==================== pipe_hazard_ctrl_flat
==> config.mk <==
export PLATFORM = sky130hd
export DESIGN_NAME = pipe_hazard_ctrl_flat
export DESIGN_NICKNAME = d
export VERILOG_FILES = /design/src/rtl/pipe_hazard_ctrl_pkg.sv /design/src/rtl/pipe_hazard_ctrl_if.sv /design/src/rtl/pipe_hazard_ctrl_stall_counter.sv /design/src/rtl/pipe_hazard_ctrl.sv /design/src/flat_wrapper.sv
export SDC_FILE = /design/constraint.sdc
export NUM_CORES = 1
export LEC_CHECK = 0
export ABC_CLOCK_PERIOD_IN_PS = 2900
export CORE_MARGIN = 10
export CORE_UTILIZATION = 44
export CTS_CLUSTER_DIAMETER = 50
export DETAILED_ROUTE_END_ITERATION = 16
export PLACE_DENSITY = 0.79
export SLEW_MARGIN = 20
export SYNTH_ARGS = -nofsm -noshare
export SYNTH_HDL_FRONTEND = slang
export SYNTH_SLANG_ARGS = --single-unit
==> constraint.sdc <==
create_clock -name clk -period 2.9 [get_ports clk]
set_clock_uncertainty 0.1 [all_clocks]
set_input_delay 0.87 -clock clk [delete_from_list [all_inputs] [get_ports clk]]
set_output_delay 0.87 -clock clk [all_outputs]
set_load 0.01 [all_outputs]
==> src/rtl/pipe_hazard_ctrl_pkg.sv <==
// Shared pipeline control types: FSM encoding, the per-bank control word and its canned values.
package pipe_pkg;

    localparam int REG_W = 3;

    typedef enum logic [1:0] {
        RUN      = 2'd0,
        MEM_WAIT = 2'd1,
        HALTED   = 2'd2
    } state_e;

    typedef struct packed {
        logic pcWrite;
        logic fdWrite;
        logic dxWrite;
        logic xmWrite;
        logic mwWrite;
        logic dxBubble;
        logic fdFlush;
    } ctrl_t;

    // All-zero word doubles as the NOP/bubble control loaded into a bank.
    localparam ctrl_t CTRL_FREEZE  = 7'b00000_00;
    localparam ctrl_t CTRL_ADVANCE = 7'b11111_00;
    localparam ctrl_t CTRL_LOADUSE = 7'b00111_10;
    localparam ctrl_t CTRL_SQUASH  = 7'b11111_11;

    function automatic ctrl_t runDecode(input logic memWait, input logic branchTaken,
                                        input logic loadUse);
        ctrl_t c;
        if (memWait)          c = CTRL_FREEZE;
        else if (branchTaken) c = CTRL_SQUASH;
        else if (loadUse)     c = CTRL_LOADUSE;
        else                  c = CTRL_ADVANCE;
        return c;
    endfunction

endpackage

==> src/rtl/pipe_hazard_ctrl_if.sv <==
// Hazard-controller bundle: decode/execute/memory status in, pipeline bank controls out.
interface pipe_hazard_ctrl_if #(
    parameter int REG_W = 3,
    parameter int CNT_W = 16
);
    logic [REG_W-1:0] DRs;
    logic [REG_W-1:0] DRt;
    logic             DUsesRs;
    logic             DUsesRt;
    logic [REG_W-1:0] XRd;
    logic             XMemRead;
    logic             XRegWrite;
    logic             XBranchTaken;
    logic             MMemAccess;
    logic             MemDone;
    logic             WHalt;
    logic             PCWrite;
    logic             FDWrite;
    logic             DXWrite;
    logic             XMWrite;
    logic             MWWrite;
    logic             DXBubble;
    logic             FDFlush;
    logic             MemReq;
    logic             Halted;
    logic [CNT_W-1:0] StallCnt;

    modport master (
        output DRs, DRt, DUsesRs, DUsesRt, XRd, XMemRead, XRegWrite, XBranchTaken,
               MMemAccess, MemDone, WHalt,
        input  PCWrite, FDWrite, DXWrite, XMWrite, MWWrite, DXBubble, FDFlush,
               MemReq, Halted, StallCnt
    );

    modport slave (
        input  DRs, DRt, DUsesRs, DUsesRt, XRd, XMemRead, XRegWrite, XBranchTaken,
               MMemAccess, MemDone, WHalt,
        output PCWrite, FDWrite, DXWrite, XMWrite, MWWrite, DXBubble, FDFlush,
               MemReq, Halted, StallCnt
    );
endinterface

==> src/rtl/pipe_hazard_ctrl_stall_counter.sv <==
// Saturating stall-cycle counter with enable and asynchronous active-low clear.
module stall_counter #(
    parameter int CNT_W = 16
) (
    input  logic             clk,
    input  logic             rst_n,
    input  logic             en_i,
    output logic [CNT_W-1:0] count_o
);
    logic [CNT_W-1:0] count_q;

    always_ff @(posedge clk or negedge rst_n) begin
        if (!rst_n) begin
            count_q <= '0;
        end else if (en_i && (count_q != {CNT_W{1'b1}})) begin
            count_q <= count_q + {{(CNT_W-1){1'b0}}, 1'b1};
        end
    end

    assign count_o = count_q;
endmodule

==> src/rtl/pipe_hazard_ctrl.sv <==
// Per-cycle advance/hold/bubble/flush decisions for the 5-stage pipeline, plus halt drain.
module pipe_hazard_ctrl
    import pipe_pkg::*;
#(
    parameter int REG_W = 3,
    parameter int CNT_W = 16
) (
    input  logic              clk,
    input  logic              rst_n,
    pipe_hazard_ctrl_if.slave bus
);
    state_e           state_q;
    state_e           state_d;
    logic             halted_q;
    ctrl_t            ctrl;
    logic             memReq;
    logic             loadUse;
    logic             memWait;
    logic             stallEn;
    logic [CNT_W-1:0] stallCnt;

    assign loadUse = bus.XMemRead & bus.XRegWrite &
                     ((bus.DUsesRs & (bus.XRd[REG_W-1:0] == bus.DRs[REG_W-1:0])) |
                      (bus.DUsesRt & (bus.XRd[REG_W-1:0] == bus.DRt[REG_W-1:0])));
    assign memWait = bus.MMemAccess & ~bus.MemDone;

    // Controls are combinational so a zero-wait access or a hazard costs no extra cycle.
    always_comb begin
        ctrl    = CTRL_FREEZE;
        memReq  = 1'b0;
        state_d = state_q;
        case (state_q)
            RUN: begin
                ctrl   = runDecode(memWait, bus.XBranchTaken, loadUse);
                memReq = bus.MMemAccess;
                if (memWait) state_d = MEM_WAIT;
                if (bus.WHalt) state_d = HALTED;
            end
            MEM_WAIT: begin
                memReq = bus.MMemAccess;
                if (bus.MemDone) begin
                    ctrl    = runDecode(1'b0, bus.XBranchTaken, loadUse);
                    state_d = RUN;
                end
                if (bus.WHalt) state_d = HALTED;
            end
            HALTED:  state_d = HALTED;
            default: state_d = RUN;
        endcase
        if (!rst_n) begin
            ctrl   = CTRL_FREEZE;
            memReq = 1'b0;
        end
    end

    always_ff @(posedge clk or negedge rst_n) begin
        if (!rst_n) begin
            state_q  <= RUN;
            halted_q <= 1'b0;
        end else begin
            state_q  <= state_d;
            halted_q <= (state_d == HALTED);
        end
    end

    assign stallEn = (state_q != HALTED) && !ctrl.pcWrite;

    stall_counter #(.CNT_W(CNT_W)) u_stall_counter (
        .clk     (clk),
        .rst_n   (rst_n),
        .en_i    (stallEn),
        .count_o (stallCnt)
    );

    assign bus.PCWrite  = ctrl.pcWrite;
    assign bus.FDWrite  = ctrl.fdWrite;
    assign bus.DXWrite  = ctrl.dxWrite;
    assign bus.XMWrite  = ctrl.xmWrite;
    assign bus.MWWrite  = ctrl.mwWrite;
    assign bus.DXBubble = ctrl.dxBubble;
    assign bus.FDFlush  = ctrl.fdFlush;
    assign bus.MemReq   = memReq;
    assign bus.Halted   = halted_q;
    assign bus.StallCnt = stallCnt;
endmodule

==> src/flat_wrapper.sv <==
// flat-port wrapper written by rule: the top's interface ports become plain ports
module pipe_hazard_ctrl_flat import pipe_pkg::*;
#(
    parameter int REG_W = 3,
    parameter int CNT_W = 16
)
  (clk, rst_n, bus_DRs, bus_DRt, bus_DUsesRs, bus_DUsesRt, bus_XRd, bus_XMemRead, bus_XRegWrite, bus_XBranchTaken, bus_MMemAccess, bus_MemDone, bus_WHalt, bus_PCWrite, bus_FDWrite, bus_DXWrite, bus_XMWrite, bus_MWWrite, bus_DXBubble, bus_FDFlush, bus_MemReq, bus_Halted, bus_StallCnt);
  pipe_hazard_ctrl_if #(.REG_W(REG_W), .CNT_W(CNT_W)) bus_i ();
  input  logic clk;
  input  logic rst_n;
  input wire logic [$bits(bus_i.DRs)-1:0] bus_DRs;
  input wire logic [$bits(bus_i.DRt)-1:0] bus_DRt;
  input wire logic [$bits(bus_i.DUsesRs)-1:0] bus_DUsesRs;
  input wire logic [$bits(bus_i.DUsesRt)-1:0] bus_DUsesRt;
  input wire logic [$bits(bus_i.XRd)-1:0] bus_XRd;
  input wire logic [$bits(bus_i.XMemRead)-1:0] bus_XMemRead;
  input wire logic [$bits(bus_i.XRegWrite)-1:0] bus_XRegWrite;
  input wire logic [$bits(bus_i.XBranchTaken)-1:0] bus_XBranchTaken;
  input wire logic [$bits(bus_i.MMemAccess)-1:0] bus_MMemAccess;
  input wire logic [$bits(bus_i.MemDone)-1:0] bus_MemDone;
  input wire logic [$bits(bus_i.WHalt)-1:0] bus_WHalt;
  output wire logic [$bits(bus_i.PCWrite)-1:0] bus_PCWrite;
  output wire logic [$bits(bus_i.FDWrite)-1:0] bus_FDWrite;
  output wire logic [$bits(bus_i.DXWrite)-1:0] bus_DXWrite;
  output wire logic [$bits(bus_i.XMWrite)-1:0] bus_XMWrite;
  output wire logic [$bits(bus_i.MWWrite)-1:0] bus_MWWrite;
  output wire logic [$bits(bus_i.DXBubble)-1:0] bus_DXBubble;
  output wire logic [$bits(bus_i.FDFlush)-1:0] bus_FDFlush;
  output wire logic [$bits(bus_i.MemReq)-1:0] bus_MemReq;
  output wire logic [$bits(bus_i.Halted)-1:0] bus_Halted;
  output wire logic [$bits(bus_i.StallCnt)-1:0] bus_StallCnt;
  assign bus_i.DRs = bus_DRs;
  assign bus_i.DRt = bus_DRt;
  assign bus_i.DUsesRs = bus_DUsesRs;
  assign bus_i.DUsesRt = bus_DUsesRt;
  assign bus_i.XRd = bus_XRd;
  assign bus_i.XMemRead = bus_XMemRead;
  assign bus_i.XRegWrite = bus_XRegWrite;
  assign bus_i.XBranchTaken = bus_XBranchTaken;
  assign bus_i.MMemAccess = bus_MMemAccess;
  assign bus_i.MemDone = bus_MemDone;
  assign bus_i.WHalt = bus_WHalt;
  assign bus_PCWrite = bus_i.PCWrite;
  assign bus_FDWrite = bus_i.FDWrite;
  assign bus_DXWrite = bus_i.DXWrite;
  assign bus_XMWrite = bus_i.XMWrite;
  assign bus_MWWrite = bus_i.MWWrite;
  assign bus_DXBubble = bus_i.DXBubble;
  assign bus_FDFlush = bus_i.FDFlush;
  assign bus_MemReq = bus_i.MemReq;
  assign bus_Halted = bus_i.Halted;
  assign bus_StallCnt = bus_i.StallCnt;
  pipe_hazard_ctrl #(.REG_W(REG_W), .CNT_W(CNT_W)) u_core (.clk(clk), .rst_n(rst_n), .bus(bus_i));
endmodule
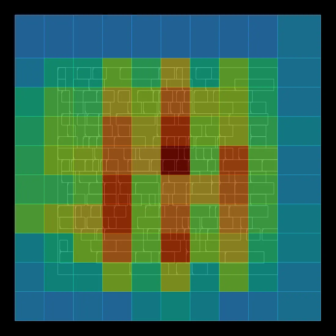
(pipe_hazard_ctrl_flat/congestion.png)
Global Route met1 Usage: 12.9%
GRT met3 Usage: 6.67%

==> results.yml <==
# physical design summary
outcome:
  status: "complete, no violations"
synth:
  synthMuxAreaShare_pct: 0.937
  yosys_most_used_dff: "dfrtp_1"
  ys_cells: 110
  area_leaders: "dfrtp_1, xor2_1, xnor2_1, nand3_1, nor4_4"
  synthDistinctLibCells: 36
  synth-simple-area-share_pct: 29.6
  adder_share_pct: 1.04
  top_area_cell: "dfrtp_1"
  fp_nets: 130
  synth_xor_xnor_area_share_pct: 15.3
  postSynth.asyncResetShare_pct: 100
setup_path:
  crit_type: "input port to output pin"
  crit_end: "bus_FDWrite"
  r2r-end: "u_core.u_stall_counter.count_o[1]"
  r2r_cells: 6
  cp.required_ps: 1930
  timing.rr.start: "u_core.u_stall_counter.count_o[0]"
  cp_max_fo: 2
  startpoint: "bus_DRt[0]"
cts:
  cts_setup_buffers: 1
  ctsResizeCount: 51
  clk_latency_ps: 300
  root_buffer: "clkbuf_4"
  clkSlewWorstSetupHoldPaths_ps: 100
  hold_buffers: 0
  cts.sinks: 19
finish:
  logic_area_um2: 691
  layoutNonFillerInstCount: 198
  area_delta_synth_final_pct: 47.3
  final_cell_mix: "clkdlybuf4s50_1, dfrtp_1, buf_4"
  lay_top_count: "clkdlybuf4s50_1"
  fin_util_pct: 69.6
  drive_gt1_share_pct: 32.7
  design_area_um2: 1770
  nFillCells: 214
final_timing:
  fin_crit_ps: 2870
  tightest_slew_ps: 469
  period_used_pct: 98.9
  final-hold-violation-count: 0
  fin_ws_ps: 33.0
  drv_slew: 0
min_path:
  min_from: "u_core.u_stall_counter.count_o[10]"
  hold_path_depth: 1
  hold_class: "register to register"
global_route:
  grt-busiest-layer: "met2"
  grt-ovfl-total: 0
routing:
  avgRoutedWirePerCell_um: 15.0
  dr.pass1.iters: 4
  route.met3.wl_um: 347
  top_signal_layer_used: "met4"
  via_count: 1034
  ant_nets: 0
die:
  dieArea_um2: 5220
  fp_util_pct: 47.2
  core_um2: 2540
  die_width_um: 72.3
pwr:
  finalPower_mw: 0.584
  leakage_nw: 0.810
  powerDensity_nw_per_um2: 330
job:
  warnings: 26
place:
  dp_cells: 191
  io_buffers: 43
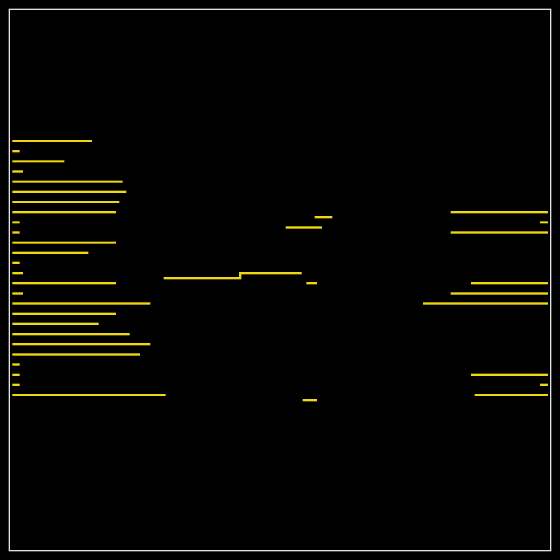
(pipe_hazard_ctrl_flat/layer_met3.png)
- longest straight run: 20.2 µm
- share of all routed wire: 12%
- nets with wire on the layer: 37
- wire length on this layer: 347 µm

area by class of cell:
class | instances | share of cell area, %
multi-input combinational | 80 | 39.0
timing repair buffer | 59 | 29.3
sequential | 19 | 26.8
tap | 30 | 2.12
clock buffer | 4 | 1.48
inverter | 6 | 1.27
where the power goes:
group          total (mW)  internal [mW]  switching, mW
combinational       0.137         0.0814         0.0558
clock               0.137         0.0537         0.0831
sequential          0.310          0.285         0.0253
total               0.584          0.420          0.164
critical path, cell delays in order:
cell and delay [ps]:
clkdlybuf4s15_1 200, xnor2_1 150, and4_1 200, o21a_1 190
a21oi_2 140, buf_2 150

==================== proc_io_sched
<file path="src/rtl/proc_io_pkg.sv">
// Shared types and constants for the processor I/O scheduler: FSM states,
// error flag bit positions and default parameter values.
package proc_io_pkg;

    typedef enum logic [1:0] {
        ST_IDLE = 2'd0,
        ST_FIRE = 2'd1,
        ST_RUN  = 2'd2,
        ST_DONE = 2'd3
    } state_e;

    localparam int ERR_UFL0 = 0;
    localparam int ERR_UFL1 = 1;
    localparam int ERR_WDOG = 2;

    localparam int DW_DEF       = 32;
    localparam int DEPTH_DEF    = 4;
    localparam int NOUT_DEF     = 5;
    localparam int WDOG_CYC_DEF = 1024;

endpackage

</file>
<file path="src/rtl/proc_io_fifo.sv">
// Per-channel sample FIFO: head visible combinationally, pop takes effect at the edge.
// Latency: a push is visible at the head one cycle later; full blocks pushes, empty ignores pops.
module proc_io_fifo
    import proc_io_pkg::*;
#(
    parameter int DW    = DW_DEF,
    parameter int DEPTH = DEPTH_DEF
) (
    input  logic          clk,
    input  logic          rst_n,
    input  logic          push_i,
    input  logic [DW-1:0] push_dat_i,
    input  logic          pop_i,
    output logic [DW-1:0] head_dat_o,
    output logic          full_o,
    output logic          empty_o
);

    localparam int AW = $clog2(DEPTH);

    logic [AW:0]   wr_ptr_q, wr_ptr_d;
    logic [AW:0]   rd_ptr_q, rd_ptr_d;
    logic [DW-1:0] mem_q [DEPTH];
    logic          push_ok, pop_ok;

    // Pointers carry one wrap bit so full and empty are distinguishable.
    assign empty_o = (wr_ptr_q == rd_ptr_q);
    assign full_o  = (wr_ptr_q[AW] != rd_ptr_q[AW]) &&
                     (wr_ptr_q[AW-1:0] == rd_ptr_q[AW-1:0]);

    assign push_ok    = push_i && !full_o;
    assign pop_ok     = pop_i && !empty_o;
    assign head_dat_o = mem_q[rd_ptr_q[AW-1:0]];

    always_comb begin
        wr_ptr_d = wr_ptr_q;
        rd_ptr_d = rd_ptr_q;
        if (push_ok) wr_ptr_d = wr_ptr_q + (AW+1)'(1);
        if (pop_ok)  rd_ptr_d = rd_ptr_q + (AW+1)'(1);
    end

    always_ff @(posedge clk or negedge rst_n) begin
        if (!rst_n) begin
            wr_ptr_q <= '0;
            rd_ptr_q <= '0;
        end else begin
            wr_ptr_q <= wr_ptr_d;
            rd_ptr_q <= rd_ptr_d;
        end
    end

    always_ff @(posedge clk) begin
        if (push_ok) mem_q[wr_ptr_q[AW-1:0]] <= push_dat_i;
    end

endmodule

</file>
<file path="src/rtl/proc_io_sched.sv">
// Two-channel sample scheduler feeding a processor frame by frame (IDLE/FIRE/RUN/DONE).
// Latency: itr one cycle after both FIFOs hold data; in_proc is combinational from the FIFO head.
// Backpressure: sN_ready drops when FIFO N is full; optional watchdog via PROC_IO_SCHED_WDOG_EN.
module proc_io_sched
    import proc_io_pkg::*;
#(
    parameter int DW       = DW_DEF,
    parameter int DEPTH    = DEPTH_DEF,
    parameter int NOUT     = NOUT_DEF,
    parameter int WDOG_CYC = WDOG_CYC_DEF
) (
    input  logic            clk,
    input  logic            rst_geral_n,
    input  logic [DW-1:0]   s0_data,
    input  logic            s0_valid,
    output logic            s0_ready,
    input  logic [DW-1:0]   s1_data,
    input  logic            s1_valid,
    output logic            s1_ready,
    input  logic [1:0]      req_in,
    output logic [DW-1:0]   in_proc,
    input  logic [NOUT-1:0] out_en,
    output logic            itr,
    output logic            frame_done,
    output logic [15:0]     frame_cnt,
    output logic [2:0]      err
);

    state_e        state_q, state_d;
    logic [15:0]   frame_cnt_q, frame_cnt_d;
    logic [1:0]    ufl_q, ufl_d;
    logic          full0, full1, empty0, empty1;
    logic [DW-1:0] head0, head1;
    logic          sel0, sel1, pop0, pop1;
    logic          wdog_to, wdog_err;
    logic          eof;

    assign eof = out_en[NOUT-1];

    // Ready is held low while reset is asserted, not just when full.
    assign s0_ready = !full0 && rst_geral_n;
    assign s1_ready = !full1 && rst_geral_n;

    proc_io_fifo #(.DW(DW), .DEPTH(DEPTH)) u_fifo0 (
        .clk        (clk),
        .rst_n      (rst_geral_n),
        .push_i     (s0_valid && s0_ready),
        .push_dat_i (s0_data),
        .pop_i      (pop0),
        .head_dat_o (head0),
        .full_o     (full0),
        .empty_o    (empty0)
    );

    proc_io_fifo #(.DW(DW), .DEPTH(DEPTH)) u_fifo1 (
        .clk        (clk),
        .rst_n      (rst_geral_n),
        .push_i     (s1_valid && s1_ready),
        .push_dat_i (s1_data),
        .pop_i      (pop1),
        .head_dat_o (head1),
        .full_o     (full1),
        .empty_o    (empty1)
    );

    assign sel0 = (state_q == ST_RUN) && (req_in == 2'b01);
    assign sel1 = (state_q == ST_RUN) && (req_in == 2'b10);
    assign pop0 = sel0 && !empty0;
    assign pop1 = sel1 && !empty1;

    always_comb begin
        in_proc = '0;
        if (pop0)      in_proc = head0;
        else if (pop1) in_proc = head1;
    end

`ifdef PROC_IO_SCHED_WDOG_EN
    localparam int WW = $clog2(WDOG_CYC + 1);

    logic [WW-1:0] wdog_q, wdog_d;
    logic          wdog_err_q, wdog_err_d;

    // Counter restarts in FIRE so every RUN period gets the full budget.
    always_comb begin
        wdog_d = wdog_q;
        if (state_q == ST_FIRE)     wdog_d = '0;
        else if (state_q == ST_RUN) wdog_d = wdog_q + WW'(1);
    end

    assign wdog_to    = (state_q == ST_RUN) && (wdog_q == WW'(WDOG_CYC - 1)) && !eof;
    assign wdog_err_d = wdog_err_q || wdog_to;
    assign wdog_err   = wdog_err_q;

    always_ff @(posedge clk or negedge rst_geral_n) begin
        if (!rst_geral_n) begin
            wdog_q     <= '0;
            wdog_err_q <= 1'b0;
        end else begin
            wdog_q     <= wdog_d;
            wdog_err_q <= wdog_err_d;
        end
    end
`else
    logic unused_wdog;
    assign unused_wdog = ^WDOG_CYC;
    assign wdog_to     = 1'b0;
    assign wdog_err    = 1'b0;
`endif

    // Only the end-of-frame strobe matters; the other processor strobes are not used here.
    logic unused_out_en;
    assign unused_out_en = ^out_en[NOUT-2:0];

    always_comb begin
        state_d     = state_q;
        itr         = 1'b0;
        frame_done  = 1'b0;
        frame_cnt_d = frame_cnt_q;
        ufl_d       = ufl_q | {sel1 && empty1, sel0 && empty0};
        case (state_q)
            ST_IDLE: if (!empty0 && !empty1) state_d = ST_FIRE;
            ST_FIRE: begin
                itr     = 1'b1;
                state_d = ST_RUN;
            end
            ST_RUN: begin
                if (eof)          state_d = ST_DONE;
                else if (wdog_to) state_d = ST_IDLE;
            end
            ST_DONE: begin
                frame_done  = 1'b1;
                frame_cnt_d = frame_cnt_q + 16'd1;
                state_d     = ST_IDLE;
            end
            default: state_d = ST_IDLE;
        endcase
    end

    always_ff @(posedge clk or negedge rst_geral_n) begin
        if (!rst_geral_n) begin
            state_q     <= ST_IDLE;
            frame_cnt_q <= '0;
            ufl_q       <= '0;
        end else begin
            state_q     <= state_d;
            frame_cnt_q <= frame_cnt_d;
            ufl_q       <= ufl_d;
        end
    end

    assign frame_cnt = frame_cnt_q;

    always_comb begin
        err           = '0;
        err[ERR_UFL0] = ufl_q[0];
        err[ERR_UFL1] = ufl_q[1];
        err[ERR_WDOG] = wdog_err;
    end

endmodule

</file>
<file path="config.mk">
export PLATFORM = sky130hd
export DESIGN_NAME = proc_io_sched
export DESIGN_NICKNAME = d
export VERILOG_FILES = /design/src/rtl/proc_io_pkg.sv /design/src/rtl/proc_io_fifo.sv /design/src/rtl/proc_io_sched.sv
export SDC_FILE = /design/constraint.sdc
export NUM_CORES = 1
export LEC_CHECK = 0
export CAP_MARGIN = 20
export CORE_UTILIZATION = 32
export CTS_BUF_LIST = sky130_fd_sc_hd__clkbuf_8
export DETAILED_ROUTE_END_ITERATION = 8
export GPL_ROUTABILITY_DRIVEN = 1
export PLACE_DENSITY = 0.49
export SLEW_MARGIN = 20
export SYNTH_ARGS = -nofsm -noshare
export SYNTH_HDL_FRONTEND = slang
export SYNTH_HIERARCHICAL = 1
export SYNTH_SLANG_ARGS = --single-unit
</file>
<file path="constraint.sdc">
create_clock -name clk -period 4 [get_ports clk]
set_input_delay 0.4 -clock clk [delete_from_list [all_inputs] [get_ports clk]]
set_output_delay 0.4 -clock clk [all_outputs]
set_load 0.05 [all_outputs]
</file>
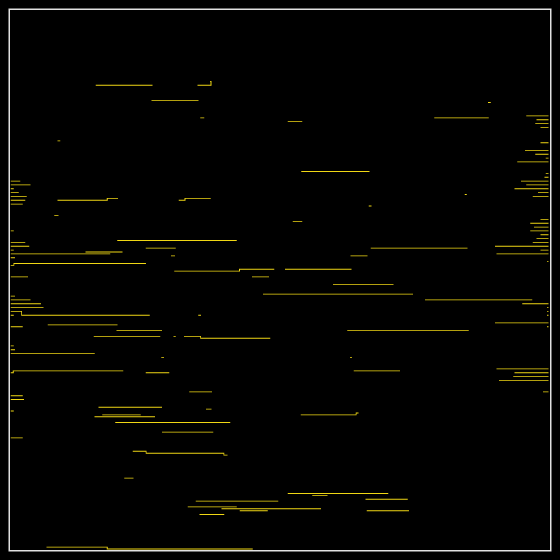
(proc_io_sched/layer_met3.png)
- main direction: horizontal
- share of all routed wire: 6.0%
- nets with wire on the layer: 87
- longest straight run: 52.9 µm
- wire length on this layer: 1,550 µm
GRT met3 Usage: 3.31%
via count: 5,850
final wirelength: 25,700 µm

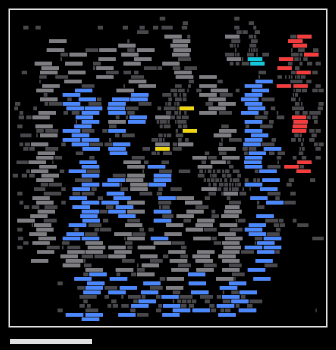
(proc_io_sched/flops_by_reg.png)
Scale bar: 50 µm. Other sequential cells in the stronger grey, the rest of the logic in the fainter grey.
- cyan: state_q (sequential cells 2)
- blue: u_fifo0/mem_q (sequential cells 128)
- yellow: u_fifo1/wr_ptr_q (sequential cells 3)
- red: frame_cnt (sequential cells 16)
- not coloured: 139

==> results.yml <==
# physical design summary
cts:
  ctsResizeCount: 0
  tritoncts: "yes"
  clkSlewWorstSetupHoldPaths_ps: 50
  cts_setup_buffers: 0
  clk_latency_ps: 560
  cts.sinks: 288
  root_buffer: "clkbuf_8"
  htree_levels: 2
final_timing:
  tns_ps: 0
  fin_ws_ps: 244
  whs_ps: 427
  slew_headroom_pct: 39.4
  tightest_slew_ps: 906
  drv_slew: 0
  final-hold-violation-count: 0
  finClkSkew_ps: 32.8
global_route:
  grt-busiest-layer: "met2"
  grt_pass1_wl_um: 39100
  met1_usage_pct: 17.7
  antenna_found_initial: 4
  grt_pass1_vias: 6545
  grt.total_usage_pct: 14.5
  grt-ovfl-total: 0
  grt_max_degree: 38
outcome:
  status: "complete, no violations"
synth:
  yosys_most_used_dff: "edfxtp_1"
  fp_nets: 646
  synth_seq_share_pct: 73.8
  synth-simple-area-share_pct: 2.87
  top_area_cell: "edfxtp_1"
  adder_share_pct: 1.63
  synthCells: 556
  synthMuxAreaShare_pct: 12.6
  area_leaders: "edfxtp_1, mux4_2, dfrtp_1, a22o_1, ha_1"
  syn_avg_cell_area_um2: 20.7
  ys_sh_aoi_pct: 4.54
  most_common_cell: "edfxtp_1"
setup_path:
  crit_family: "simple AND/OR/NAND/NOR gates"
  critical_path.cell_chain: "xor2_1, nor3_1, nor3_4, buf_4, a22o_1, buf_12"
  path_depth: 6
  cpPeakStageDelay_ps: 780
  cp-start-kind: "register"
  startpoint: "u_fifo0/wr_ptr_q[0]"
  r2r_cells: 8
  cp.arrival_ps: 3360
finish:
  nFillCells: 3173
  final_cell_mix: "edfxtp_1, clkdlybuf4s50_1, mux4_2"
  design_area_um2: 14400
  fin_nets: 817
place:
  placed_cell_area_um2: 13500
  preCtsSetupSlack_ps: 576
  dp_hpwl_um: 16600
  dp_cells: 1137
routing:
  ant_nets: 0
  top_signal_layer_used: "met5"
  route.met2.wl_um: 13200
  avgRoutedWirePerCell_um: 21.0
  dr.pass1.iters: 4
die:
  dieArea_um2: 36700
  die.size.y_um: 192
  rows: 69
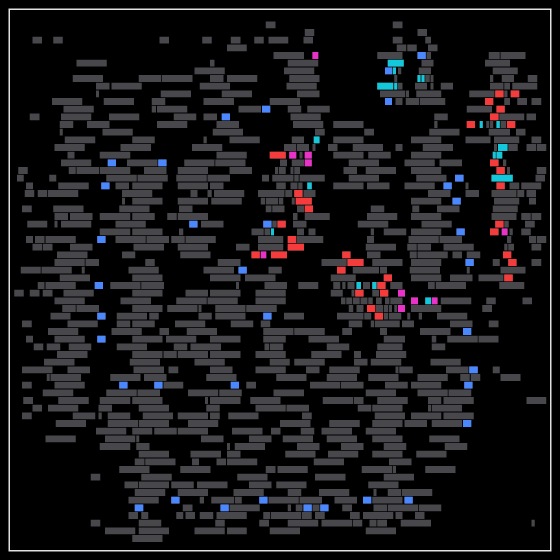
(proc_io_sched/logic_types.png)
- cyan: nor cells (cells 18; most used nor2_1)
- blue: non-inverting ao/oa cells (cells 36; most used a22o_1; where spread over the die)
- magenta: and/or cells (cells 10; most used and3_2)
- red: xor and xnor cells (cells 33; most used xnor2_1)
combinational share of cell area: 19.9%
Non-Filler Instances: 1,225
Commonest Layout Cell: edfxtp_1

## power by group
| part | leakage [nW] | internal, mW | switching, mW |
|---|---|---|---|
| clock network | 0.509 | 1.34 | 1.11 |
| registers | 2.73 | 3.71 | 0.205 |
| logic | 1.65 | 1.25 | 1.74 |
## layout make-up
type,count,area (µm²),area share [%]
antenna,1,2.50,0.0174
clock buffer,49,674,4.69
clock inverter,38,240,1.67
inverter,12,45.0,0.313
multi-input combinational,233,2860,19.9
sequential,288,8490,59.1
tap,461,577,4.01
timing repair buffer,143,1490,10.4

==================== ram_port_master
--- src/rtl/ram_port_master_pkg.sv ---
// Shared constants for the ram_port_master slice: default widths, response depth,
// command op encoding and the round-robin grant type.
package ram_port_master_pkg;
   localparam int ADDR_W_DEF    = 3;
   localparam int DATA_W_DEF    = 128;
   localparam int RSP_DEPTH_DEF = 4;

   localparam logic OP_WR = 1'b1;
   localparam logic OP_RD = 1'b0;

   typedef enum logic {GNT_RD = 1'b0, GNT_WR = 1'b1} gnt_e;
endpackage

--- src/rtl/ram_rsp_fifo.sv ---
// Read-response FIFO with registered storage; head is visible the cycle after push.
// No internal flow control: the caller's credit scheme keeps push/pop within bounds.
module ram_rsp_fifo
   import ram_port_master_pkg::*;
#(
   parameter int DATA_W = DATA_W_DEF,
   parameter int DEPTH  = RSP_DEPTH_DEF,
   localparam int PW    = $clog2(DEPTH),
   localparam int CW    = PW + 1
)(
   input  logic              clk,
   input  logic              rst,
   input  logic              push,
   input  logic [DATA_W-1:0] push_data,
   input  logic              pop,
   output logic [DATA_W-1:0] head,
   output logic [CW-1:0]     count
);
   logic [DATA_W-1:0] mem [DEPTH];
   logic [PW-1:0]     wr_ptr;
   logic [PW-1:0]     rd_ptr;

   // Storage is reset too so the head reads as zero until the first capture.
   always_ff @(posedge clk or posedge rst) begin
      if (rst) begin
         for (int i = 0; i < DEPTH; i++) mem[i] <= '0;
         wr_ptr <= '0;
         rd_ptr <= '0;
         count  <= '0;
      end else begin
         if (push) begin
            mem[wr_ptr] <= push_data;
            wr_ptr      <= wr_ptr + PW'(1);
         end
         if (pop) rd_ptr <= rd_ptr + PW'(1);
         count <= count + CW'(push) - CW'(pop);
      end
   end

   assign head = mem[rd_ptr];
endmodule

--- src/rtl/ram_port_master.sv ---
// Arbitrates write/read requests onto the single-port RAM, one command per cycle; reads return in order 3 cycles after accept.
// Reads are credit-limited to the response FIFO depth so rd_rsp_ready backpressure never loses data; writes never stall.
module ram_port_master
   import ram_port_master_pkg::*;
#(
   parameter int ADDR_W    = ADDR_W_DEF,
   parameter int DATA_W    = DATA_W_DEF,
   parameter int RSP_DEPTH = RSP_DEPTH_DEF
)(
   input  logic              clk,
   input  logic              rst,
   input  logic              wr_req_valid,
   output logic              wr_req_ready,
   input  logic [ADDR_W-1:0] wr_req_addr,
   input  logic [DATA_W-1:0] wr_req_data,
   input  logic              rd_req_valid,
   output logic              rd_req_ready,
   input  logic [ADDR_W-1:0] rd_req_addr,
   output logic              rd_rsp_valid,
   input  logic              rd_rsp_ready,
   output logic [DATA_W-1:0] rd_rsp_data,
   output logic              ram_wr_en,
   output logic [ADDR_W-1:0] ram_addr,
   output logic [DATA_W-1:0] ram_data_in,
   input  logic [DATA_W-1:0] ram_data_out,
   output logic              busy
);
   localparam int CW = $clog2(RSP_DEPTH) + 1;
   localparam int OW = CW + 1;
   localparam logic [OW-1:0] DEPTH_V = OW'(RSP_DEPTH);

   logic          cmd_valid;
   logic          cmd_op;
   logic          cap_pend;
   gnt_e          last_gnt;
   logic [CW-1:0] fifo_count;
   logic [OW-1:0] outstanding;
   logic          cmd_is_rd;
   logic          rd_ok;
   logic          gnt_wr;
   logic          gnt_rd;
   logic          rsp_pop;

   // Every read between accept and pop holds one credit: command stage, capture stage, FIFO.
   assign cmd_is_rd   = cmd_valid & (cmd_op == OP_RD);
   assign outstanding = {1'b0, fifo_count} + OW'(cmd_is_rd) + OW'(cap_pend);
   assign rd_ok       = rd_req_valid & (outstanding < DEPTH_V);

   assign gnt_wr = wr_req_valid & (~rd_ok | (last_gnt == GNT_RD));
   assign gnt_rd = rd_ok & (~wr_req_valid | (last_gnt == GNT_WR));

   assign wr_req_ready = gnt_wr & ~rst;
   assign rd_req_ready = gnt_rd & ~rst;

   // The command register doubles as the RAM output register, so it drains every cycle.
   always_ff @(posedge clk or posedge rst) begin
      if (rst) begin
         cmd_valid   <= 1'b0;
         cmd_op      <= OP_RD;
         ram_addr    <= '0;
         ram_data_in <= '0;
         cap_pend    <= 1'b0;
         last_gnt    <= GNT_RD;
      end else begin
         cmd_valid <= wr_req_ready | rd_req_ready;
         cap_pend  <= cmd_is_rd;
         if (wr_req_ready) begin
            cmd_op      <= OP_WR;
            ram_addr    <= wr_req_addr;
            ram_data_in <= wr_req_data;
            last_gnt    <= GNT_WR;
         end else if (rd_req_ready) begin
            cmd_op   <= OP_RD;
            ram_addr <= rd_req_addr;
            last_gnt <= GNT_RD;
         end
      end
   end

   assign ram_wr_en    = cmd_valid & (cmd_op == OP_WR);
   assign rd_rsp_valid = (fifo_count != '0);
   assign rsp_pop      = rd_rsp_valid & rd_rsp_ready;
   assign busy         = cmd_valid | cap_pend | (fifo_count != '0);

   ram_rsp_fifo #(
      .DATA_W (DATA_W),
      .DEPTH  (RSP_DEPTH)
   ) u_rsp_fifo (
      .clk       (clk),
      .rst       (rst),
      .push      (cap_pend),
      .push_data (ram_data_out),
      .pop       (rsp_pop),
      .head      (rd_rsp_data),
      .count     (fifo_count)
   );
endmodule
--- config.mk ---
export PLATFORM = sky130hd
export DESIGN_NAME = ram_port_master
export DESIGN_NICKNAME = d
export VERILOG_FILES = /design/src/rtl/ram_port_master_pkg.sv /design/src/rtl/ram_rsp_fifo.sv /design/src/rtl/ram_port_master.sv
export SDC_FILE = /design/constraint.sdc
export NUM_CORES = 1
export LEC_CHECK = 0
export CORE_MARGIN = 1
export CORE_UTILIZATION = 35
export DETAILED_ROUTE_END_ITERATION = 12
export PLACE_DENSITY_LB_ADDON = 0.1
export SYNTH_ARGS = -nofsm -noshare
export SYNTH_HDL_FRONTEND = slang
export SYNTH_SLANG_ARGS = --single-unit
export TNS_END_PERCENT = 5
--- constraint.sdc ---
create_clock -name clk -period 26.3 [get_ports clk]
set_input_delay 2.63 -clock clk [delete_from_list [all_inputs] [get_ports clk]]
set_output_delay 2.63 -clock clk [all_outputs]
set_load 0.05 [all_outputs]
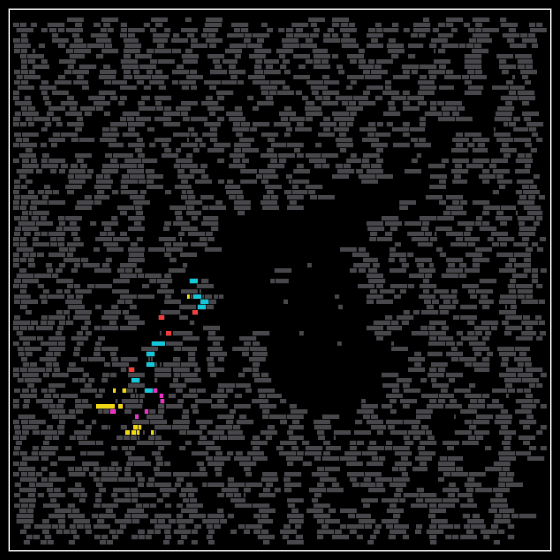
(ram_port_master/logic_types.png)
- red: xor and xnor cells (cells 4)
- magenta: and/or cells (cells 6; where south-west)
- cyan: fa/ha/maj cells (cells 9; most used ha_1)
- yellow: aoi and oai cells (cells 11; where south-west)

==> results.yml <==
# physical design summary
setup_path:
  cp.required_ps: 23670
  crit_buf_inv: 3
  cp.arrival_ps: 5130
final_timing:
  slew_headroom_pct: 28.2
  whs_ps: 482
  rsz0062_at_grt: "false"
  final-hold-violation-count: 0
  tns_ps: 0
synth:
  synthCells: 1576
  syn_avg_cell_area_um2: 17.3
  synthMuxAreaShare_pct: 37.0
  most_common_cell: "dfrtp_1"
  ys.warnings.count: 0
  fp_nets: 1852
  synth-simple-area-share_pct: 0.330
pwr:
  seq_power_share_pct: 31.4
  internal_power_mw: 3.29
  powerDensity_nw_per_um2: 154
  finalPower_mw: 5.54
routing:
  via_count: 15800
  dr.pass1.iters: 4
  top_signal_layer_used: "met5"
place:
  placed_cell_area_um2: 33600
  dp_cells: 3055
finish:
  design_area_um2: 36100
  fin_nets: 2378
  clock_buffers: 111
  logic_gates: 811
  clock_cell_area_share_pct: 6.76
  sh_seq_area_pct: 45.3
  antenna_cells: 2
die:
  die.size.y_um: 281
  rows: 101
  num_io_pins: 531
  num_tap_cells: 1030
  dieArea_um2: 79000
  core_um2: 76500
job:
  warnings: 35
cts:
  htree_levels: 3
  hold_buffers: 0
global_route:
  grt-ovfl-total: 0
  grt-busiest-layer: "met2"
  grt_max_degree: 182
outcome:
  status: "complete, no violations"
==> path summary, 6_finish.rpt <==
path,end,cells past startpoint,start
max,wr_req_ready,5,rst
min,ram_data_in[18],1,ram_data_in[18]
max reg2reg,ram_data_in[99],7,cap_pend
min reg2reg,ram_data_in[18],1,ram_data_in[18]
max in group asynchronous,u_rsp_fifo.mem[297],5,rst
min in group asynchronous,ram_data_in[115],2,rst

==================== conv_window_buf_flat
`config.mk`:
```
export PLATFORM = sky130hd
export DESIGN_NAME = conv_window_buf_flat
export DESIGN_NICKNAME = d
export VERILOG_FILES = /design/src/rtl/conv_window_buf_if.sv /design/src/rtl/conv_window_buf.sv /design/src/flat_wrapper.sv
export SDC_FILE = /design/constraint.sdc
export NUM_CORES = 1
export LEC_CHECK = 0
export ABC_AREA = 1
export ABC_CLOCK_PERIOD_IN_PS = 2000
export CAP_MARGIN = 0
export CORE_UTILIZATION = 58
export CTS_BUF_LIST = sky130_fd_sc_hd__clkbuf_4 sky130_fd_sc_hd__clkbuf_8
export CTS_CLUSTER_DIAMETER = 50
export DETAILED_ROUTE_END_ITERATION = 6
export PLACE_DENSITY_LB_ADDON = 0.08
export SYNTH_ARGS = -nofsm -noshare
export SYNTH_HDL_FRONTEND = slang
export SYNTH_SLANG_ARGS = --single-unit
```
`constraint.sdc`:
```
create_clock -name clk -period 2 [get_ports clk]
set_clock_uncertainty 0.05 [all_clocks]
set_input_delay 0.6 -clock clk [delete_from_list [all_inputs] [get_ports clk]]
set_output_delay 0.6 -clock clk [all_outputs]
set_load 0.01 [all_outputs]
```
`src/rtl/conv_window_buf_if.sv`:
```
// Stream bundle for conv_window_buf.
// Pixel side: valid_in / ready_in / pixel_in.
// Window side: valid_out / ready_out / win_out / out_last.
// Modport slave is the block's view. Modport master is the view of the surrounding logic.
interface conv_window_buf_if #(
    parameter int unsigned DATA_W = 1,
    parameter int unsigned KSIZE  = 3
);
    localparam int unsigned WIN_W = KSIZE * KSIZE * DATA_W;

    logic              valid_in;
    logic              ready_in;
    logic [DATA_W-1:0] pixel_in;
    logic              valid_out;
    logic              ready_out;
    logic [WIN_W-1:0]  win_out;
    logic              out_last;

    modport slave (
        input  valid_in, pixel_in, ready_out,
        output ready_in, valid_out, win_out, out_last
    );

    modport master (
        output valid_in, pixel_in, ready_out,
        input  ready_in, valid_out, win_out, out_last
    );
endinterface

```
`src/rtl/conv_window_buf.sv`:
```
// K x K sliding-window generator over a raster pixel stream, with a configurable stride.
// Ports:
//   clk      - rising-edge clock
//   rst_n    - synchronous active-low reset
//   sync_clr - synchronous frame restart. It drops any pending window.
//   bus      - pixel-in and window-out valid/ready handshakes (conv_window_buf_if.slave)
// The output has a single stage with no skid buffer.
// ready_in is combinational from valid_out, ready_out, rst_n and sync_clr.
module conv_window_buf #(
    parameter int unsigned DATA_W = 1,
    parameter int unsigned WIDTH  = 28,
    parameter int unsigned HEIGHT = 28,
    parameter int unsigned KSIZE  = 3,
    parameter int unsigned STRIDE = 1
) (
    input  logic             clk,
    input  logic             rst_n,
    input  logic             sync_clr,
    conv_window_buf_if.slave bus
);
    localparam int unsigned XW     = (WIDTH > 1) ? $clog2(WIDTH) : 1;
    localparam int unsigned YW     = (HEIGHT > 1) ? $clog2(HEIGHT) : 1;
    localparam int unsigned RN     = KSIZE - 1;
    localparam int unsigned PW     = (RN > 1) ? $clog2(RN) : 1;
    localparam int unsigned PW1    = PW + 1;
    localparam int unsigned SW     = (STRIDE > 1) ? $clog2(STRIDE) : 1;
    localparam int unsigned WIN_W  = KSIZE * KSIZE * DATA_W;
    localparam int unsigned LAST_X = WIDTH - 1 - ((WIDTH - KSIZE) % STRIDE);
    localparam int unsigned LAST_Y = HEIGHT - 1 - ((HEIGHT - KSIZE) % STRIDE);

    logic [XW-1:0]     x;
    logic [YW-1:0]     y;
    logic [PW-1:0]     wptr;
    logic [SW-1:0]     px;
    logic [SW-1:0]     py;
    logic [DATA_W-1:0] line_mem [RN][WIDTH];
    logic [DATA_W-1:0] win      [KSIZE][KSIZE];
    logic [DATA_W-1:0] win_next [KSIZE][KSIZE];
    logic [WIN_W-1:0]  win_flat;
    logic [WIN_W-1:0]  win_q;
    logic              valid_q;
    logic              last_q;
    logic              ready_c;
    logic              accept;
    logic              x_end;
    logic              y_end;
    logic              emit;
    logic              emit_last;

    // Slot holding row (y - RN + off). Slot wptr still holds the oldest row, so it is read before being overwritten.
    function automatic logic [PW-1:0] row_slot(input logic [PW-1:0] base, input int unsigned off);
        logic [PW1-1:0] sum;
        sum = {1'b0, base} + PW1'(off);
        if (sum >= PW1'(RN)) begin
            sum = sum - PW1'(RN);
        end
        return sum[PW-1:0];
    endfunction

    assign ready_c   = rst_n && !sync_clr && (!valid_q || bus.ready_out);
    assign accept    = bus.valid_in && ready_c;
    assign x_end     = (x == XW'(WIDTH - 1));
    assign y_end     = (y == YW'(HEIGHT - 1));
    assign emit      = accept && (x >= XW'(KSIZE - 1)) && (y >= YW'(KSIZE - 1))
                       && (px == '0) && (py == '0);
    assign emit_last = (x == XW'(LAST_X)) && (y == YW'(LAST_Y));

    // Shift the window left and build the new right column from the line rows, oldest first, with pixel_in at the bottom.
    always_comb begin
        for (int r = 0; r < KSIZE; r++) begin
            for (int c = 0; c < KSIZE - 1; c++) begin
                win_next[r][c] = win[r][c+1];
            end
            if (r == KSIZE - 1) begin
                win_next[r][KSIZE-1] = bus.pixel_in;
            end else begin
                win_next[r][KSIZE-1] = line_mem[row_slot(wptr, r)][x];
            end
        end
    end

    // Flatten the window: element (r,c) sits at bit offset (r*KSIZE+c)*DATA_W.
    always_comb begin
        win_flat = '0;
        for (int r = 0; r < KSIZE; r++) begin
            for (int c = 0; c < KSIZE; c++) begin
                win_flat[(r*KSIZE+c)*DATA_W +: DATA_W] = win_next[r][c];
            end
        end
    end

    // Position counters. A phase counter restarts once the position reaches KSIZE-1 and then counts modulo STRIDE.
    always_ff @(posedge clk) begin
        if (!rst_n || sync_clr) begin
            x    <= '0;
            y    <= '0;
            wptr <= '0;
            px   <= '0;
            py   <= '0;
        end else if (accept) begin
            if (x_end) begin
                x  <= '0;
                px <= '0;
                if (y_end) begin
                    y    <= '0;
                    py   <= '0;
                    wptr <= '0;
                end else begin
                    y    <= y + 1'b1;
                    wptr <= (wptr == PW'(RN - 1)) ? '0 : wptr + 1'b1;
                    py   <= ((y < YW'(KSIZE - 1)) || (py == SW'(STRIDE - 1))) ? '0 : py + 1'b1;
                end
            end else begin
                x  <= x + 1'b1;
                px <= ((x < XW'(KSIZE - 1)) || (px == SW'(STRIDE - 1))) ? '0 : px + 1'b1;
            end
        end
    end

    // Line rows and window register. Stale contents are never emitted, so these have no reset.
    always_ff @(posedge clk) begin
        if (accept) begin
            line_mem[wptr][x] <= bus.pixel_in;
            win               <= win_next;
        end
    end

    // Output stage. A new emit takes priority over draining.
    always_ff @(posedge clk) begin
        if (!rst_n || sync_clr) begin
            valid_q <= 1'b0;
            last_q  <= 1'b0;
            win_q   <= '0;
        end else if (emit) begin
            valid_q <= 1'b1;
            last_q  <= emit_last;
            win_q   <= win_flat;
        end else if (bus.ready_out) begin
            valid_q <= 1'b0;
            last_q  <= 1'b0;
        end
    end

    assign bus.ready_in  = ready_c;
    assign bus.valid_out = valid_q;
    assign bus.win_out   = win_q;
    assign bus.out_last  = last_q;
endmodule

```
`src/flat_wrapper.sv`:
```
// flat-port wrapper written by rule: the top's interface ports become plain ports
module conv_window_buf_flat 
#(
    parameter int unsigned DATA_W = 1,
    parameter int unsigned WIDTH  = 28,
    parameter int unsigned HEIGHT = 28,
    parameter int unsigned KSIZE  = 3,
    parameter int unsigned STRIDE = 1
)
  (clk, rst_n, sync_clr, bus_valid_in, bus_pixel_in, bus_ready_out, bus_ready_in, bus_valid_out, bus_win_out, bus_out_last);
  conv_window_buf_if #(.DATA_W(DATA_W), .KSIZE(KSIZE)) bus_i ();
  input  logic clk;
  input  logic rst_n;
  input  logic sync_clr;
  input wire logic [$bits(bus_i.valid_in)-1:0] bus_valid_in;
  input wire logic [$bits(bus_i.pixel_in)-1:0] bus_pixel_in;
  input wire logic [$bits(bus_i.ready_out)-1:0] bus_ready_out;
  output wire logic [$bits(bus_i.ready_in)-1:0] bus_ready_in;
  output wire logic [$bits(bus_i.valid_out)-1:0] bus_valid_out;
  output wire logic [$bits(bus_i.win_out)-1:0] bus_win_out;
  output wire logic [$bits(bus_i.out_last)-1:0] bus_out_last;
  assign bus_i.valid_in = bus_valid_in;
  assign bus_i.pixel_in = bus_pixel_in;
  assign bus_i.ready_out = bus_ready_out;
  assign bus_ready_in = bus_i.ready_in;
  assign bus_valid_out = bus_i.valid_out;
  assign bus_win_out = bus_i.win_out;
  assign bus_out_last = bus_i.out_last;
  conv_window_buf #(.DATA_W(DATA_W), .WIDTH(WIDTH), .HEIGHT(HEIGHT), .KSIZE(KSIZE), .STRIDE(STRIDE)) u_core (.clk(clk), .rst_n(rst_n), .sync_clr(sync_clr), .bus(bus_i));
endmodule
```
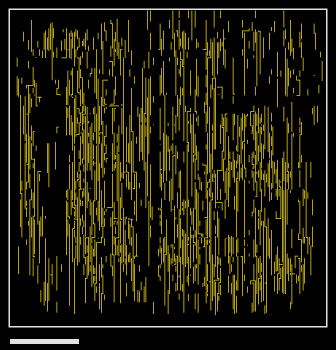
(conv_window_buf_flat/layer_met2.png)
Scale bar: 20 µm.
- nets with wire on the layer: 486
- wire length on this layer: 5,200 µm
- share of all routed wire: 49%

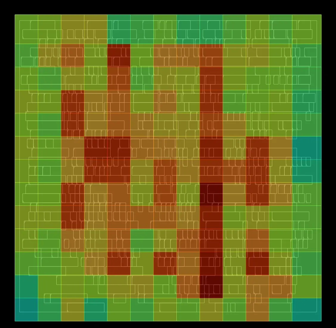
(conv_window_buf_flat/congestion.png)
drt wl/cell: 15.0 µm
GRT met3 Usage: 2.93%
Global Route met1 Usage: 37.0%
Layout Utilization: 69.8%

[cell type report]
type / count / area, µm² / share of cell area (%)
Sequential cell: 87 / 2360 / 43.8
Multi-Input combinational cell: 367 / 1870 / 34.7
Timing Repair Buffer: 49 / 488 / 9.04
Inverter: 80 / 310 / 5.75
Clock buffer: 12 / 159 / 2.95
Tap cell: 102 / 128 / 2.37
Clock inverter: 4 / 75.1 / 1.39
[metal layers]
layer  vias up  global-route usage, %  wire length (µm)
met5         -                      0                 0
met4         0                   9.66               152
met3        12                   2.93               457
met2       103                   44.3              5200
met1      1870                   37.0              4740
li1       1936                      -                 -
==> results.yml <==
# physical design summary
setup_path:
  reg2reg_slack_ps: 160
  path_depth: 1
  cp-start-kind: "register"
  crit_family: "buffers and inverters"
  startpoint: "u_core.bus.out_last"
  critical_path.cell_chain: "clkdlybuf4s50_1"
  cp_max_fo: 2
pwr:
  finalPower_mw: 3.48
  sw_frac_of_total_pct: 20.6
  internal_power_mw: 2.77
  combPwrFrac_pct: 3.5
cts:
  cts_buffer_depth: 2
  ctsResizeCount: 7
  root_buffer: "clkbuf_8"
routing:
  ant_nets: 0
die:
  die.size.y_um: 91.5
outcome:
  status: "complete, no violations"
final_timing:
  tightest_slew_ps: 420
  drv_slew: 0
place:
  dp_cells: 685
  io_buffers: 17
synth:
  top_area_cell: "edfxtp_1"
  yosys_most_used_dff: "edfxtp_1"
min_path:
  min_to: "u_core.win[7]"

==================== duty_ramp_multi
--- config.mk ---
export PLATFORM = sky130hd
export DESIGN_NAME = duty_ramp_multi
export DESIGN_NICKNAME = d
export VERILOG_FILES = /design/src/rtl/duty_ramp_multi.sv
export SDC_FILE = /design/constraint.sdc
export NUM_CORES = 1
export LEC_CHECK = 0
export CORE_MARGIN = 2
export CORE_UTILIZATION = 60
export CTS_CLUSTER_SIZE = 14
export DETAILED_ROUTE_END_ITERATION = 7
export GPL_TIMING_DRIVEN = 0
export PLACE_DENSITY = 0.87
export SKIP_CTS_REPAIR_TIMING = 1
export SLEW_MARGIN = 40
export SYNTH_ARGS = -nofsm -noshare
export SYNTH_HDL_FRONTEND = slang
export SYNTH_SLANG_ARGS = --single-unit
--- constraint.sdc ---
create_clock -name clk -period 6.6 [get_ports clk]
set_clock_uncertainty 0.2 [all_clocks]
set_input_delay 0.66 -clock clk [delete_from_list [all_inputs] [get_ports clk]]
set_output_delay 0.66 -clock clk [all_outputs]
set_load 0.05 [all_outputs]
--- src/rtl/duty_ramp_multi.sv ---
// Multi-channel duty ramp buffer: each channel walks its duty toward a latched target
// by a programmable step every programmable number of clocks. Optional macro: DUTY_CLAMP_EN.
module duty_ramp_multi #(
    parameter int CH        = 4,
    parameter int DW        = 20,
    parameter int GW        = 12,
    parameter int SW        = 8,
    parameter int INIT_DUTY = 0,
    parameter int DUTY_MIN  = 25_000,
    parameter int DUTY_MAX  = 125_000,
    localparam int CW       = (CH > 1) ? $clog2(CH) : 1
) (
    input  logic           clk,
    input  logic           rst,
    input  logic           cfg_valid,
    output logic           cfg_ready,
    input  logic [CW-1:0]  cfg_ch,
    input  logic [DW-1:0]  cfg_need,
    input  logic [GW-1:0]  cfg_gap,
    input  logic [SW-1:0]  cfg_step,
    output logic [CH*DW-1:0] duty_out,
    output logic [CH-1:0]  at_target,
    output logic           busy
);

`ifdef DUTY_CLAMP_EN
    localparam bit CLAMP_EN = 1'b1;
`else
    localparam bit CLAMP_EN = 1'b0;
`endif

    function automatic logic [DW-1:0] clamp_need(input logic [DW-1:0] v);
        if (CLAMP_EN && (v < DW'(DUTY_MIN))) begin
            clamp_need = DW'(DUTY_MIN);
        end else if (CLAMP_EN && (v > DW'(DUTY_MAX))) begin
            clamp_need = DW'(DUTY_MAX);
        end else begin
            clamp_need = v;
        end
    endfunction

    localparam logic [DW-1:0] INIT_S = clamp_need(DW'(INIT_DUTY));

    logic cfg_ready_r;

    // config port is ready every cycle except the reset cycle
    always_ff @(posedge clk) begin
        if (rst) begin
            cfg_ready_r <= 1'b0;
        end else begin
            cfg_ready_r <= 1'b1;
        end
    end

    assign cfg_ready = cfg_ready_r;
    assign busy      = ~&at_target;

    for (genvar i = 0; i < CH; i++) begin : g_ch
        logic [DW-1:0] duty_r;
        logic [DW-1:0] need_r;
        logic [GW-1:0] gap_r;
        logic [GW-1:0] count_r;
        logic [SW-1:0] step_r;
        logic [DW-1:0] duty_nxt_s;
        logic [GW-1:0] count_nxt_s;
        logic [DW:0]   step_s;
        logic [DW:0]   diff_s;
        logic          wr_s;
        logic          step_evt_s;

        // gap counter and clamped step toward need, evaluated in DW+1 bits
        always_comb begin
            wr_s        = cfg_valid && cfg_ready_r && (cfg_ch == CW'(i));
            step_s      = (DW+1)'(step_r);
            diff_s      = {(DW+1){1'b0}};
            step_evt_s  = 1'b0;
            count_nxt_s = count_r;
            duty_nxt_s  = duty_r;
            if (duty_r == need_r) begin
                count_nxt_s = {GW{1'b0}};
            end else if (count_r == (gap_r - GW'(1'b1))) begin
                count_nxt_s = {GW{1'b0}};
                step_evt_s  = 1'b1;
            end else begin
                count_nxt_s = count_r + GW'(1'b1);
            end
            if (step_evt_s && (duty_r < need_r)) begin
                diff_s     = {1'b0, need_r} - {1'b0, duty_r};
                duty_nxt_s = (step_s >= diff_s) ? need_r : DW'({1'b0, duty_r} + step_s);
            end else if (step_evt_s) begin
                diff_s     = {1'b0, duty_r} - {1'b0, need_r};
                duty_nxt_s = (step_s >= diff_s) ? need_r : DW'({1'b0, duty_r} - step_s);
            end else begin
                diff_s     = {(DW+1){1'b0}};
            end
        end

        // a write wins over a same-cycle step event and restarts the gap count
        always_ff @(posedge clk) begin
            if (rst) begin
                duty_r  <= INIT_S;
                need_r  <= INIT_S;
                gap_r   <= GW'(1'b1);
                step_r  <= SW'(1'b1);
                count_r <= {GW{1'b0}};
            end else if (wr_s) begin
                need_r  <= clamp_need(cfg_need);
                gap_r   <= (cfg_gap == {GW{1'b0}}) ? GW'(1'b1) : cfg_gap;
                step_r  <= (cfg_step == {SW{1'b0}}) ? SW'(1'b1) : cfg_step;
                count_r <= {GW{1'b0}};
            end else begin
                duty_r  <= duty_nxt_s;
                count_r <= count_nxt_s;
            end
        end

        assign duty_out[i*DW +: DW] = duty_r;
        assign at_target[i]         = (duty_r == need_r);
    end

endmodule

==> results.yml <==
# physical design summary
finish:
  nonClkBufAreaFrac_pct: 6.17
  clock_buffers: 42
  design.seq.count: 289
  logic_area_um2: 21700
  nFillCells: 4204
die:
  dieArea_um2: 50500
  rows: 80
  die.size.y_um: 225
setup_path:
  crit_end: "g_ch[0].duty_r[16]"
  crit_type: "register to register"
global_route:
  grt_max_degree: 15
  met1_usage_pct: 54.0
synth:
  synthTopCellsByCount: "nand2_1, a21oi_1, inv_1, nor2_1, ha_1"
  syn-cell-area_um2: 29200
  yosys_register_bits: 289
  yosys_area_um2: 29200
job:
  warnings: 138
routing:
  route.met3.wl_um: 13700
  viasPerCell: 6.70
outcome:
  status: "complete, no violations"
final_timing:
  tightest_slew_ps: 929
==> power by group <==
| group | switching, mW | total (mW) | leakage, nW | internal (mW) |
|---|---|---|---|---|
| sequential | 0.401 | 2.35 | 2.35 | 1.95 |
| clock | 0.829 | 2.15 | 0.604 | 1.32 |
| combinational | 6.68 | 10.5 | 9.93 | 3.85 |
| total | 7.91 | 15.0 | 12.9 | 7.12 |
==> registers in the layout (all words and copies together), names as in the netlist <==
signal	cells
g_ch.duty_r	80
g_ch.need_r	80
g_ch.count_r	48
g_ch.gap_r	48
g_ch.step_r	32
cfg_ready	1
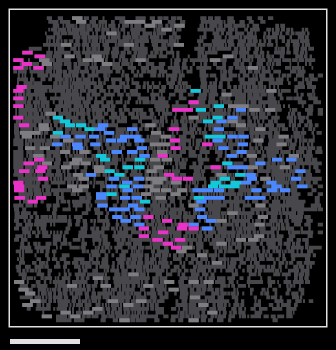
(duty_ramp_multi/flops_by_reg.png)
Scale bar: 50 µm. Other sequential cells in the stronger grey, the rest of the logic in the fainter grey.
- blue: g_ch.need_r (sequential cells 80)
- cyan: g_ch.step_r (sequential cells 32)
- magenta: g_ch.count_r (sequential cells 48)
- not coloured: 129


==================== gr8b0nd_seq_alu
### config.mk
export PLATFORM = sky130hd
export DESIGN_NAME = gr8b0nd_seq_alu
export DESIGN_NICKNAME = d
export VERILOG_FILES = /design/src/rtl/gr8b0nd_pkg.sv /design/src/rtl/gr8b0nd_seq_mul.sv /design/src/rtl/gr8b0nd_seq_alu.sv
export SDC_FILE = /design/constraint.sdc
export NUM_CORES = 1
export LEC_CHECK = 0
export CORE_MARGIN = 2
export CORE_UTILIZATION = 56
export DETAILED_ROUTE_END_ITERATION = 10
export PLACE_DENSITY = 0.79
export RECOVER_POWER = 50
export SLEW_MARGIN = 0
export SYNTH_ARGS = -nofsm -noshare
export SYNTH_HDL_FRONTEND = slang
export SYNTH_SLANG_ARGS = --single-unit
### constraint.sdc
create_clock -name clk -period 3.8 [get_ports clk]
set_input_delay 0.76 -clock clk [delete_from_list [all_inputs] [get_ports clk]]
set_output_delay 0.76 -clock clk [all_outputs]
set_load 0.01 [all_outputs]
### src/rtl/gr8b0nd_pkg.sv
`default_nettype none
// ============================================================================
// Module      : gr8b0nd_pkg
// Description : Shared types and constants for the gr8b0nd sequential ALU.
//               Holds the 4-bit opcode enum, the execute FSM state enum,
//               the default datapath geometry and an opcode legality helper.
// Revision    : 1.0 - initial release
// ============================================================================
package gr8b0nd_pkg;

  localparam int DEF_WIDTH = 16;
  localparam int DEF_LANES = 2;

  typedef enum logic [3:0] {
    OP_ADD = 4'd0,
    OP_MUL = 4'd1,
    OP_SH  = 4'd2,
    OP_SLT = 4'd3,
    OP_AND = 4'd4,
    OP_OR  = 4'd5,
    OP_XOR = 4'd6,
    OP_NOT = 4'd7,
    OP_NEG = 4'd8
  } op_e;

  typedef enum logic [1:0] {
    ST_IDLE = 2'd0,
    ST_MUL  = 2'd1,
    ST_DONE = 2'd2
  } state_e;

  // Codes above OP_NEG are reserved and flagged through err.
  function automatic logic op_is_legal(input logic [3:0] code);
    return (code <= 4'(OP_NEG));
  endfunction

endpackage : gr8b0nd_pkg
`default_nettype wire

### src/rtl/gr8b0nd_seq_mul.sv
`default_nettype none
// ============================================================================
// Module      : gr8b0nd_seq_mul
// Description : Iterative shift-add multiplier, one multiplier bit per cycle.
//               Produces the low WIDTH bits of b * a, either as one full word
//               or as LANES independent lanes (carry chain and operand shifts
//               are cut at lane boundaries in packed mode).
// Ports       : clk, reset (async, active-low)
//               start       - load operands and step count (WIDTH or LW)
//               packed_mode - 0 full word, 1 independent lanes
//               a           - multiplier, b - multiplicand
//               done        - high in the cycle whose edge performs the last step
//               product     - accumulator value written by the current step
// Revision    : 1.0 - initial release
// ============================================================================
module gr8b0nd_seq_mul
  import gr8b0nd_pkg::*;
#(
  parameter int WIDTH = DEF_WIDTH,
  parameter int LANES = DEF_LANES
) (
  input  logic             clk,
  input  logic             reset,
  input  logic             start,
  input  logic             packed_mode,
  input  logic [WIDTH-1:0] a,
  input  logic [WIDTH-1:0] b,
  output logic             done,
  output logic [WIDTH-1:0] product
);

  localparam int LW = WIDTH / LANES;
  localparam int CW = $clog2(WIDTH + 1);

  logic [WIDTH-1:0] r_acc;
  logic [WIDTH-1:0] r_mcand;
  logic [WIDTH-1:0] r_mplier;
  logic [CW-1:0]    r_count;
  logic             r_packed;

  logic [WIDTH-1:0] w_acc_next;
  logic [WIDTH-1:0] w_mcand_next;
  logic [WIDTH-1:0] w_mplier_next;
  logic [LANES-1:0] w_cin;      // carry into each lane

  assign w_cin[0] = 1'b0;

  for (genvar i = 0; i < LANES; i++) begin : g_lane
    logic          w_mbit;
    logic [LW-1:0] w_addend;
    logic          w_mc_in;
    logic          w_mp_in;

    // Packed lanes each consume their own multiplier LSB; full mode uses bit 0.
    assign w_mbit   = r_packed ? r_mplier[i*LW] : r_mplier[0];
    assign w_addend = w_mbit ? r_mcand[i*LW +: LW] : '0;

    if (i == 0) begin : g_first
      assign w_mc_in = 1'b0;
    end else begin : g_upper
      // Stop the multiplicand MSB of the lower lane leaking into this lane.
      assign w_mc_in = r_packed ? 1'b0 : r_mcand[i*LW-1];
    end

    if (i == LANES - 1) begin : g_last
      assign w_mp_in = 1'b0;
      // Carry out of the top lane is the discarded high half.
      assign w_acc_next[i*LW +: LW] = r_acc[i*LW +: LW] + w_addend + LW'(w_cin[i]);
    end else begin : g_inner
      logic [LW:0] w_lsum;
      assign w_mp_in = r_packed ? 1'b0 : r_mplier[(i+1)*LW];
      assign w_lsum  = {1'b0, r_acc[i*LW +: LW]} + {1'b0, w_addend} + {{LW{1'b0}}, w_cin[i]};
      assign w_cin[i+1] = r_packed ? 1'b0 : w_lsum[LW];
      assign w_acc_next[i*LW +: LW] = w_lsum[LW-1:0];
    end

    assign w_mcand_next[i*LW +: LW]  = {r_mcand[i*LW +: LW-1], w_mc_in};
    assign w_mplier_next[i*LW +: LW] = {w_mp_in, r_mplier[i*LW+1 +: LW-1]};
  end

  always_ff @(posedge clk or negedge reset) begin
    if (!reset) begin
      r_acc    <= '0;
      r_mcand  <= '0;
      r_mplier <= '0;
      r_count  <= '0;
      r_packed <= 1'b0;
    end else if (start) begin
      r_acc    <= '0;
      r_mcand  <= b;
      r_mplier <= a;
      r_packed <= packed_mode;
      r_count  <= packed_mode ? CW'(LW) : CW'(WIDTH);
    end else if (r_count != '0) begin
      r_acc    <= w_acc_next;
      r_mcand  <= w_mcand_next;
      r_mplier <= w_mplier_next;
      r_count  <= r_count - CW'(1);
    end
  end

  assign done    = (r_count == CW'(1));
  assign product = w_acc_next;

endmodule : gr8b0nd_seq_mul
`default_nettype wire

### src/rtl/gr8b0nd_seq_alu.sv
`default_nettype none
// ============================================================================
// Module      : gr8b0nd_seq_alu
// Description : Multicycle ALU with valid/ready handshakes. Single-cycle ops
//               are computed combinationally and registered on accept; MUL
//               runs on the iterative shift-add unit. Operates either on the
//               whole word or on LANES independent LW-bit lanes.
// Ports       : clk, reset (async, active-low)
//               in_valid / in_ready   - operation handshake (ready only in IDLE)
//               op, packed_mode, a, b - opcode, lane mode, source, destination
//               out_valid / out_ready - result handshake
//               result, carry, err    - registered result, per-lane ADD carry,
//                                       illegal-opcode flag
// Revision    : 1.0 - initial release
// ============================================================================
module gr8b0nd_seq_alu
  import gr8b0nd_pkg::*;
#(
  parameter int WIDTH = DEF_WIDTH,
  parameter int LANES = DEF_LANES
) (
  input  logic             clk,
  input  logic             reset,
  input  logic             in_valid,
  output logic             in_ready,
  input  logic [3:0]       op,
  input  logic             packed_mode,
  input  logic [WIDTH-1:0] a,
  input  logic [WIDTH-1:0] b,
  output logic             out_valid,
  input  logic             out_ready,
  output logic [WIDTH-1:0] result,
  output logic [LANES-1:0] carry,
  output logic             err
);

  localparam int LW = WIDTH / LANES;

  state_e           r_state;
  logic [WIDTH-1:0] r_result;
  logic [LANES-1:0] r_carry;
  logic             r_err;

  // Index 0: full-word view, index 1: packed-lane view.
  logic [1:0][WIDTH-1:0] w_res_mode;
  logic [1:0][LANES-1:0] w_cy_mode;

  logic [WIDTH-1:0] w_res;
  logic [LANES-1:0] w_carry;
  logic             w_legal;
  logic             w_accept;
  logic             w_mul_start;
  logic             w_mul_done;
  logic [WIDTH-1:0] w_mul_product;

  // --------------------------------------------------------------------------
  // Single-cycle datapath, built once per unit size
  // --------------------------------------------------------------------------
  for (genvar m = 0; m < 2; m++) begin : g_mode
    localparam int UW = (m == 0) ? WIDTH : LW;
    localparam int NU = (m == 0) ? 1 : LANES;

    for (genvar u = 0; u < NU; u++) begin : g_unit
      localparam logic [UW:0] c_uw = (UW + 1)'(UW);

      logic [UW-1:0] w_ua;
      logic [UW-1:0] w_ub;
      logic [UW-1:0] w_mag;
      logic [UW:0]   w_sum;
      logic [UW-1:0] w_ures;
      logic          w_ucy;

      assign w_ua  = a[u*UW +: UW];
      assign w_ub  = b[u*UW +: UW];
      assign w_sum = {1'b0, w_ub} + {1'b0, w_ua};
      // Shift magnitude of the signed amount in a.
      assign w_mag = w_ua[UW-1] ? (-w_ua) : w_ua;

      always_comb begin
        w_ures = '0;
        w_ucy  = 1'b0;
        case (op)
          OP_ADD: begin
            w_ures = w_sum[UW-1:0];
            w_ucy  = w_sum[UW];
          end
          OP_SH: begin
            if ({1'b0, w_mag} >= c_uw) begin
              w_ures = '0;
            end else if (w_ua[UW-1]) begin
              w_ures = w_ub >> w_mag;
            end else begin
              w_ures = w_ub << w_mag;
            end
          end
          OP_SLT:  w_ures = UW'(w_ub < w_ua);
          OP_AND:  w_ures = w_ua & w_ub;
          OP_OR:   w_ures = w_ua | w_ub;
          OP_XOR:  w_ures = w_ua ^ w_ub;
          OP_NOT:  w_ures = ~w_ub;
          OP_NEG:  w_ures = -w_ub;
          default: w_ures = '0;   // MUL handled by the iterative unit; illegal ops give 0
        endcase
      end

      assign w_res_mode[m][u*UW +: UW] = w_ures;
      assign w_cy_mode[m][u]           = w_ucy;
    end

    if (NU < LANES) begin : g_cy_pad
      assign w_cy_mode[m][LANES-1:NU] = '0;
    end
  end

  assign w_res   = packed_mode ? w_res_mode[1] : w_res_mode[0];
  assign w_carry = packed_mode ? w_cy_mode[1]  : w_cy_mode[0];
  assign w_legal = op_is_legal(op);

  assign w_accept    = in_valid && (r_state == ST_IDLE);
  assign w_mul_start = w_accept && (op == OP_MUL);

  // --------------------------------------------------------------------------
  // Iterative multiplier
  // --------------------------------------------------------------------------
  gr8b0nd_seq_mul #(
    .WIDTH (WIDTH),
    .LANES (LANES)
  ) u_mul (
    .clk         (clk),
    .reset       (reset),
    .start       (w_mul_start),
    .packed_mode (packed_mode),
    .a           (a),
    .b           (b),
    .done        (w_mul_done),
    .product     (w_mul_product)
  );

  // --------------------------------------------------------------------------
  // Execute FSM with registered outputs
  // --------------------------------------------------------------------------
  always_ff @(posedge clk or negedge reset) begin
    if (!reset) begin
      r_state  <= ST_IDLE;
      r_result <= '0;
      r_carry  <= '0;
      r_err    <= 1'b0;
    end else begin
      case (r_state)
        ST_IDLE: begin
          if (in_valid) begin
            if (op == OP_MUL) begin
              r_state <= ST_MUL;
            end else begin
              r_state  <= ST_DONE;
              r_result <= w_res;
              r_carry  <= w_carry;
              r_err    <= !w_legal;
            end
          end
        end
        ST_MUL: begin
          // done marks the edge that writes the final partial product.
          if (w_mul_done) begin
            r_state  <= ST_DONE;
            r_result <= w_mul_product;
            r_carry  <= '0;
            r_err    <= 1'b0;
          end
        end
        ST_DONE: begin
          if (out_ready) begin
            r_state <= ST_IDLE;
          end
        end
        default: r_state <= ST_IDLE;
      endcase
    end
  end

  assign in_ready  = (r_state == ST_IDLE);
  assign out_valid = (r_state == ST_DONE);
  assign result    = r_result;
  assign carry     = r_carry;
  assign err       = r_err;

endmodule : gr8b0nd_seq_alu
`default_nettype wire

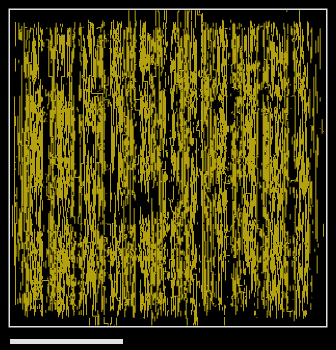
(gr8b0nd_seq_alu/layer_met2.png)
Scale bar: 50 µm.
- share of all routed wire: 44%
- nets with wire on the layer: 1,371
- wire length on this layer: 19,400 µm
- longest straight run: 74.8 µm
final wirelength: 44,300 µm
via count: 12,300
met2 usage: 70.3%

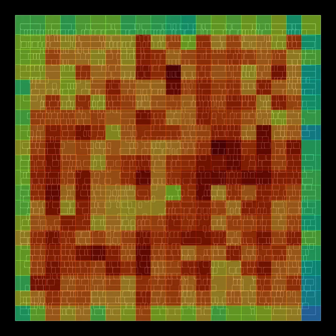
(gr8b0nd_seq_alu/congestion.png)
GRT met3 Usage: 8.82%
drt wl/cell: 25.2 µm
Total GRT Usage: 44.7%
Layout Utilization: 70.9%

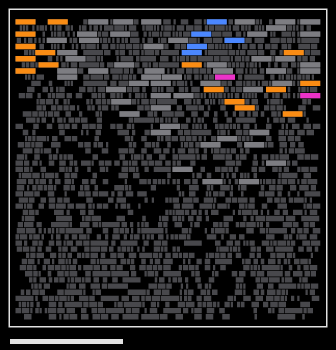
(gr8b0nd_seq_alu/flops_by_reg.png)
Scale bar: 50 µm. Other sequential cells in the stronger grey, the rest of the logic in the fainter grey.
- blue: u_mul.r_count (sequential cells 5; where north)
- orange: u_mul.r_mplier (sequential cells 16)
- magenta: r_state (sequential cells 2)

==> results.yml <==
# physical design summary
job:
  warnings: 66
  drv_cap: 1
routing:
  dr.pass1.iters: 6
  drc: 0
  viasPerCell: 7.01
  route.met2.wl_um: 19400
  ant_nets: 0
cts:
  root_buffer: "clkbuf_16"
  ctsResizeCount: 8
  numCtsBuffers: 9
  htree_levels: 3
  hold_buffers: 0
  clkSlewWorstSetupHoldPaths_ps: 70
  tritoncts: "yes"
die:
  num_io_pins: 62
  die.size.y_um: 140
  rows: 49
synth:
  synthDistinctLibCells: 96
  yosys_area_um2: 10300
  ys.warnings.count: 0
  top_cell_area_share_pct: 18.1
  ys_sh_aoi_pct: 26.9
  synth-simple-area-share_pct: 23.7
  synthTopCellsByCount: "nand2_1, nor2_1, a21oi_1, clkbuf_1, dfrtp_1"
  most_common_cell: "nand2_1"
  synthCells: 1355
  synth_xor_xnor_area_share_pct: 3.63
  postSynth.asyncResetShare_pct: 100
  area_leaders: "dfrtp_1, ha_1, mux4_2, nand2_1, nor2_1"
  ys_top_logic_family: "AND-OR/OR-AND gates"
  syn_avg_cell_area_um2: 7.63
  yosys_most_used_dff: "dfrtp_1"
final_timing:
  drv_slew: 76
  whs_ps: 512
  rsz0062_at_grt: "true"
  period_used_pct: 98.6
  finClkSkew_ps: 7.76
  fin_ws_ps: 55.1
  slew_headroom_pct: -31.1
  tightest_slew_ps: 1970
  final-setup-viol-count: 0
  fin_crit_ps: 3740
place:
  dp_hpwl_um: 34000
setup_path:
  crit_buf_inv: 0
  cpPeakStageDelay_ps: 390
  cp.required_ps: 4010
  crit_path_frequent_cell: "a21oi_2"
  crit_family: "AND-OR/OR-AND gates"
  cp_max_fo: 3
  crit_slowest_cell: "dfrtp_1"
  cp.arrival_ps: 3960
  cp-start-kind: "register"
global_route:
  grt-ovfl-total: 0
  antenna_found_initial: 0
  grt-busiest-layer: "met2"
  grt_pass1_vias: 11900
min_path:
  hold_class: "register to register"
  min_from: "result[5]"
pwr:
  switching_power_mw: 2.08
  top_power_group: "combinational logic"
  p_clk_mw: 0.926
  finalPower_mw: 4.75
finish:
  fin_nets: 1642
  layoutNonFillerInstCount: 1757
  lay_top_count: "buf_4"
  final_cell_mix: "buf_4, nand2_1, nor2_1"
outcome:
  violations: "max-capacitance violations, max-slew violations"
  status: "finished, violations left"
path summary, 6_finish.rpt:
path | endpoint | slack (ps) | cells after the start
max | result[13] | 60 | 18
min | result[5] | 510 | 2
max reg2reg | result[13] | 60 | 18
min reg2reg | result[5] | 510 | 2
max in group asynchronous | u_mul.r_acc[10] | 1670 | 1
min in group asynchronous | u_mul.r_acc[0] | 970 | 1
final cells by class:
cell class,count,area (µm²)
timing repair buffer,270,2210
sequential,75,1880
fill,1484,5240
clock inverter,7,83.8
inverter,60,225
tap,229,287
clock buffer,9,225
multi-input combinational,1107,7870

==================== rf_write_arbiter
==> rf_write_arbiter/logic_types.png <==
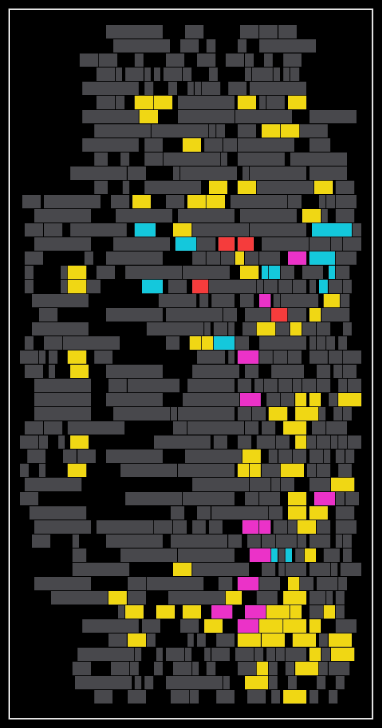
===== config.mk =====
export PLATFORM = sky130hd
export DESIGN_NAME = rf_write_arbiter
export DESIGN_NICKNAME = d
export VERILOG_FILES = /design/src/rtl/rf_write_arbiter.sv
export SDC_FILE = /design/constraint.sdc
export NUM_CORES = 1
export LEC_CHECK = 0
export CAP_MARGIN = 20
export CORE_ASPECT_RATIO = 2
export CORE_MARGIN = 1.5
export CORE_UTILIZATION = 40
export CTS_BUF_LIST = sky130_fd_sc_hd__clkbuf_4
export DETAILED_ROUTE_END_ITERATION = 10
export PLACE_DENSITY = 0.79
export SYNTH_ARGS = -nofsm -noshare
export SYNTH_HDL_FRONTEND = slang
export SYNTH_SLANG_ARGS = --single-unit

===== constraint.sdc =====
create_clock -name clk -period 2.51 [get_ports clk]
set_input_delay 0.753 -clock clk [delete_from_list [all_inputs] [get_ports clk]]
set_output_delay 0.753 -clock clk [all_outputs]
set_load 0.01 [all_outputs]

===== src/rtl/rf_write_arbiter.sv =====
// Register-file write-port arbiter.
// The pipeline WB stage (primary) shares one RF write port with a small FIFO of
// writes offered by multi-cycle units (secondary). The primary normally wins; a
// buffered secondary write drains whenever the primary is idle.
// Optional feature macro: RFARB_STARVE_GUARD_EN. When defined, a starvation
// counter forces a secondary write after STARVE_LIMIT consecutive lost cycles and
// stalls the primary for that cycle.
module rf_write_arbiter #(
  parameter int unsigned FIFO_DEPTH   = 2,
  parameter int unsigned STARVE_LIMIT = 4
) (
  input  logic        clk,
  input  logic        reset,
  input  logic        i_wb_valid,
  input  logic [4:0]  i_wb_register,
  input  logic [31:0] i_wb_data,
  input  logic        i_sec_valid,
  input  logic [4:0]  i_sec_register,
  input  logic [31:0] i_sec_data,
  output logic        o_sec_ready,
  output logic        o_stall,
  output logic        o_reg_write,
  output logic [4:0]  o_write_register,
  output logic [31:0] o_write_data,
  output logic [31:0] o_pending
);

  localparam int unsigned PtrW = $clog2(FIFO_DEPTH);
  localparam int unsigned CntW = $clog2(FIFO_DEPTH + 1);
  localparam logic [CntW-1:0] DepthCnt = CntW'(FIFO_DEPTH);

  // Reject depths the pointer arithmetic cannot wrap correctly.
  if (FIFO_DEPTH < 2 || FIFO_DEPTH > 8 || ((FIFO_DEPTH & (FIFO_DEPTH - 1)) != 0) ||
      STARVE_LIMIT < 1) begin : g_param_check
    $error("rf_write_arbiter: unsupported FIFO_DEPTH or STARVE_LIMIT");
  end

  logic [4:0]            reg_q  [FIFO_DEPTH];
  logic [31:0]           data_q [FIFO_DEPTH];
  logic [FIFO_DEPTH-1:0] valid_q, valid_d;
  logic [PtrW-1:0]       wr_ptr_q, wr_ptr_d;
  logic [PtrW-1:0]       rd_ptr_q, rd_ptr_d;
  logic [CntW-1:0]       count_q, count_d;

  logic not_empty;
  logic push;
  logic pop;
  logic forced;
  logic sec_win;
  logic pri_win;

  assign not_empty   = (count_q != '0);
  assign o_sec_ready = (count_q < DepthCnt);
  // Writes to x0 are accepted from the source but never stored.
  assign push        = i_sec_valid & o_sec_ready & (i_sec_register != 5'd0);

`ifdef RFARB_STARVE_GUARD_EN
  localparam int unsigned StW = $clog2(STARVE_LIMIT + 1);
  localparam logic [StW-1:0] StarveMax = StW'(STARVE_LIMIT);

  logic [StW-1:0] starve_q, starve_d;

  // Starvation count: cycles the buffer waited while the primary took the port.
  always_comb begin
    starve_d = '0;
    if (not_empty && pri_win) begin
      starve_d = (starve_q == StarveMax) ? starve_q : starve_q + StW'(1);
    end
  end

  // Starvation counter register.
  always_ff @(posedge clk or posedge reset) begin
    if (reset) begin
      starve_q <= '0;
    end else begin
      starve_q <= starve_d;
    end
  end

  assign forced  = not_empty && (starve_q == StarveMax);
  assign o_stall = i_wb_valid & sec_win;
`else
  assign forced  = 1'b0;
  assign o_stall = 1'b0;
`endif

  // Grant decision; outputs are held quiet while reset is asserted.
  always_comb begin
    sec_win = ~reset & not_empty & (~i_wb_valid | forced);
    pri_win = ~reset & i_wb_valid & ~sec_win;
    pop     = sec_win;
  end

  // Write-port mux: buffer head, primary pass-through, or idle zeros.
  always_comb begin
    o_reg_write      = 1'b0;
    o_write_register = 5'd0;
    o_write_data     = 32'd0;
    if (sec_win) begin
      o_reg_write      = 1'b1;
      o_write_register = reg_q[rd_ptr_q];
      o_write_data     = data_q[rd_ptr_q];
    end else if (pri_win) begin
      o_reg_write      = (i_wb_register != 5'd0);
      o_write_register = i_wb_register;
      o_write_data     = i_wb_data;
    end
  end

  // FIFO bookkeeping: pointers wrap naturally since the depth is a power of two.
  always_comb begin
    valid_d  = valid_q;
    wr_ptr_d = wr_ptr_q;
    rd_ptr_d = rd_ptr_q;
    count_d  = count_q + CntW'(push) - CntW'(pop);
    if (pop) begin
      valid_d[rd_ptr_q] = 1'b0;
      rd_ptr_d          = rd_ptr_q + PtrW'(1);
    end
    if (push) begin
      valid_d[wr_ptr_q] = 1'b1;
      wr_ptr_d          = wr_ptr_q + PtrW'(1);
    end
  end

  // FIFO control state.
  always_ff @(posedge clk or posedge reset) begin
    if (reset) begin
      valid_q  <= '0;
      wr_ptr_q <= '0;
      rd_ptr_q <= '0;
      count_q  <= '0;
    end else begin
      valid_q  <= valid_d;
      wr_ptr_q <= wr_ptr_d;
      rd_ptr_q <= rd_ptr_d;
      count_q  <= count_d;
    end
  end

  // FIFO payload storage; contents are qualified by valid_q so need no reset.
  always_ff @(posedge clk) begin
    if (push) begin
      reg_q[wr_ptr_q]  <= i_sec_register;
      data_q[wr_ptr_q] <= i_sec_data;
    end
  end

  // Scoreboard-style pending mask for the hazard logic.
  always_comb begin
    o_pending = '0;
    for (int unsigned i = 0; i < FIFO_DEPTH; i++) begin
      if (valid_q[i]) begin
        o_pending[reg_q[i]] = 1'b1;
      end
    end
    o_pending[0] = 1'b0;
  end

endmodule


==> results.yml <==
# physical design summary
outcome:
  status: "finished, violations left"
  violations: "negative setup slack"
global_route:
  met2_usage_pct: 44.8
  grt.total_usage_pct: 24.3
routing:
  ant_nets: 0
  drt_iter0_drc: 432
  wl_met1_um: 4220
  dr.pass1.iters: 7
  route.met3.wl_um: 834
  avgRoutedWirePerCell_um: 21.2
  via_count: 3441
synth:
  synth-edff-count: 74
  yosys_register_bits: 80
  yosys_area_um2: 3540
  ys_top_logic_family: "AND-OR/OR-AND gates"
  ys_sh_aoi_pct: 16.8
  adder_share_pct: 0.353
  syn_avg_cell_area_um2: 13.6
  most_common_cell: "edfxtp_1"
  synth_xor_xnor_area_share_pct: 0.989
  top_cell_area_share_pct: 62.7
  area_leaders: "edfxtp_1, a222oi_1, o22ai_1, inv_1, dfrtp_1"
cts:
  hold_buffers: 0
  root_buffer: "clkbuf_4"
  cts_buffer_depth: 2
  clkSlewWorstSetupHoldPaths_ps: 130
  tritoncts: "yes"
  htree_levels: 3
finish:
  fin_nets: 565
  drive_gt1_share_pct: 42.8
  area_delta_synth_final_pct: 65.9
  final_cell_mix: "edfxtp_1, clkdlybuf4s50_1, buf_2"
setup_path:
  r2r_cells: 5
  cp-start-kind: "register"
  cp_max_fo: 6
  critical_path.cell_chain: "nor2_2, buf_6, nor4_4, buf_6, buf_8, a222oi_1, inv_1, buf_2"
  cp.required_ps: 1760
min_path:
  hold_class: "input port to asynchronous set/reset pin"
pwr:
  switching_power_mw: 1.49
  p_seq_mw: 1.92
  internal_power_mw: 2.93
  p_comb_mw: 1.79
  leakage_nw: 2.55
  powerDensity_nw_per_um2: 752
die:
  num_io_pins: 150
  core_um2: 8590
  dieArea_um2: 9470
final_timing:
  max_freq_mhz: 354
  rsz0062_at_grt: "true"
  whs_ps: 400
  fin_ws_ps: -319
  period_used_pct: 113
  final-setup-viol-count: 52
place:
  placed_cell_area_um2: 5340
  dp_hpwl_um: 7690
Notes on rf_write_arbiter/logic_types.png above:
- magenta: and/or cells (cells 12)
- cyan: nor cells (cells 12)
- red: xor and xnor cells (cells 4; most used xnor2_1)
- yellow: aoi and oai cells (cells 73; most used a222oi_1)
Non-Filler Instances: 592
combinational share of cell area: 19.2%
Commonest Layout Cell: edfxtp_1

## layout make-up
cell class	instances	share of cell area [%]
clock inverters	7	1.06
repair buffers	231	33.4
well taps	100	2.13
diodes	1	0.0426
inverters	42	2.68
multi-input cells	122	19.2
clock buffers	9	1.15
flip-flops and latches	80	40.3
## critical path: cells and delay by family (launching register included)
| kind | cells | cell delay, ps |
|---|---|---|
| buffers and inverters | 5 | 650 |
| AND/OR/NAND/NOR | 2 | 190 |
| AND-OR/OR-AND | 1 | 380 |
| flip-flops | 1 | 440 |

==================== serial_ripple_subtractor
==> serial_ripple_subtractor/layer_met2.png <==
Scale bar: 20 µm.
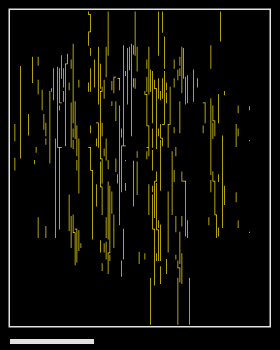
==> serial_ripple_subtractor/layer_met3.png <==
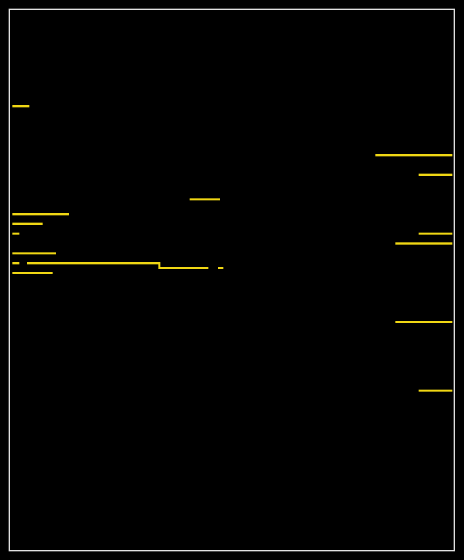
$ cat src/rtl/serial_ripple_subtractor.sv
// Bit-serial ripple-borrow subtractor: D_out = A - B - B_in, one bit per clock, LSB first.
// Optional macro SERIAL_SUB_OVF_EN adds a registered signed-overflow flag on port OVF.
module serial_ripple_subtractor #(
   parameter int n = 5
) (
   input  logic         clk,
   input  logic         rst,
   input  logic         start,
   input  logic [n-1:0] A,
   input  logic [n-1:0] B,
   input  logic         B_in,
   output logic [n-1:0] D_out,
   output logic         B_out,
   output logic         busy,
`ifdef SERIAL_SUB_OVF_EN
   output logic         OVF,
`endif
   output logic         done
);

   localparam int CW = (n > 1) ? $clog2(n) : 1;
   localparam logic [CW-1:0] LAST = CW'(n - 1);

   typedef enum logic [1:0] {IDLE = 2'd0, RUN = 2'd1, DONE = 2'd2} state_t;

   state_t          state_q, state_d;
   logic [n-1:0]    a_q, a_d, b_q, b_d;
   logic [n-2:0]    d_q, d_d;
   logic            bor_q, bor_d;
   logic [CW-1:0]   cnt_q, cnt_d;
   logic [n-1:0]    dout_q, dout_d;
   logic            bout_q, bout_d;
   logic            busy_q, busy_d;
   logic            done_q, done_d;
   logic            ovf_q, ovf_d;
   logic            d_bit, bor_nxt, last;
   logic [n-1:0]    d_full;

   assign last    = (cnt_q == LAST);
   assign d_bit   = a_q[0] ^ b_q[0] ^ bor_q;
   assign bor_nxt = (~a_q[0] & b_q[0]) | (~(a_q[0] ^ b_q[0]) & bor_q);
   // Difference bits gathered so far with the current bit on top; equals the full result on the last step.
   assign d_full  = {d_bit, d_q};

   // State register
   always_ff @(posedge clk or posedge rst) begin
      if (rst) state_q <= IDLE;
      else     state_q <= state_d;
   end

   // Next-state logic
   always_comb begin
      state_d = state_q;
      case (state_q)
         IDLE:    if (start) state_d = RUN;  else state_d = IDLE;
         RUN:     if (last)  state_d = DONE; else state_d = RUN;
         DONE:    state_d = IDLE;
         default: state_d = IDLE;
      endcase
   end

   // Datapath next values: capture in IDLE, shift one bit per RUN cycle
   always_comb begin
      a_d   = a_q;
      b_d   = b_q;
      d_d   = d_q;
      bor_d = bor_q;
      cnt_d = cnt_q;
      if (state_q == IDLE && start) begin
         a_d   = A;
         b_d   = B;
         d_d   = {(n-1){1'b0}};
         bor_d = B_in;
         cnt_d = {CW{1'b0}};
      end else if (state_q == RUN) begin
         a_d   = {1'b0, a_q[n-1:1]};
         b_d   = {1'b0, b_q[n-1:1]};
         d_d   = d_full[n-1:1];
         bor_d = bor_nxt;
         cnt_d = cnt_q + CW'(1);
      end else begin
         cnt_d = cnt_q;
      end
   end

   // Output logic: results load only on the final RUN step
   always_comb begin
      dout_d = dout_q;
      bout_d = bout_q;
      ovf_d  = ovf_q;
      done_d = 1'b0;
      busy_d = (state_d != IDLE);
      if (state_q == RUN && last) begin
         dout_d = d_full;
         bout_d = bor_nxt;
         // a_q[0]/b_q[0] hold the operand sign bits at this point.
         ovf_d  = (a_q[0] ^ b_q[0]) & (d_bit ^ a_q[0]);
         done_d = 1'b1;
      end else begin
         done_d = 1'b0;
      end
   end

   // Datapath and output registers
   always_ff @(posedge clk or posedge rst) begin
      if (rst) begin
         a_q    <= {n{1'b0}};
         b_q    <= {n{1'b0}};
         d_q    <= {(n-1){1'b0}};
         bor_q  <= 1'b0;
         cnt_q  <= {CW{1'b0}};
         dout_q <= {n{1'b0}};
         bout_q <= 1'b0;
         ovf_q  <= 1'b0;
         busy_q <= 1'b0;
         done_q <= 1'b0;
      end else begin
         a_q    <= a_d;
         b_q    <= b_d;
         d_q    <= d_d;
         bor_q  <= bor_d;
         cnt_q  <= cnt_d;
         dout_q <= dout_d;
         bout_q <= bout_d;
         ovf_q  <= ovf_d;
         busy_q <= busy_d;
         done_q <= done_d;
      end
   end

   assign D_out = dout_q;
   assign B_out = bout_q;
   assign busy  = busy_q;
   assign done  = done_q;
`ifdef SERIAL_SUB_OVF_EN
   assign OVF   = ovf_q;
`else
   logic unused_ovf;
   assign unused_ovf = ovf_q;
`endif

endmodule

$ cat config.mk
export PLATFORM = sky130hd
export DESIGN_NAME = serial_ripple_subtractor
export DESIGN_NICKNAME = d
export VERILOG_FILES = /design/src/rtl/serial_ripple_subtractor.sv
export SDC_FILE = /design/constraint.sdc
export NUM_CORES = 1
export LEC_CHECK = 0
export CAP_MARGIN = 0
export CORE_ASPECT_RATIO = 1.25
export CORE_MARGIN = 4
export CORE_UTILIZATION = 35
export CTS_CLUSTER_SIZE = 30
export DETAILED_ROUTE_END_ITERATION = 7
export GPL_TIMING_DRIVEN = 0
export PLACE_DENSITY_LB_ADDON = 0.15
export SYNTH_ARGS = -nofsm -noshare
export SYNTH_HDL_FRONTEND = slang
export SYNTH_SLANG_ARGS = --single-unit
$ cat constraint.sdc
create_clock -name clk -period 1.45 [get_ports clk]
set_input_delay 0.2175 -clock clk [delete_from_list [all_inputs] [get_ports clk]]
set_output_delay 0.2175 -clock clk [all_outputs]
set_load 0.05 [all_outputs]
==> results.yml <==
# physical design summary
outcome:
  status: "complete, no violations"
die:
  num_tap_cells: 39
  rows: 24
  num_io_pins: 22
  die_width_um: 61.5
finish:
  clock_cell_area_share_pct: 2.68
  lay_top_count: "dfrtp_1"
  final_cell_mix: "dfrtp_1, inv_1, clkdlybuf4s50_1"
  area_delta_synth_final_pct: 23.2
  n_all_buffers: 26
  seq_area_um2: 701
  nFillCells: 347
setup_path:
  r2r-end: "D_out[1]"
  reg2reg_slack_ps: 110
  cp.required_ps: 1230
  crit_end: "B_out"
  cp-start-kind: "register"
  crit_family: "buffers and inverters"
  startpoint: "B_out"
  cp_max_fo: 2
  path_depth: 1
  crit_buf_inv: 1
  critical_path.cell_chain: "dlygate4sd2_1"
  worstSetupEndpointType: "output pin"
  crit_type: "register to output pin"
global_route:
  grt_pass1_vias: 830
  grt_pass1_wl_um: 3710
synth:
  ys_sh_aoi_pct: 15.3
  adder_share_pct: 3.60
  synthMuxAreaShare_pct: 6.19
  yosys_register_bits: 28
  synthDistinctLibCells: 25
  yosys_most_used_dff: "dfrtp_1"
  synth-edff-count: 0
routing:
  drc: 0
  dr.pass1.iters: 4
final_timing:
  tns_ps: 0
  max_freq_mhz: 733
  drv_slew: 0
  period_used_pct: 94.1
  tightest_slew_ps: 1070
pwr:
  p_comb_mw: 1.65
  sw_frac_of_total_pct: 40.3
  leakage_nw: 0.771
  combPwrFrac_pct: 49.1
place:
  io_buffers: 21
## Picture notes: serial_ripple_subtractor/layer_met2.png
- nets with wire on the layer: 120
- share of all routed wire: 54%
- main direction: vertical
- wire length on this layer: 1,250 µm

## Picture notes: serial_ripple_subtractor/layer_met3.png
- longest straight run: 18.2 µm
- nets with wire on the layer: 14

## timing repair
action | in CTS | in global routing
resized | 8 | 0
hold buffers | 0 | 0
setup endpoints to repair | 8 | 0
## routing by layer
| metal | global-route usage, % | vias up | routed length [µm] |
|---|---|---|---|
| li1 | - | 385 | - |
| met1 | 14.2 | 426 | 952 |
| met2 | 17.7 | 17 | 1250 |
| met3 | 2.23 | 2 | 94 |
| met4 | 4.25 | 0 | 9 |
| met5 | 0 | - | 0 |

==================== triplet_stream_tx
==> triplet_stream_tx/logic_types.png <==
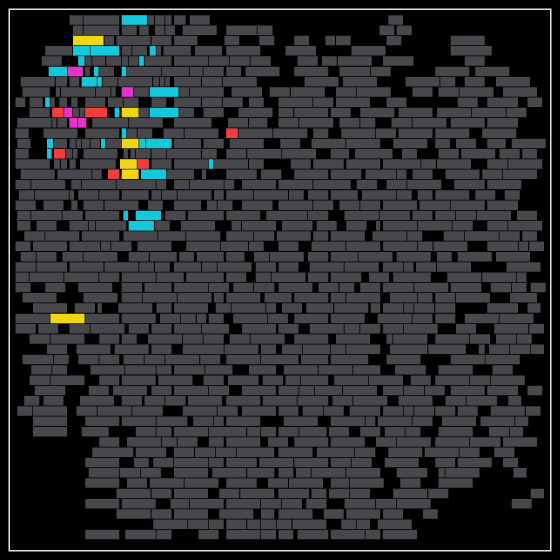
==> triplet_stream_tx/congestion.png <==
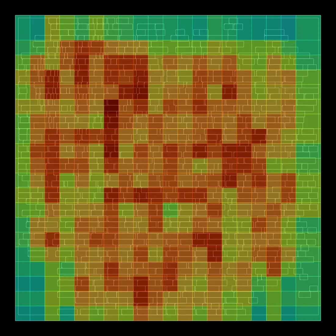
==> triplet_stream_tx/layer_met3.png <==
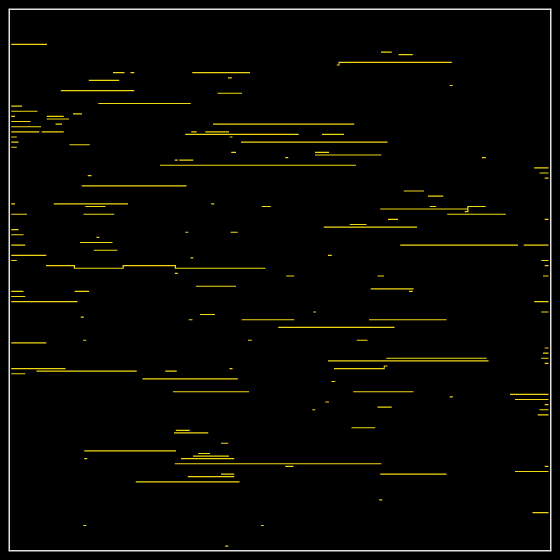
## src/rtl/triplet_stream_tx_pkg.sv

```systemverilog
// Shared types for the triplet operand stream: lane index and triplet layout.
// Imported by the transmitter and reusable by the receive-side logic.
package triplet_stream_tx_pkg;

    localparam int unsigned DEFAULT_IO_DATA_WIDTH = 16;

    typedef enum logic [1:0] {
        LANE0,
        LANE1,
        LANE2
    } lane_e;

    // Layout of one buffered triplet at the default lane width; lane0 is the first word received.
    typedef struct packed {
        logic                             last;
        logic [DEFAULT_IO_DATA_WIDTH-1:0] lane2;
        logic [DEFAULT_IO_DATA_WIDTH-1:0] lane1;
        logic [DEFAULT_IO_DATA_WIDTH-1:0] lane0;
    } triplet_t;

    function automatic lane_e next_lane(input lane_e cur);
        case (cur)
            LANE0:   return LANE1;
            LANE1:   return LANE2;
            default: return LANE0;
        endcase
    endfunction

endpackage

```

## src/rtl/triplet_fifo.sv

```systemverilog
// Small register-based FIFO with registered head, exact level and synchronous clear.
// Used for triplets on both the transmit and receive side of the operand stream.
module triplet_fifo #(
    parameter int unsigned WIDTH = 48,
    parameter int unsigned DEPTH = 4
) (
    input  logic                       clk,
    input  logic                       rst_n,
    input  logic                       clear,
    input  logic                       push,
    input  logic [WIDTH-1:0]           push_data,
    input  logic                       pop,
    output logic [WIDTH-1:0]           head_data,
    output logic                       full,
    output logic                       empty,
    output logic [$clog2(DEPTH):0]     level
);

    localparam int unsigned PTR_W = $clog2(DEPTH);
    localparam int unsigned LVL_W = PTR_W + 1;

    logic [WIDTH-1:0] mem_q [DEPTH];
    logic [WIDTH-1:0] mem_d [DEPTH];
    logic [PTR_W-1:0] wr_ptr_q, wr_ptr_d;
    logic [PTR_W-1:0] rd_ptr_q, rd_ptr_d;
    logic [LVL_W-1:0] level_q, level_d;

    always_comb begin
        mem_d    = mem_q;
        wr_ptr_d = wr_ptr_q;
        rd_ptr_d = rd_ptr_q;
        level_d  = level_q;
        if (clear) begin
            wr_ptr_d = '0;
            rd_ptr_d = '0;
            level_d  = '0;
        end else begin
            // DEPTH is a power of two, so pointer overflow is the modulo wrap.
            if (push) begin
                mem_d[wr_ptr_q] = push_data;
                wr_ptr_d        = wr_ptr_q + 1'b1;
            end
            if (pop) begin
                rd_ptr_d = rd_ptr_q + 1'b1;
            end
            if (push && !pop) begin
                level_d = level_q + 1'b1;
            end else if (pop && !push) begin
                level_d = level_q - 1'b1;
            end
        end
    end

    always_ff @(posedge clk or negedge rst_n) begin
        if (!rst_n) begin
            for (int unsigned i = 0; i < DEPTH; i++) begin
                mem_q[i] <= '0;
            end
            wr_ptr_q <= '0;
            rd_ptr_q <= '0;
            level_q  <= '0;
        end else begin
            mem_q    <= mem_d;
            wr_ptr_q <= wr_ptr_d;
            rd_ptr_q <= rd_ptr_d;
            level_q  <= level_d;
        end
    end

    always_comb begin
        head_data = mem_q[rd_ptr_q];
        full      = (level_q == LVL_W'(DEPTH));
        empty     = (level_q == '0);
        level     = level_q;
    end

    a_no_push_when_full: assert property (@(posedge clk) disable iff (!rst_n) !(push && full));
    a_no_pop_when_empty: assert property (@(posedge clk) disable iff (!rst_n) !(pop && empty));

endmodule

```

## src/rtl/triplet_stream_tx.sv

```systemverilog
// Packs host words into triplets, buffers them and presents them on a
// three-lane valid/ready stream with frame-boundary marking.
module triplet_stream_tx
    import triplet_stream_tx_pkg::*;
#(
    parameter int unsigned IO_DATA_WIDTH      = 16,
    parameter int unsigned FIFO_DEPTH         = 4,
    parameter int unsigned TRIPLETS_PER_FRAME = 64
) (
    input  logic                          clk,
    input  logic                          arst_n_in,
    input  logic [IO_DATA_WIDTH-1:0]      host_word,
    input  logic                          host_valid,
    output logic                          host_ready,
    input  logic                          flush,
    output logic [IO_DATA_WIDTH-1:0]      tx_data0,
    output logic [IO_DATA_WIDTH-1:0]      tx_data1,
    output logic [IO_DATA_WIDTH-1:0]      tx_data2,
    output logic                          tx_valid,
    input  logic                          tx_ready,
    output logic                          tx_last,
    output logic                          frame_done,
    output logic [$clog2(FIFO_DEPTH):0]   fifo_level
);

    localparam int unsigned TRIP_W = 3 * IO_DATA_WIDTH;
    localparam int unsigned CNT_W  = (TRIPLETS_PER_FRAME > 1) ? $clog2(TRIPLETS_PER_FRAME) : 1;
    localparam logic [CNT_W-1:0] LAST_CNT = CNT_W'(TRIPLETS_PER_FRAME - 1);

    lane_e                    lane_q, lane_d;
    logic [IO_DATA_WIDTH-1:0] pack0_q, pack0_d;
    logic [IO_DATA_WIDTH-1:0] pack1_q, pack1_d;
    logic [CNT_W-1:0]         count_q, count_d;
    logic                     frame_done_q, frame_done_d;

    logic                     fifo_full;
    logic                     fifo_empty;
    logic                     accept;
    logic                     push;
    logic                     pop;
    logic [TRIP_W-1:0]        push_data;
    logic [TRIP_W-1:0]        head_data;

    // host_ready depends only on registered state, never on tx_ready.
    always_comb begin
        host_ready = !((lane_q == LANE2) && fifo_full);
        accept     = host_valid && host_ready;
        push       = accept && (lane_q == LANE2);
        push_data  = {host_word, pack1_q, pack0_q};
        tx_valid   = !fifo_empty;
        pop        = tx_valid && tx_ready;
        tx_data0   = head_data[IO_DATA_WIDTH-1:0];
        tx_data1   = head_data[2*IO_DATA_WIDTH-1:IO_DATA_WIDTH];
        tx_data2   = head_data[3*IO_DATA_WIDTH-1:2*IO_DATA_WIDTH];
        tx_last    = tx_valid && (count_q == LAST_CNT);
        frame_done = frame_done_q;
    end

    always_comb begin
        lane_d       = lane_q;
        pack0_d      = pack0_q;
        pack1_d      = pack1_q;
        count_d      = count_q;
        frame_done_d = 1'b0;
        if (flush) begin
            lane_d  = LANE0;
            count_d = '0;
        end else begin
            if (accept) begin
                if (lane_q == LANE0) pack0_d = host_word;
                if (lane_q == LANE1) pack1_d = host_word;
                lane_d = next_lane(lane_q);
            end
            if (pop) begin
                if (count_q == LAST_CNT) begin
                    count_d      = '0;
                    frame_done_d = 1'b1;
                end else begin
                    count_d = count_q + 1'b1;
                end
            end
        end
    end

    always_ff @(posedge clk or negedge arst_n_in) begin
        if (!arst_n_in) begin
            lane_q       <= LANE0;
            pack0_q      <= '0;
            pack1_q      <= '0;
            count_q      <= '0;
            frame_done_q <= 1'b0;
        end else begin
            lane_q       <= lane_d;
            pack0_q      <= pack0_d;
            pack1_q      <= pack1_d;
            count_q      <= count_d;
            frame_done_q <= frame_done_d;
        end
    end

    triplet_fifo #(
        .WIDTH (TRIP_W),
        .DEPTH (FIFO_DEPTH)
    ) u_fifo (
        .clk       (clk),
        .rst_n     (arst_n_in),
        .clear     (flush),
        .push      (push),
        .push_data (push_data),
        .pop       (pop),
        .head_data (head_data),
        .full      (fifo_full),
        .empty     (fifo_empty),
        .level     (fifo_level)
    );

endmodule

```

## config.mk

```make
export PLATFORM = sky130hd
export DESIGN_NAME = triplet_stream_tx
export DESIGN_NICKNAME = d
export VERILOG_FILES = /design/src/rtl/triplet_stream_tx_pkg.sv /design/src/rtl/triplet_fifo.sv /design/src/rtl/triplet_stream_tx.sv
export SDC_FILE = /design/constraint.sdc
export NUM_CORES = 1
export LEC_CHECK = 0
export CAP_MARGIN = 25
export CORE_UTILIZATION = 53
export CTS_CLUSTER_SIZE = 14
export DETAILED_ROUTE_END_ITERATION = 7
export PLACE_DENSITY = 0.8
export SETUP_SLACK_MARGIN = 0.15
export SLEW_MARGIN = 20
export SYNTH_ARGS = -nofsm -noshare
export SYNTH_HDL_FRONTEND = slang
export SYNTH_SLANG_ARGS = --single-unit
```

## constraint.sdc

```tcl
create_clock -name clk -period 2 [get_ports clk]
set_input_delay 0.5 -clock clk [delete_from_list [all_inputs] [get_ports clk]]
set_output_delay 0.5 -clock clk [all_outputs]
set_load 0.05 [all_outputs]
```

==> results.yml <==
# physical design summary
synth:
  synth_seq_share_pct: 57.2
  fp_nets: 658
  syn-cell-area_um2: 10500
  ys_sh_aoi_pct: 0.668
  top_area_cell: "dfrtp_1"
  synth_xor_xnor_area_share_pct: 0.501
  area_leaders: "dfrtp_1, mux2_2, mux4_2, mux2_1, buf_6"
  postSynth.asyncResetShare_pct: 100
  ys_cells: 631
  synth-simple-area-share_pct: 3.23
  synthDistinctLibCells: 36
  most_common_cell: "dfrtp_1"
finish:
  largest_cell_class: "registers"
  fin_util_pct: 76.6
  antenna_cells: 0
  logic_area_um2: 4990
  logic_gates: 347
  clock_buffers: 34
  sh_seq_area_pct: 40.3
  area_delta_synth_final_pct: 42.1
setup_path:
  reg2reg_slack_ps: -120
  worstSetupEndpointType: "output pin"
  cp-start-kind: "register"
  path_depth: 4
  r2r_cells: 9
  crit_buf_inv: 3
  crit_path_frequent_cell: "buf_12"
pwr:
  p_comb_mw: 6.38
  p_clk_mw: 5.06
  combPwrFrac_pct: 36.2
  finalPower_mw: 17.6
  seq_power_share_pct: 35.1
  clock_power_share_pct: 28.7
  leakage_nw: 6.80
  p_seq_mw: 6.19
final_timing:
  fin_ws_ps: -533
  final-setup-viol-count: 173
  slew_headroom_pct: 66.9
  rsz0062_at_grt: "true"
  final-hold-violation-count: 0
global_route:
  grt_pass1_vias: 7353
  antenna_found_initial: 0
  grt-ovfl-total: 0
place:
  io_buffers: 75
  dp_hpwl_um: 15400
cts:
  tritoncts: "yes"
  hold_buffers: 1
  cts.sinks: 240
  cts_buffer_depth: 3
min_path:
  min_to: "u_fifo.mem_q[185]"
outcome:
  status: "finished, violations left"
  violations: "negative setup slack"
die:
  rows: 51
  dieArea_um2: 20400
routing:
  ant_nets: 0
job:
  drv_cap: 0
Notes on triplet_stream_tx/logic_types.png above:
- yellow: fa/ha/maj cells (cells 6; most used ha_1)
- red: xor and xnor cells (cells 6; most used xor2_1; where north-west)
- cyan: nor cells (cells 26; most used nor2_1; where north-west)
- magenta: and/or cells (cells 5; most used or3_1; where north-west)

Notes on triplet_stream_tx/congestion.png above:
Total GRT Usage: 30.0%
GRT met3 Usage: 4.33%
met2 usage: 50.9%

Notes on triplet_stream_tx/layer_met3.png above:
- nets with wire on the layer: 105
- longest straight run: 54.3 µm
- main direction: horizontal
final wirelength: 29,700 µm
via count: 6,497

-- registers in the layout, summed over array words and instances, names as in the netlist --
signal,flops
lane_q,2
u_fifo.mem_q,192
u_fifo.wr_ptr_q,2
frame_done,1
u_fifo.rd_ptr_q,2
pack0_q,16
u_fifo.level,3
count_q,6
pack1_q,16
-- per-layer routing --
layer / part of all wire, % / routed length [µm] / track usage [%] / vias up
met1: 41 / 12200 / 39.6 / 3540
met5: 0 / 0 / 0 / -
met3: 4.1 / 1230 / 4.33 / 73
met4: 3.7 / 1100 / 10.7 / 0
li1: - / - / - / 2684
met2: 51 / 15200 / 50.9 / 200

==================== l2_result_sink_flat
<file path="config.mk">
export PLATFORM = sky130hd
export DESIGN_NAME = l2_result_sink_flat
export DESIGN_NICKNAME = d
export VERILOG_FILES = /design/src/rtl/l2_result_sink_if.sv /design/src/rtl/l2_result_sink.sv /design/src/flat_wrapper.sv
export SDC_FILE = /design/constraint.sdc
export NUM_CORES = 1
export LEC_CHECK = 0
export CAP_MARGIN = 20
export CORE_MARGIN = 10
export CORE_UTILIZATION = 65
export CTS_BUF_LIST = sky130_fd_sc_hd__clkbuf_4 sky130_fd_sc_hd__clkbuf_8
export CTS_CLUSTER_DIAMETER = 120
export DETAILED_ROUTE_END_ITERATION = 7
export PLACE_DENSITY = 0.95
export RECOVER_POWER = 25
export SYNTH_ARGS = -nofsm -noshare
export SYNTH_HDL_FRONTEND = slang
export SYNTH_SLANG_ARGS = --single-unit
</file>
<file path="constraint.sdc">
create_clock -name clk -period 7.64 [get_ports clk]
set_input_delay 1.528 -clock clk [delete_from_list [all_inputs] [get_ports clk]]
set_output_delay 1.528 -clock clk [all_outputs]
set_load 0.02 [all_outputs]
</file>
<file path="src/rtl/l2_result_sink_if.sv">
// Result-stream and readback bundle for the L2 result sink.
// Ports: accumulator side (f_in, f_valid, ovf_in), host side (clear_stats,
// rd_en, rd_data, rd_valid), status (empty, full, count, drop_count,
// sticky_ovf, wrap_err). master = producer/reader, slave = the sink.
interface l2_result_sink_if #(
    parameter int DEPTH = 8,
    parameter int WIDTH = 20
) ();
    localparam int CW = $clog2(DEPTH) + 1;

    logic [WIDTH-1:0] f_in;
    logic             f_valid;
    logic             ovf_in;
    logic             clear_stats;
    logic             rd_en;
    logic [WIDTH-1:0] rd_data;
    logic             rd_valid;
    logic             empty;
    logic             full;
    logic [CW-1:0]    count;
    logic [7:0]       drop_count;
    logic             sticky_ovf;
    logic             wrap_err;

    modport master (
        output f_in, f_valid, ovf_in, clear_stats, rd_en,
        input  rd_data, rd_valid, empty, full, count,
        input  drop_count, sticky_ovf, wrap_err
    );

    modport slave (
        input  f_in, f_valid, ovf_in, clear_stats, rd_en,
        output rd_data, rd_valid, empty, full, count,
        output drop_count, sticky_ovf, wrap_err
    );
endinterface

</file>
<file path="src/rtl/l2_result_sink.sv">
// Captures accumulator results into a small FIFO and tracks integrity stats.
// Ports: clk, reset (sync, active-high), sif (l2_result_sink_if.slave).
module l2_result_sink #(
    parameter int DEPTH = 8,
    parameter int WIDTH = 20
) (
    input logic clk,
    input logic reset,
    l2_result_sink_if.slave sif
);
    localparam int PW = $clog2(DEPTH);
    localparam int CW = PW + 1;

    logic [WIDTH-1:0] mem_q [DEPTH];

    logic [PW-1:0]    wr_ptr_q, wr_ptr_d;
    logic [PW-1:0]    rd_ptr_q, rd_ptr_d;
    logic [CW-1:0]    count_q, count_d;
    logic [WIDTH-1:0] rd_data_q, rd_data_d;
    logic             rd_valid_q, rd_valid_d;
    logic [7:0]       drop_q, drop_d;
    logic             sovf_q, sovf_d;
    logic             wrap_q, wrap_d;
    logic [WIDTH-1:0] last_f_q, last_f_d;

    logic empty, full, wr_en, rd_go;

    assign empty = (count_q == '0);
    assign full  = (count_q == CW'(DEPTH));
    // Full is the pre-edge value: a same-cycle read never frees room.
    assign wr_en = sif.f_valid && !full;
    assign rd_go = sif.rd_en && !empty;

    always_comb begin
        wr_ptr_d   = wr_ptr_q;
        rd_ptr_d   = rd_ptr_q;
        count_d    = count_q;
        rd_data_d  = rd_data_q;
        rd_valid_d = 1'b0;
        drop_d     = drop_q;
        sovf_d     = sovf_q;
        wrap_d     = wrap_q;
        last_f_d   = last_f_q;

        if (wr_en) begin
            wr_ptr_d = wr_ptr_q + PW'(1);
        end
        if (rd_go) begin
            rd_data_d  = mem_q[rd_ptr_q];
            rd_valid_d = 1'b1;
            rd_ptr_d   = rd_ptr_q + PW'(1);
        end

        unique case ({wr_en, rd_go})
            2'b10:   count_d = count_q + CW'(1);
            2'b01:   count_d = count_q - CW'(1);
            default: count_d = count_q;
        endcase

        // Clear beats any same-cycle stat event, including the last_f update.
        if (sif.clear_stats) begin
            drop_d   = '0;
            sovf_d   = 1'b0;
            wrap_d   = 1'b0;
            last_f_d = '0;
        end else begin
            if (sif.f_valid && full && drop_q != 8'hFF) begin
                drop_d = drop_q + 8'd1;
            end
            if (sif.ovf_in) begin
                sovf_d = 1'b1;
            end
            // Dropped samples still feed the monotonic check.
            if (sif.f_valid) begin
                if (sif.f_in < last_f_q) begin
                    wrap_d = 1'b1;
                end
                last_f_d = sif.f_in;
            end
        end
    end

    always_ff @(posedge clk) begin
        if (wr_en) begin
            mem_q[wr_ptr_q] <= sif.f_in;
        end
    end

    always_ff @(posedge clk) begin
        if (reset) begin
            wr_ptr_q   <= '0;
            rd_ptr_q   <= '0;
            count_q    <= '0;
            rd_data_q  <= '0;
            rd_valid_q <= 1'b0;
            drop_q     <= '0;
            sovf_q     <= 1'b0;
            wrap_q     <= 1'b0;
            last_f_q   <= '0;
        end else begin
            wr_ptr_q   <= wr_ptr_d;
            rd_ptr_q   <= rd_ptr_d;
            count_q    <= count_d;
            rd_data_q  <= rd_data_d;
            rd_valid_q <= rd_valid_d;
            drop_q     <= drop_d;
            sovf_q     <= sovf_d;
            wrap_q     <= wrap_d;
            last_f_q   <= last_f_d;
        end
    end

    assign sif.rd_data    = rd_data_q;
    assign sif.rd_valid   = rd_valid_q;
    assign sif.empty      = empty;
    assign sif.full       = full;
    assign sif.count      = count_q;
    assign sif.drop_count = drop_q;
    assign sif.sticky_ovf = sovf_q;
    assign sif.wrap_err   = wrap_q;
endmodule

</file>
<file path="src/flat_wrapper.sv">
// flat-port wrapper written by rule: the top's interface ports become plain ports
module l2_result_sink_flat 
#(
    parameter int DEPTH = 8,
    parameter int WIDTH = 20
)
  (clk, reset, sif_f_in, sif_f_valid, sif_ovf_in, sif_clear_stats, sif_rd_en, sif_rd_data, sif_rd_valid, sif_empty, sif_full, sif_count, sif_drop_count, sif_sticky_ovf, sif_wrap_err);
  l2_result_sink_if #(.DEPTH(DEPTH), .WIDTH(WIDTH)) sif_i ();
  input logic clk;
  input logic reset;
  input wire logic [$bits(sif_i.f_in)-1:0] sif_f_in;
  input wire logic [$bits(sif_i.f_valid)-1:0] sif_f_valid;
  input wire logic [$bits(sif_i.ovf_in)-1:0] sif_ovf_in;
  input wire logic [$bits(sif_i.clear_stats)-1:0] sif_clear_stats;
  input wire logic [$bits(sif_i.rd_en)-1:0] sif_rd_en;
  output wire logic [$bits(sif_i.rd_data)-1:0] sif_rd_data;
  output wire logic [$bits(sif_i.rd_valid)-1:0] sif_rd_valid;
  output wire logic [$bits(sif_i.empty)-1:0] sif_empty;
  output wire logic [$bits(sif_i.full)-1:0] sif_full;
  output wire logic [$bits(sif_i.count)-1:0] sif_count;
  output wire logic [$bits(sif_i.drop_count)-1:0] sif_drop_count;
  output wire logic [$bits(sif_i.sticky_ovf)-1:0] sif_sticky_ovf;
  output wire logic [$bits(sif_i.wrap_err)-1:0] sif_wrap_err;
  assign sif_i.f_in = sif_f_in;
  assign sif_i.f_valid = sif_f_valid;
  assign sif_i.ovf_in = sif_ovf_in;
  assign sif_i.clear_stats = sif_clear_stats;
  assign sif_i.rd_en = sif_rd_en;
  assign sif_rd_data = sif_i.rd_data;
  assign sif_rd_valid = sif_i.rd_valid;
  assign sif_empty = sif_i.empty;
  assign sif_full = sif_i.full;
  assign sif_count = sif_i.count;
  assign sif_drop_count = sif_i.drop_count;
  assign sif_sticky_ovf = sif_i.sticky_ovf;
  assign sif_wrap_err = sif_i.wrap_err;
  l2_result_sink #(.DEPTH(DEPTH), .WIDTH(WIDTH)) u_core (.clk(clk), .reset(reset), .sif(sif_i));
endmodule
</file>
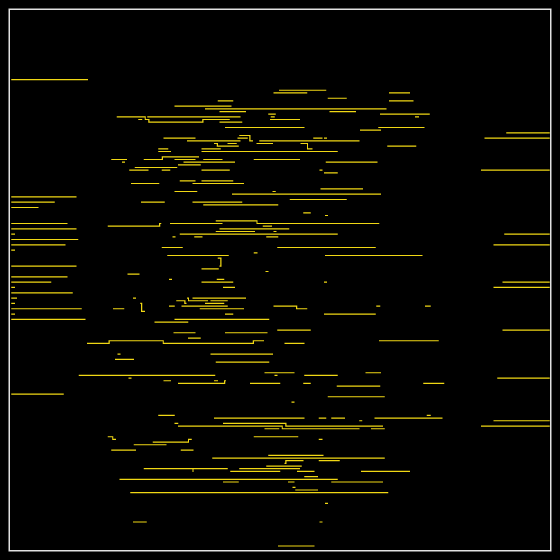
(l2_result_sink_flat/layer_met3.png)
- longest straight run: 65.6 µm
- share of all routed wire: 10%
final wirelength: 20,500 µm
GRT met3 Usage: 5.79%
via count: 5,273

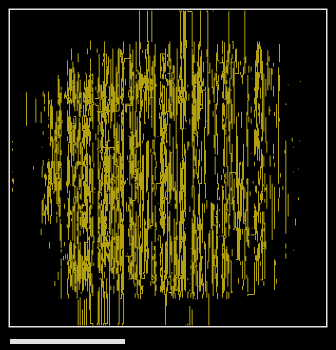
(l2_result_sink_flat/layer_met2.png)
Scale bar: 50 µm.
- nets with wire on the layer: 634
- share of all routed wire: 51%
met2 usage: 37.6%

==> results.yml <==
# physical design summary
synth:
  yosys_most_used_dff: "edfxtp_1"
  area_leaders: "edfxtp_1, dfxtp_1, mux4_2, mux2i_1, ha_1"
  postSynth.asyncResetShare_pct: 0
  synthTopCellsByCount: "edfxtp_1, nor2_1, dfxtp_1, mux2i_1, mux4_2"
  synth-edff-count: 160
  syn-cell-area_um2: 9010
  ys.warnings.count: 0
  adder_share_pct: 3.69
  top_cell_area_share_pct: 53.3
  synthCells: 549
  ys_top_logic_family: "multiplexers"
  yosys_area_um2: 9010
die:
  die_width_um: 138
  num_tap_cells: 176
  dieArea_um2: 19000
  fp_util_pct: 67.3
  die.size.y_um: 138
  rows: 42
global_route:
  grt_pass1_vias: 5620
  grt_max_degree: 46
  grt-ovfl-total: 0
setup_path:
  crit_end: "u_core.sif.count[3]"
  startpoint: "sif_f_valid"
  cp_max_fo: 23
  cpPeakStageDelay_ps: 450
  cp.required_ps: 8060
  crit_buf_inv: 3
  cp.arrival_ps: 4150
  crit_path_frequent_cell: "ha_1"
  crit_slowest_cell: "clkdlybuf4s50_1"
  timing.rr.start: "u_core.sif.count[0]"
  crit_family: "buffers and inverters"
  worstSetupEndpointType: "register"
  r2r_cells: 10
cts:
  cts_buffer_depth: 3
  clk_latency_ps: 510
  htree_levels: 2
  tritoncts: "yes"
  cts.sinks: 221
  hold_buffers: 0
final_timing:
  fin_crit_ps: 3730
  drv_slew: 0
  period_used_pct: 48.9
  final-hold-violation-count: 0
  tightest_slew_ps: 915
  whs_ps: 482
routing:
  route.met3.wl_um: 2050
  wl_met1_um: 7190
  top_signal_layer_used: "met4"
  route.met2.wl_um: 10400
finish:
  design_area_um2: 10500
  drive_gt1_share_pct: 22.5
  seq_area_um2: 6030
  sh_comb_area_pct: 26.1
  nNonClkInverters: 26
  n_all_buffers: 75
  fin_nets: 685
  clock_cell_area_share_pct: 6.53
  nonClkBufAreaFrac_pct: 6.80
  logic_gates: 274
min_path:
  min_to: "u_core.sif.sticky_ovf"
pwr:
  seq_power_share_pct: 44.1
  p_comb_mw: 0.871
  p_seq_mw: 1.46
  powerDensity_nw_per_um2: 316
  irDropWorstVdd_v: 0.000211
outcome:
  status: "complete, no violations"
job:
  drv_cap: 0
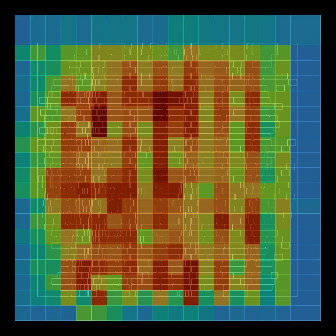
(l2_result_sink_flat/congestion.png)
drt wl/cell: 24.6 µm
Layout Utilization: 78.2%
Global Route met1 Usage: 26.1%
Total GRT Usage: 22.4%

-- stage by stage --
stage | worst slack [ps] | utilization [%] | power, mW | instances
final | 3910 | 78.2 | 3.31 | 835
after floorplan | 3390 | - | 2.09 | 549
after global routing | 3770 | 78.2 | 3.44 | 835
after global placement | 3570 | 73.1 | 2.29 | 772
after CTS | 3960 | 78.2 | 3.34 | 834
after detailed placement | 3490 | 73.1 | 2.34 | 772

==================== piccolo_key_sched_seq
==> piccolo_key_sched_seq/flops_by_reg.png <==
Scale bar: 50 µm. Other sequential cells in the stronger grey, the rest of the logic in the fainter grey.
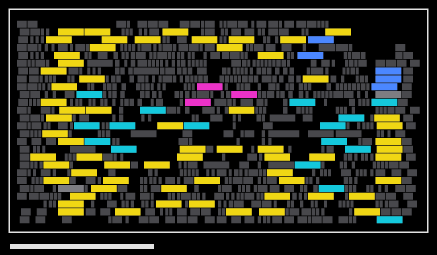
==> piccolo_key_sched_seq/logic_types.png <==
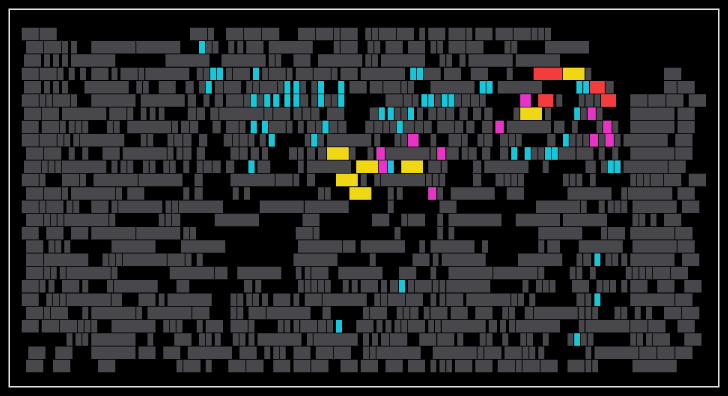
File: src/rtl/piccolo_key_sched_seq.sv
// Sequential Piccolo-80 key schedule: whitening keys plus one round-key pair per beat.
// Optional `PICCOLO_RK_BUFFER_EN adds an 800-bit buffer of all round keys.
module piccolo_key_sched_seq (
    input  logic         clk,
    input  logic         rst_n,
    input  logic         key_valid,
    output logic         key_ready,
    input  logic [79:0]  key,
    output logic [63:0]  wk,
    output logic         wk_valid,
    output logic [31:0]  rk_pair,
    output logic [4:0]   rk_round,
    output logic         rk_last,
    output logic         rk_valid,
    input  logic         rk_ready,
    output logic         busy
`ifdef PICCOLO_RK_BUFFER_EN
    ,
    output logic [799:0] rk_all,
    output logic         rk_all_valid
`endif
);

    localparam logic [0:0] IDLE = 1'b0;
    localparam logic [0:0] RUN  = 1'b1;

    logic [0:0]  state;
    logic [15:0] k0, k1, k2, k3, k4;
    logic [4:0]  i;
    logic [2:0]  m5;
    logic [4:0]  c;
    logic [31:0] con;
    logic [31:0] sel;
    logic        cap;
    logic        beat;
    logic        done;

    assign busy      = (state == RUN);
    assign key_ready = ~busy;
    assign rk_valid  = busy;
    assign rk_round  = i;
    assign rk_last   = busy & (i == 5'd24);

    assign cap  = ~busy & key_valid;
    assign beat = busy & rk_ready;
    assign done = beat & (i == 5'd24);

    assign c   = i + 5'd1;
    assign con = {c, 5'b0, c, 2'b00, c, 5'b0, c} ^ 32'h0f1e2d3c;

    always_comb begin
        sel = '0;
        case (m5)
            3'd0, 3'd2: sel = {k2, k3};
            3'd1, 3'd4: sel = {k0, k1};
            3'd3:       sel = {k4, k4};
            default:    sel = '0;
        endcase
    end

    // Gated to zero outside RUN so the idle bus is quiet and matches reset.
    assign rk_pair = busy ? (sel ^ con) : 32'h0;

    always_ff @(posedge clk or negedge rst_n) begin
        if (!rst_n) begin
            state    <= IDLE;
            k0       <= '0;
            k1       <= '0;
            k2       <= '0;
            k3       <= '0;
            k4       <= '0;
            i        <= '0;
            m5       <= '0;
            wk       <= '0;
            wk_valid <= 1'b0;
        end else if (cap) begin
            state    <= RUN;
            k0       <= key[79:64];
            k1       <= key[63:48];
            k2       <= key[47:32];
            k3       <= key[31:16];
            k4       <= key[15:0];
            i        <= '0;
            m5       <= '0;
            wk       <= {key[79:72], key[55:48],
                         key[63:56], key[71:64],
                         key[15:8],  key[23:16],
                         key[31:24], key[7:0]};
            wk_valid <= 1'b1;
        end else if (done) begin
            state <= IDLE;
            i     <= '0;
            m5    <= '0;
        end else if (beat) begin
            i  <= i + 5'd1;
            m5 <= (m5 == 3'd4) ? 3'd0 : m5 + 3'd1;
        end
    end

`ifdef PICCOLO_RK_BUFFER_EN
    always_ff @(posedge clk or negedge rst_n) begin
        if (!rst_n) begin
            rk_all       <= '0;
            rk_all_valid <= 1'b0;
        end else if (cap) begin
            rk_all_valid <= 1'b0;
        end else if (beat) begin
            rk_all[10'd799 - {i, 5'b0} -: 32] <= rk_pair;
            if (done)
                rk_all_valid <= 1'b1;
        end
    end
`endif

endmodule

File: config.mk
export PLATFORM = sky130hd
export DESIGN_NAME = piccolo_key_sched_seq
export DESIGN_NICKNAME = d
export VERILOG_FILES = /design/src/rtl/piccolo_key_sched_seq.sv
export SDC_FILE = /design/constraint.sdc
export NUM_CORES = 1
export LEC_CHECK = 0
export ABC_AREA = 1
export CAP_MARGIN = 20
export CORE_AREA = 2 2 143 75
export DETAILED_ROUTE_END_ITERATION = 10
export DIE_AREA = 0 0 145 77
export HOLD_SLACK_MARGIN = 0.03
export PLACE_DENSITY = 0.94
export SLEW_MARGIN = 30
export SYNTH_ARGS = -nofsm -noshare
export SYNTH_HDL_FRONTEND = slang
export SYNTH_SLANG_ARGS = --single-unit
File: constraint.sdc
create_clock -name clk -period 4.4 [get_ports clk]
set_clock_uncertainty 0.2 [all_clocks]
set_input_delay 0.66 -clock clk [delete_from_list [all_inputs] [get_ports clk]]
set_output_delay 0.66 -clock clk [all_outputs]
set_load 0.01 [all_outputs]
==> results.yml <==
# physical design summary
final_timing:
  rsz0062_at_grt: "false"
  tightest_slew_ps: 805
  slew_headroom_pct: 46.3
  fin_ws_ps: 583
  final-setup-viol-count: 0
  whs_ps: 194
  period_used_pct: 86.7
  drv_slew: 0
finish:
  lay_top_count: "nand2_1"
  n_all_buffers: 197
  layoutNonFillerInstCount: 963
  area_delta_synth_final_pct: 48.8
  nonClkBufAreaFrac_pct: 28.5
  antenna_cells: 0
routing:
  via_count: 4980
  route.met2.wl_um: 6950
  route.met3.wl_um: 2010
  avgRoutedWirePerCell_um: 16.9
synth:
  ys_cells: 644
  top_area_cell: "dfrtp_1"
  synthCells: 644
  yosys_area_um2: 4590
  syn-cell-area_um2: 4590
  fp_nets: 735
  adder_share_pct: 1.91
  synthTopCellsByCount: "nand2_1, dfrtp_1, nand3_1, nor2_1, inv_1"
  most_common_cell: "nand2_1"
  area_leaders: "dfrtp_1, nand2_1, nand3_1, nor2_1, buf_2"
cts:
  numCtsBuffers: 9
  clkSlewWorstSetupHoldPaths_ps: 70
  hold_buffers: 0
  root_buffer: "clkbuf_16"
place:
  preCtsSetupSlack_ps: 934
  io_buffers: 189
min_path:
  hold_class: "input port to asynchronous set/reset pin"
setup_path:
  crit_path_frequent_cell: "nor2_1"
  crit_slowest_cell: "ha_1"
  timing.rr.start: "busy"
  worstSetupEndpointType: "output pin"
  cpPeakStageDelay_ps: 680
  cp-start-kind: "register"
  cp.required_ps: 3540
  r2r-end: "wk_valid"
die:
  core_um2: 9920
  num_tap_cells: 140
  die.size.y_um: 77
pwr:
  powerDensity_nw_per_um2: 671
  irDropWorstVdd_v: 0.000318
outcome:
  status: "complete, no violations"
global_route:
  grt_pass1_vias: 4724
  use_met3_pct: 9.88
  met2_usage_pct: 42.2
About piccolo_key_sched_seq/flops_by_reg.png:
- yellow: wk (sequential cells 64; where spread over the die)
- blue: rk_round (sequential cells 5; where north-east)
- cyan: k2 (sequential cells 16)
- magenta: m5 (sequential cells 3)
flop share of the area: 33.0%
Seq. pwr: 1.42 mW

About piccolo_key_sched_seq/logic_types.png:
- red: xor and xnor cells (cells 4; most used xor2_1; where north-east)
- cyan: nor cells (cells 50; most used nor2_1)
- yellow: fa/ha/maj cells (cells 7; most used ha_1; where centre)
- magenta: aoi and oai cells (cells 11; most used o21ai_0)

==> kinds of logic after synthesis <==
kind of cell             count (synthesis)
AND-OR/OR-AND                           11
XOR/XNOR                                 4
flip-flops                              90
AND/OR/NAND/NOR                        474
adder cells (fa/ha/maj)                  7
buffers and inverters                   58
==> flip-flops by register name (all words and copies together) (netlist names) <==
signal and count:
m5 3, rk_round 5, wk_valid 1, wk 64, k2 16, busy 1
==> where the power goes <==
group	leakage, nW	internal, mW	switching (mW)
combinational	2.21	1.18	1.22
sequential	1.17	1.11	0.306
clock	0.129	0.441	0.325


==> screenshots <==
Met3 routing.
image #1
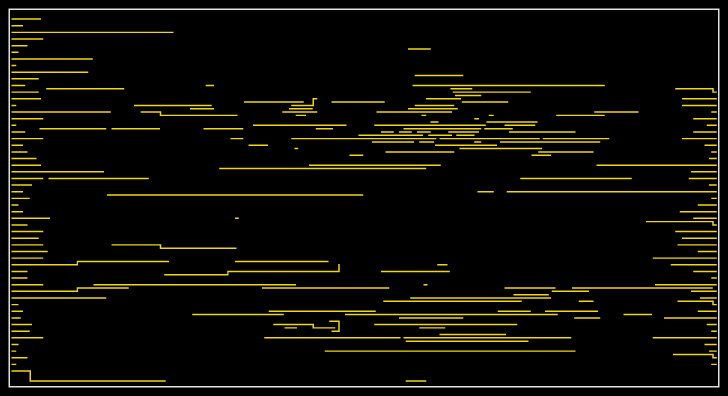
image #2
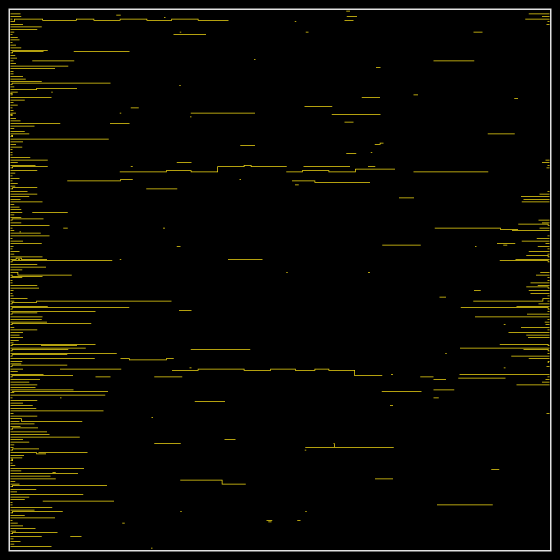
image #3
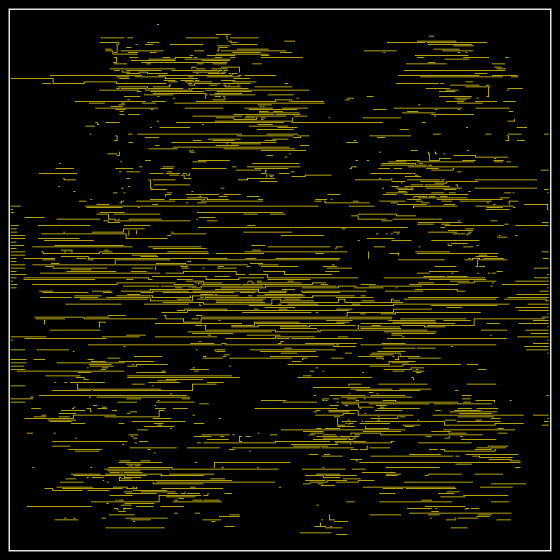
image #4
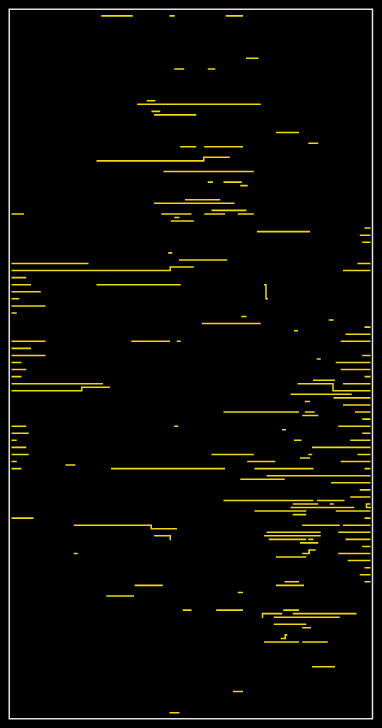
image #5
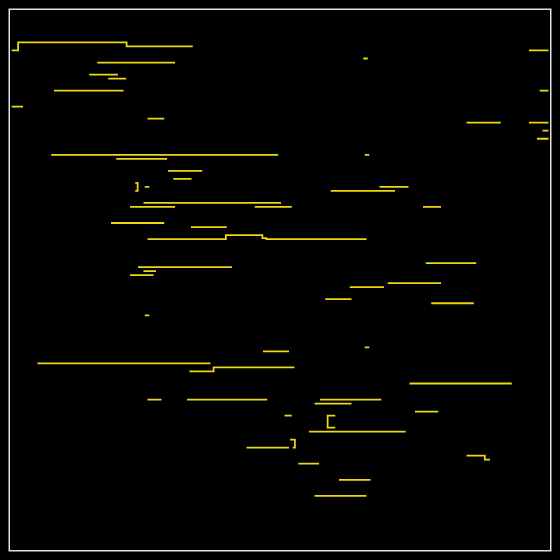
image #6
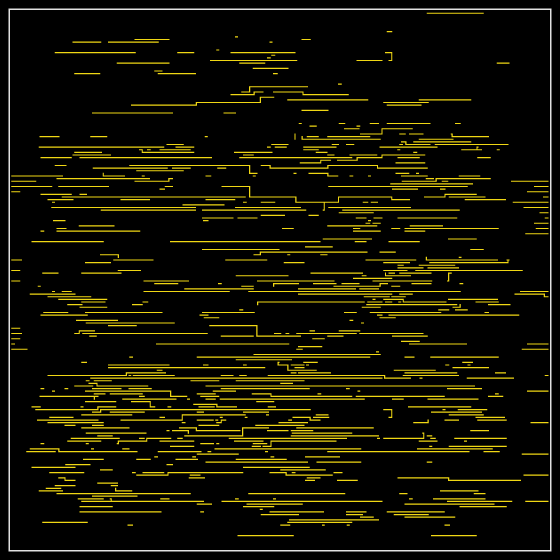
duty_ramp_multi -> image #3
rf_write_arbiter -> image #4
ram_port_master -> image #2
gr8b0nd_seq_alu -> image #6
piccolo_key_sched_seq -> image #1
conv_window_buf_flat -> image #5

Key to image #4:
- wire length on this layer: 835 µm
- longest straight run: 30.4 µm
- nets with wire on the layer: 124


==> gallery <==
The metal 2 layer.
panel A
Scale bar: 50 µm.
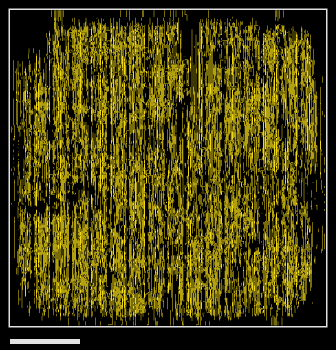
panel B
Scale bar: 20 µm.
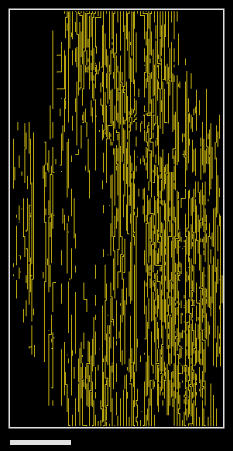
panel C
Scale bar: 50 µm.
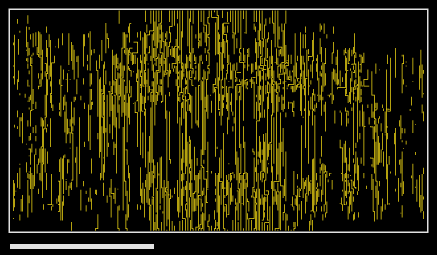
panel D
Scale bar: 100 µm.
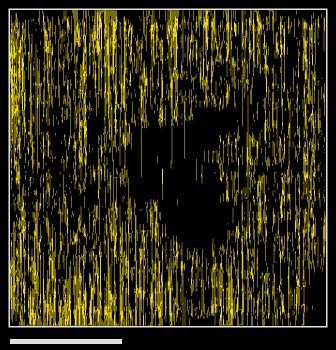
panel E
Scale bar: 50 µm.
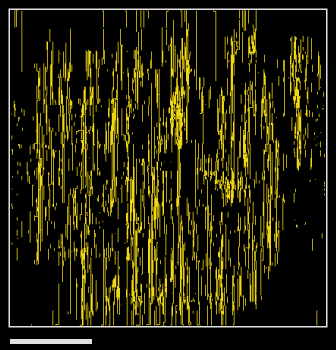
panel F
Scale bar: 20 µm.
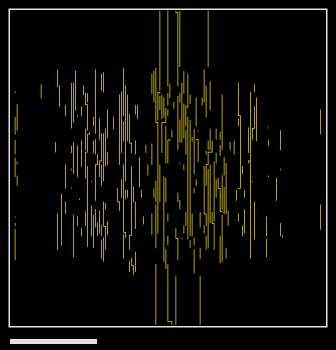
pipe_hazard_ctrl_flat is panel F.
rf_write_arbiter is panel B.
proc_io_sched is panel E.
duty_ramp_multi is panel A.
ram_port_master is panel D.
piccolo_key_sched_seq is panel C.
The one with the largest die is panel D.
The one with the smallest die is panel F.

Power figures rest on the tool's default switching activity, not on a simulated workload.
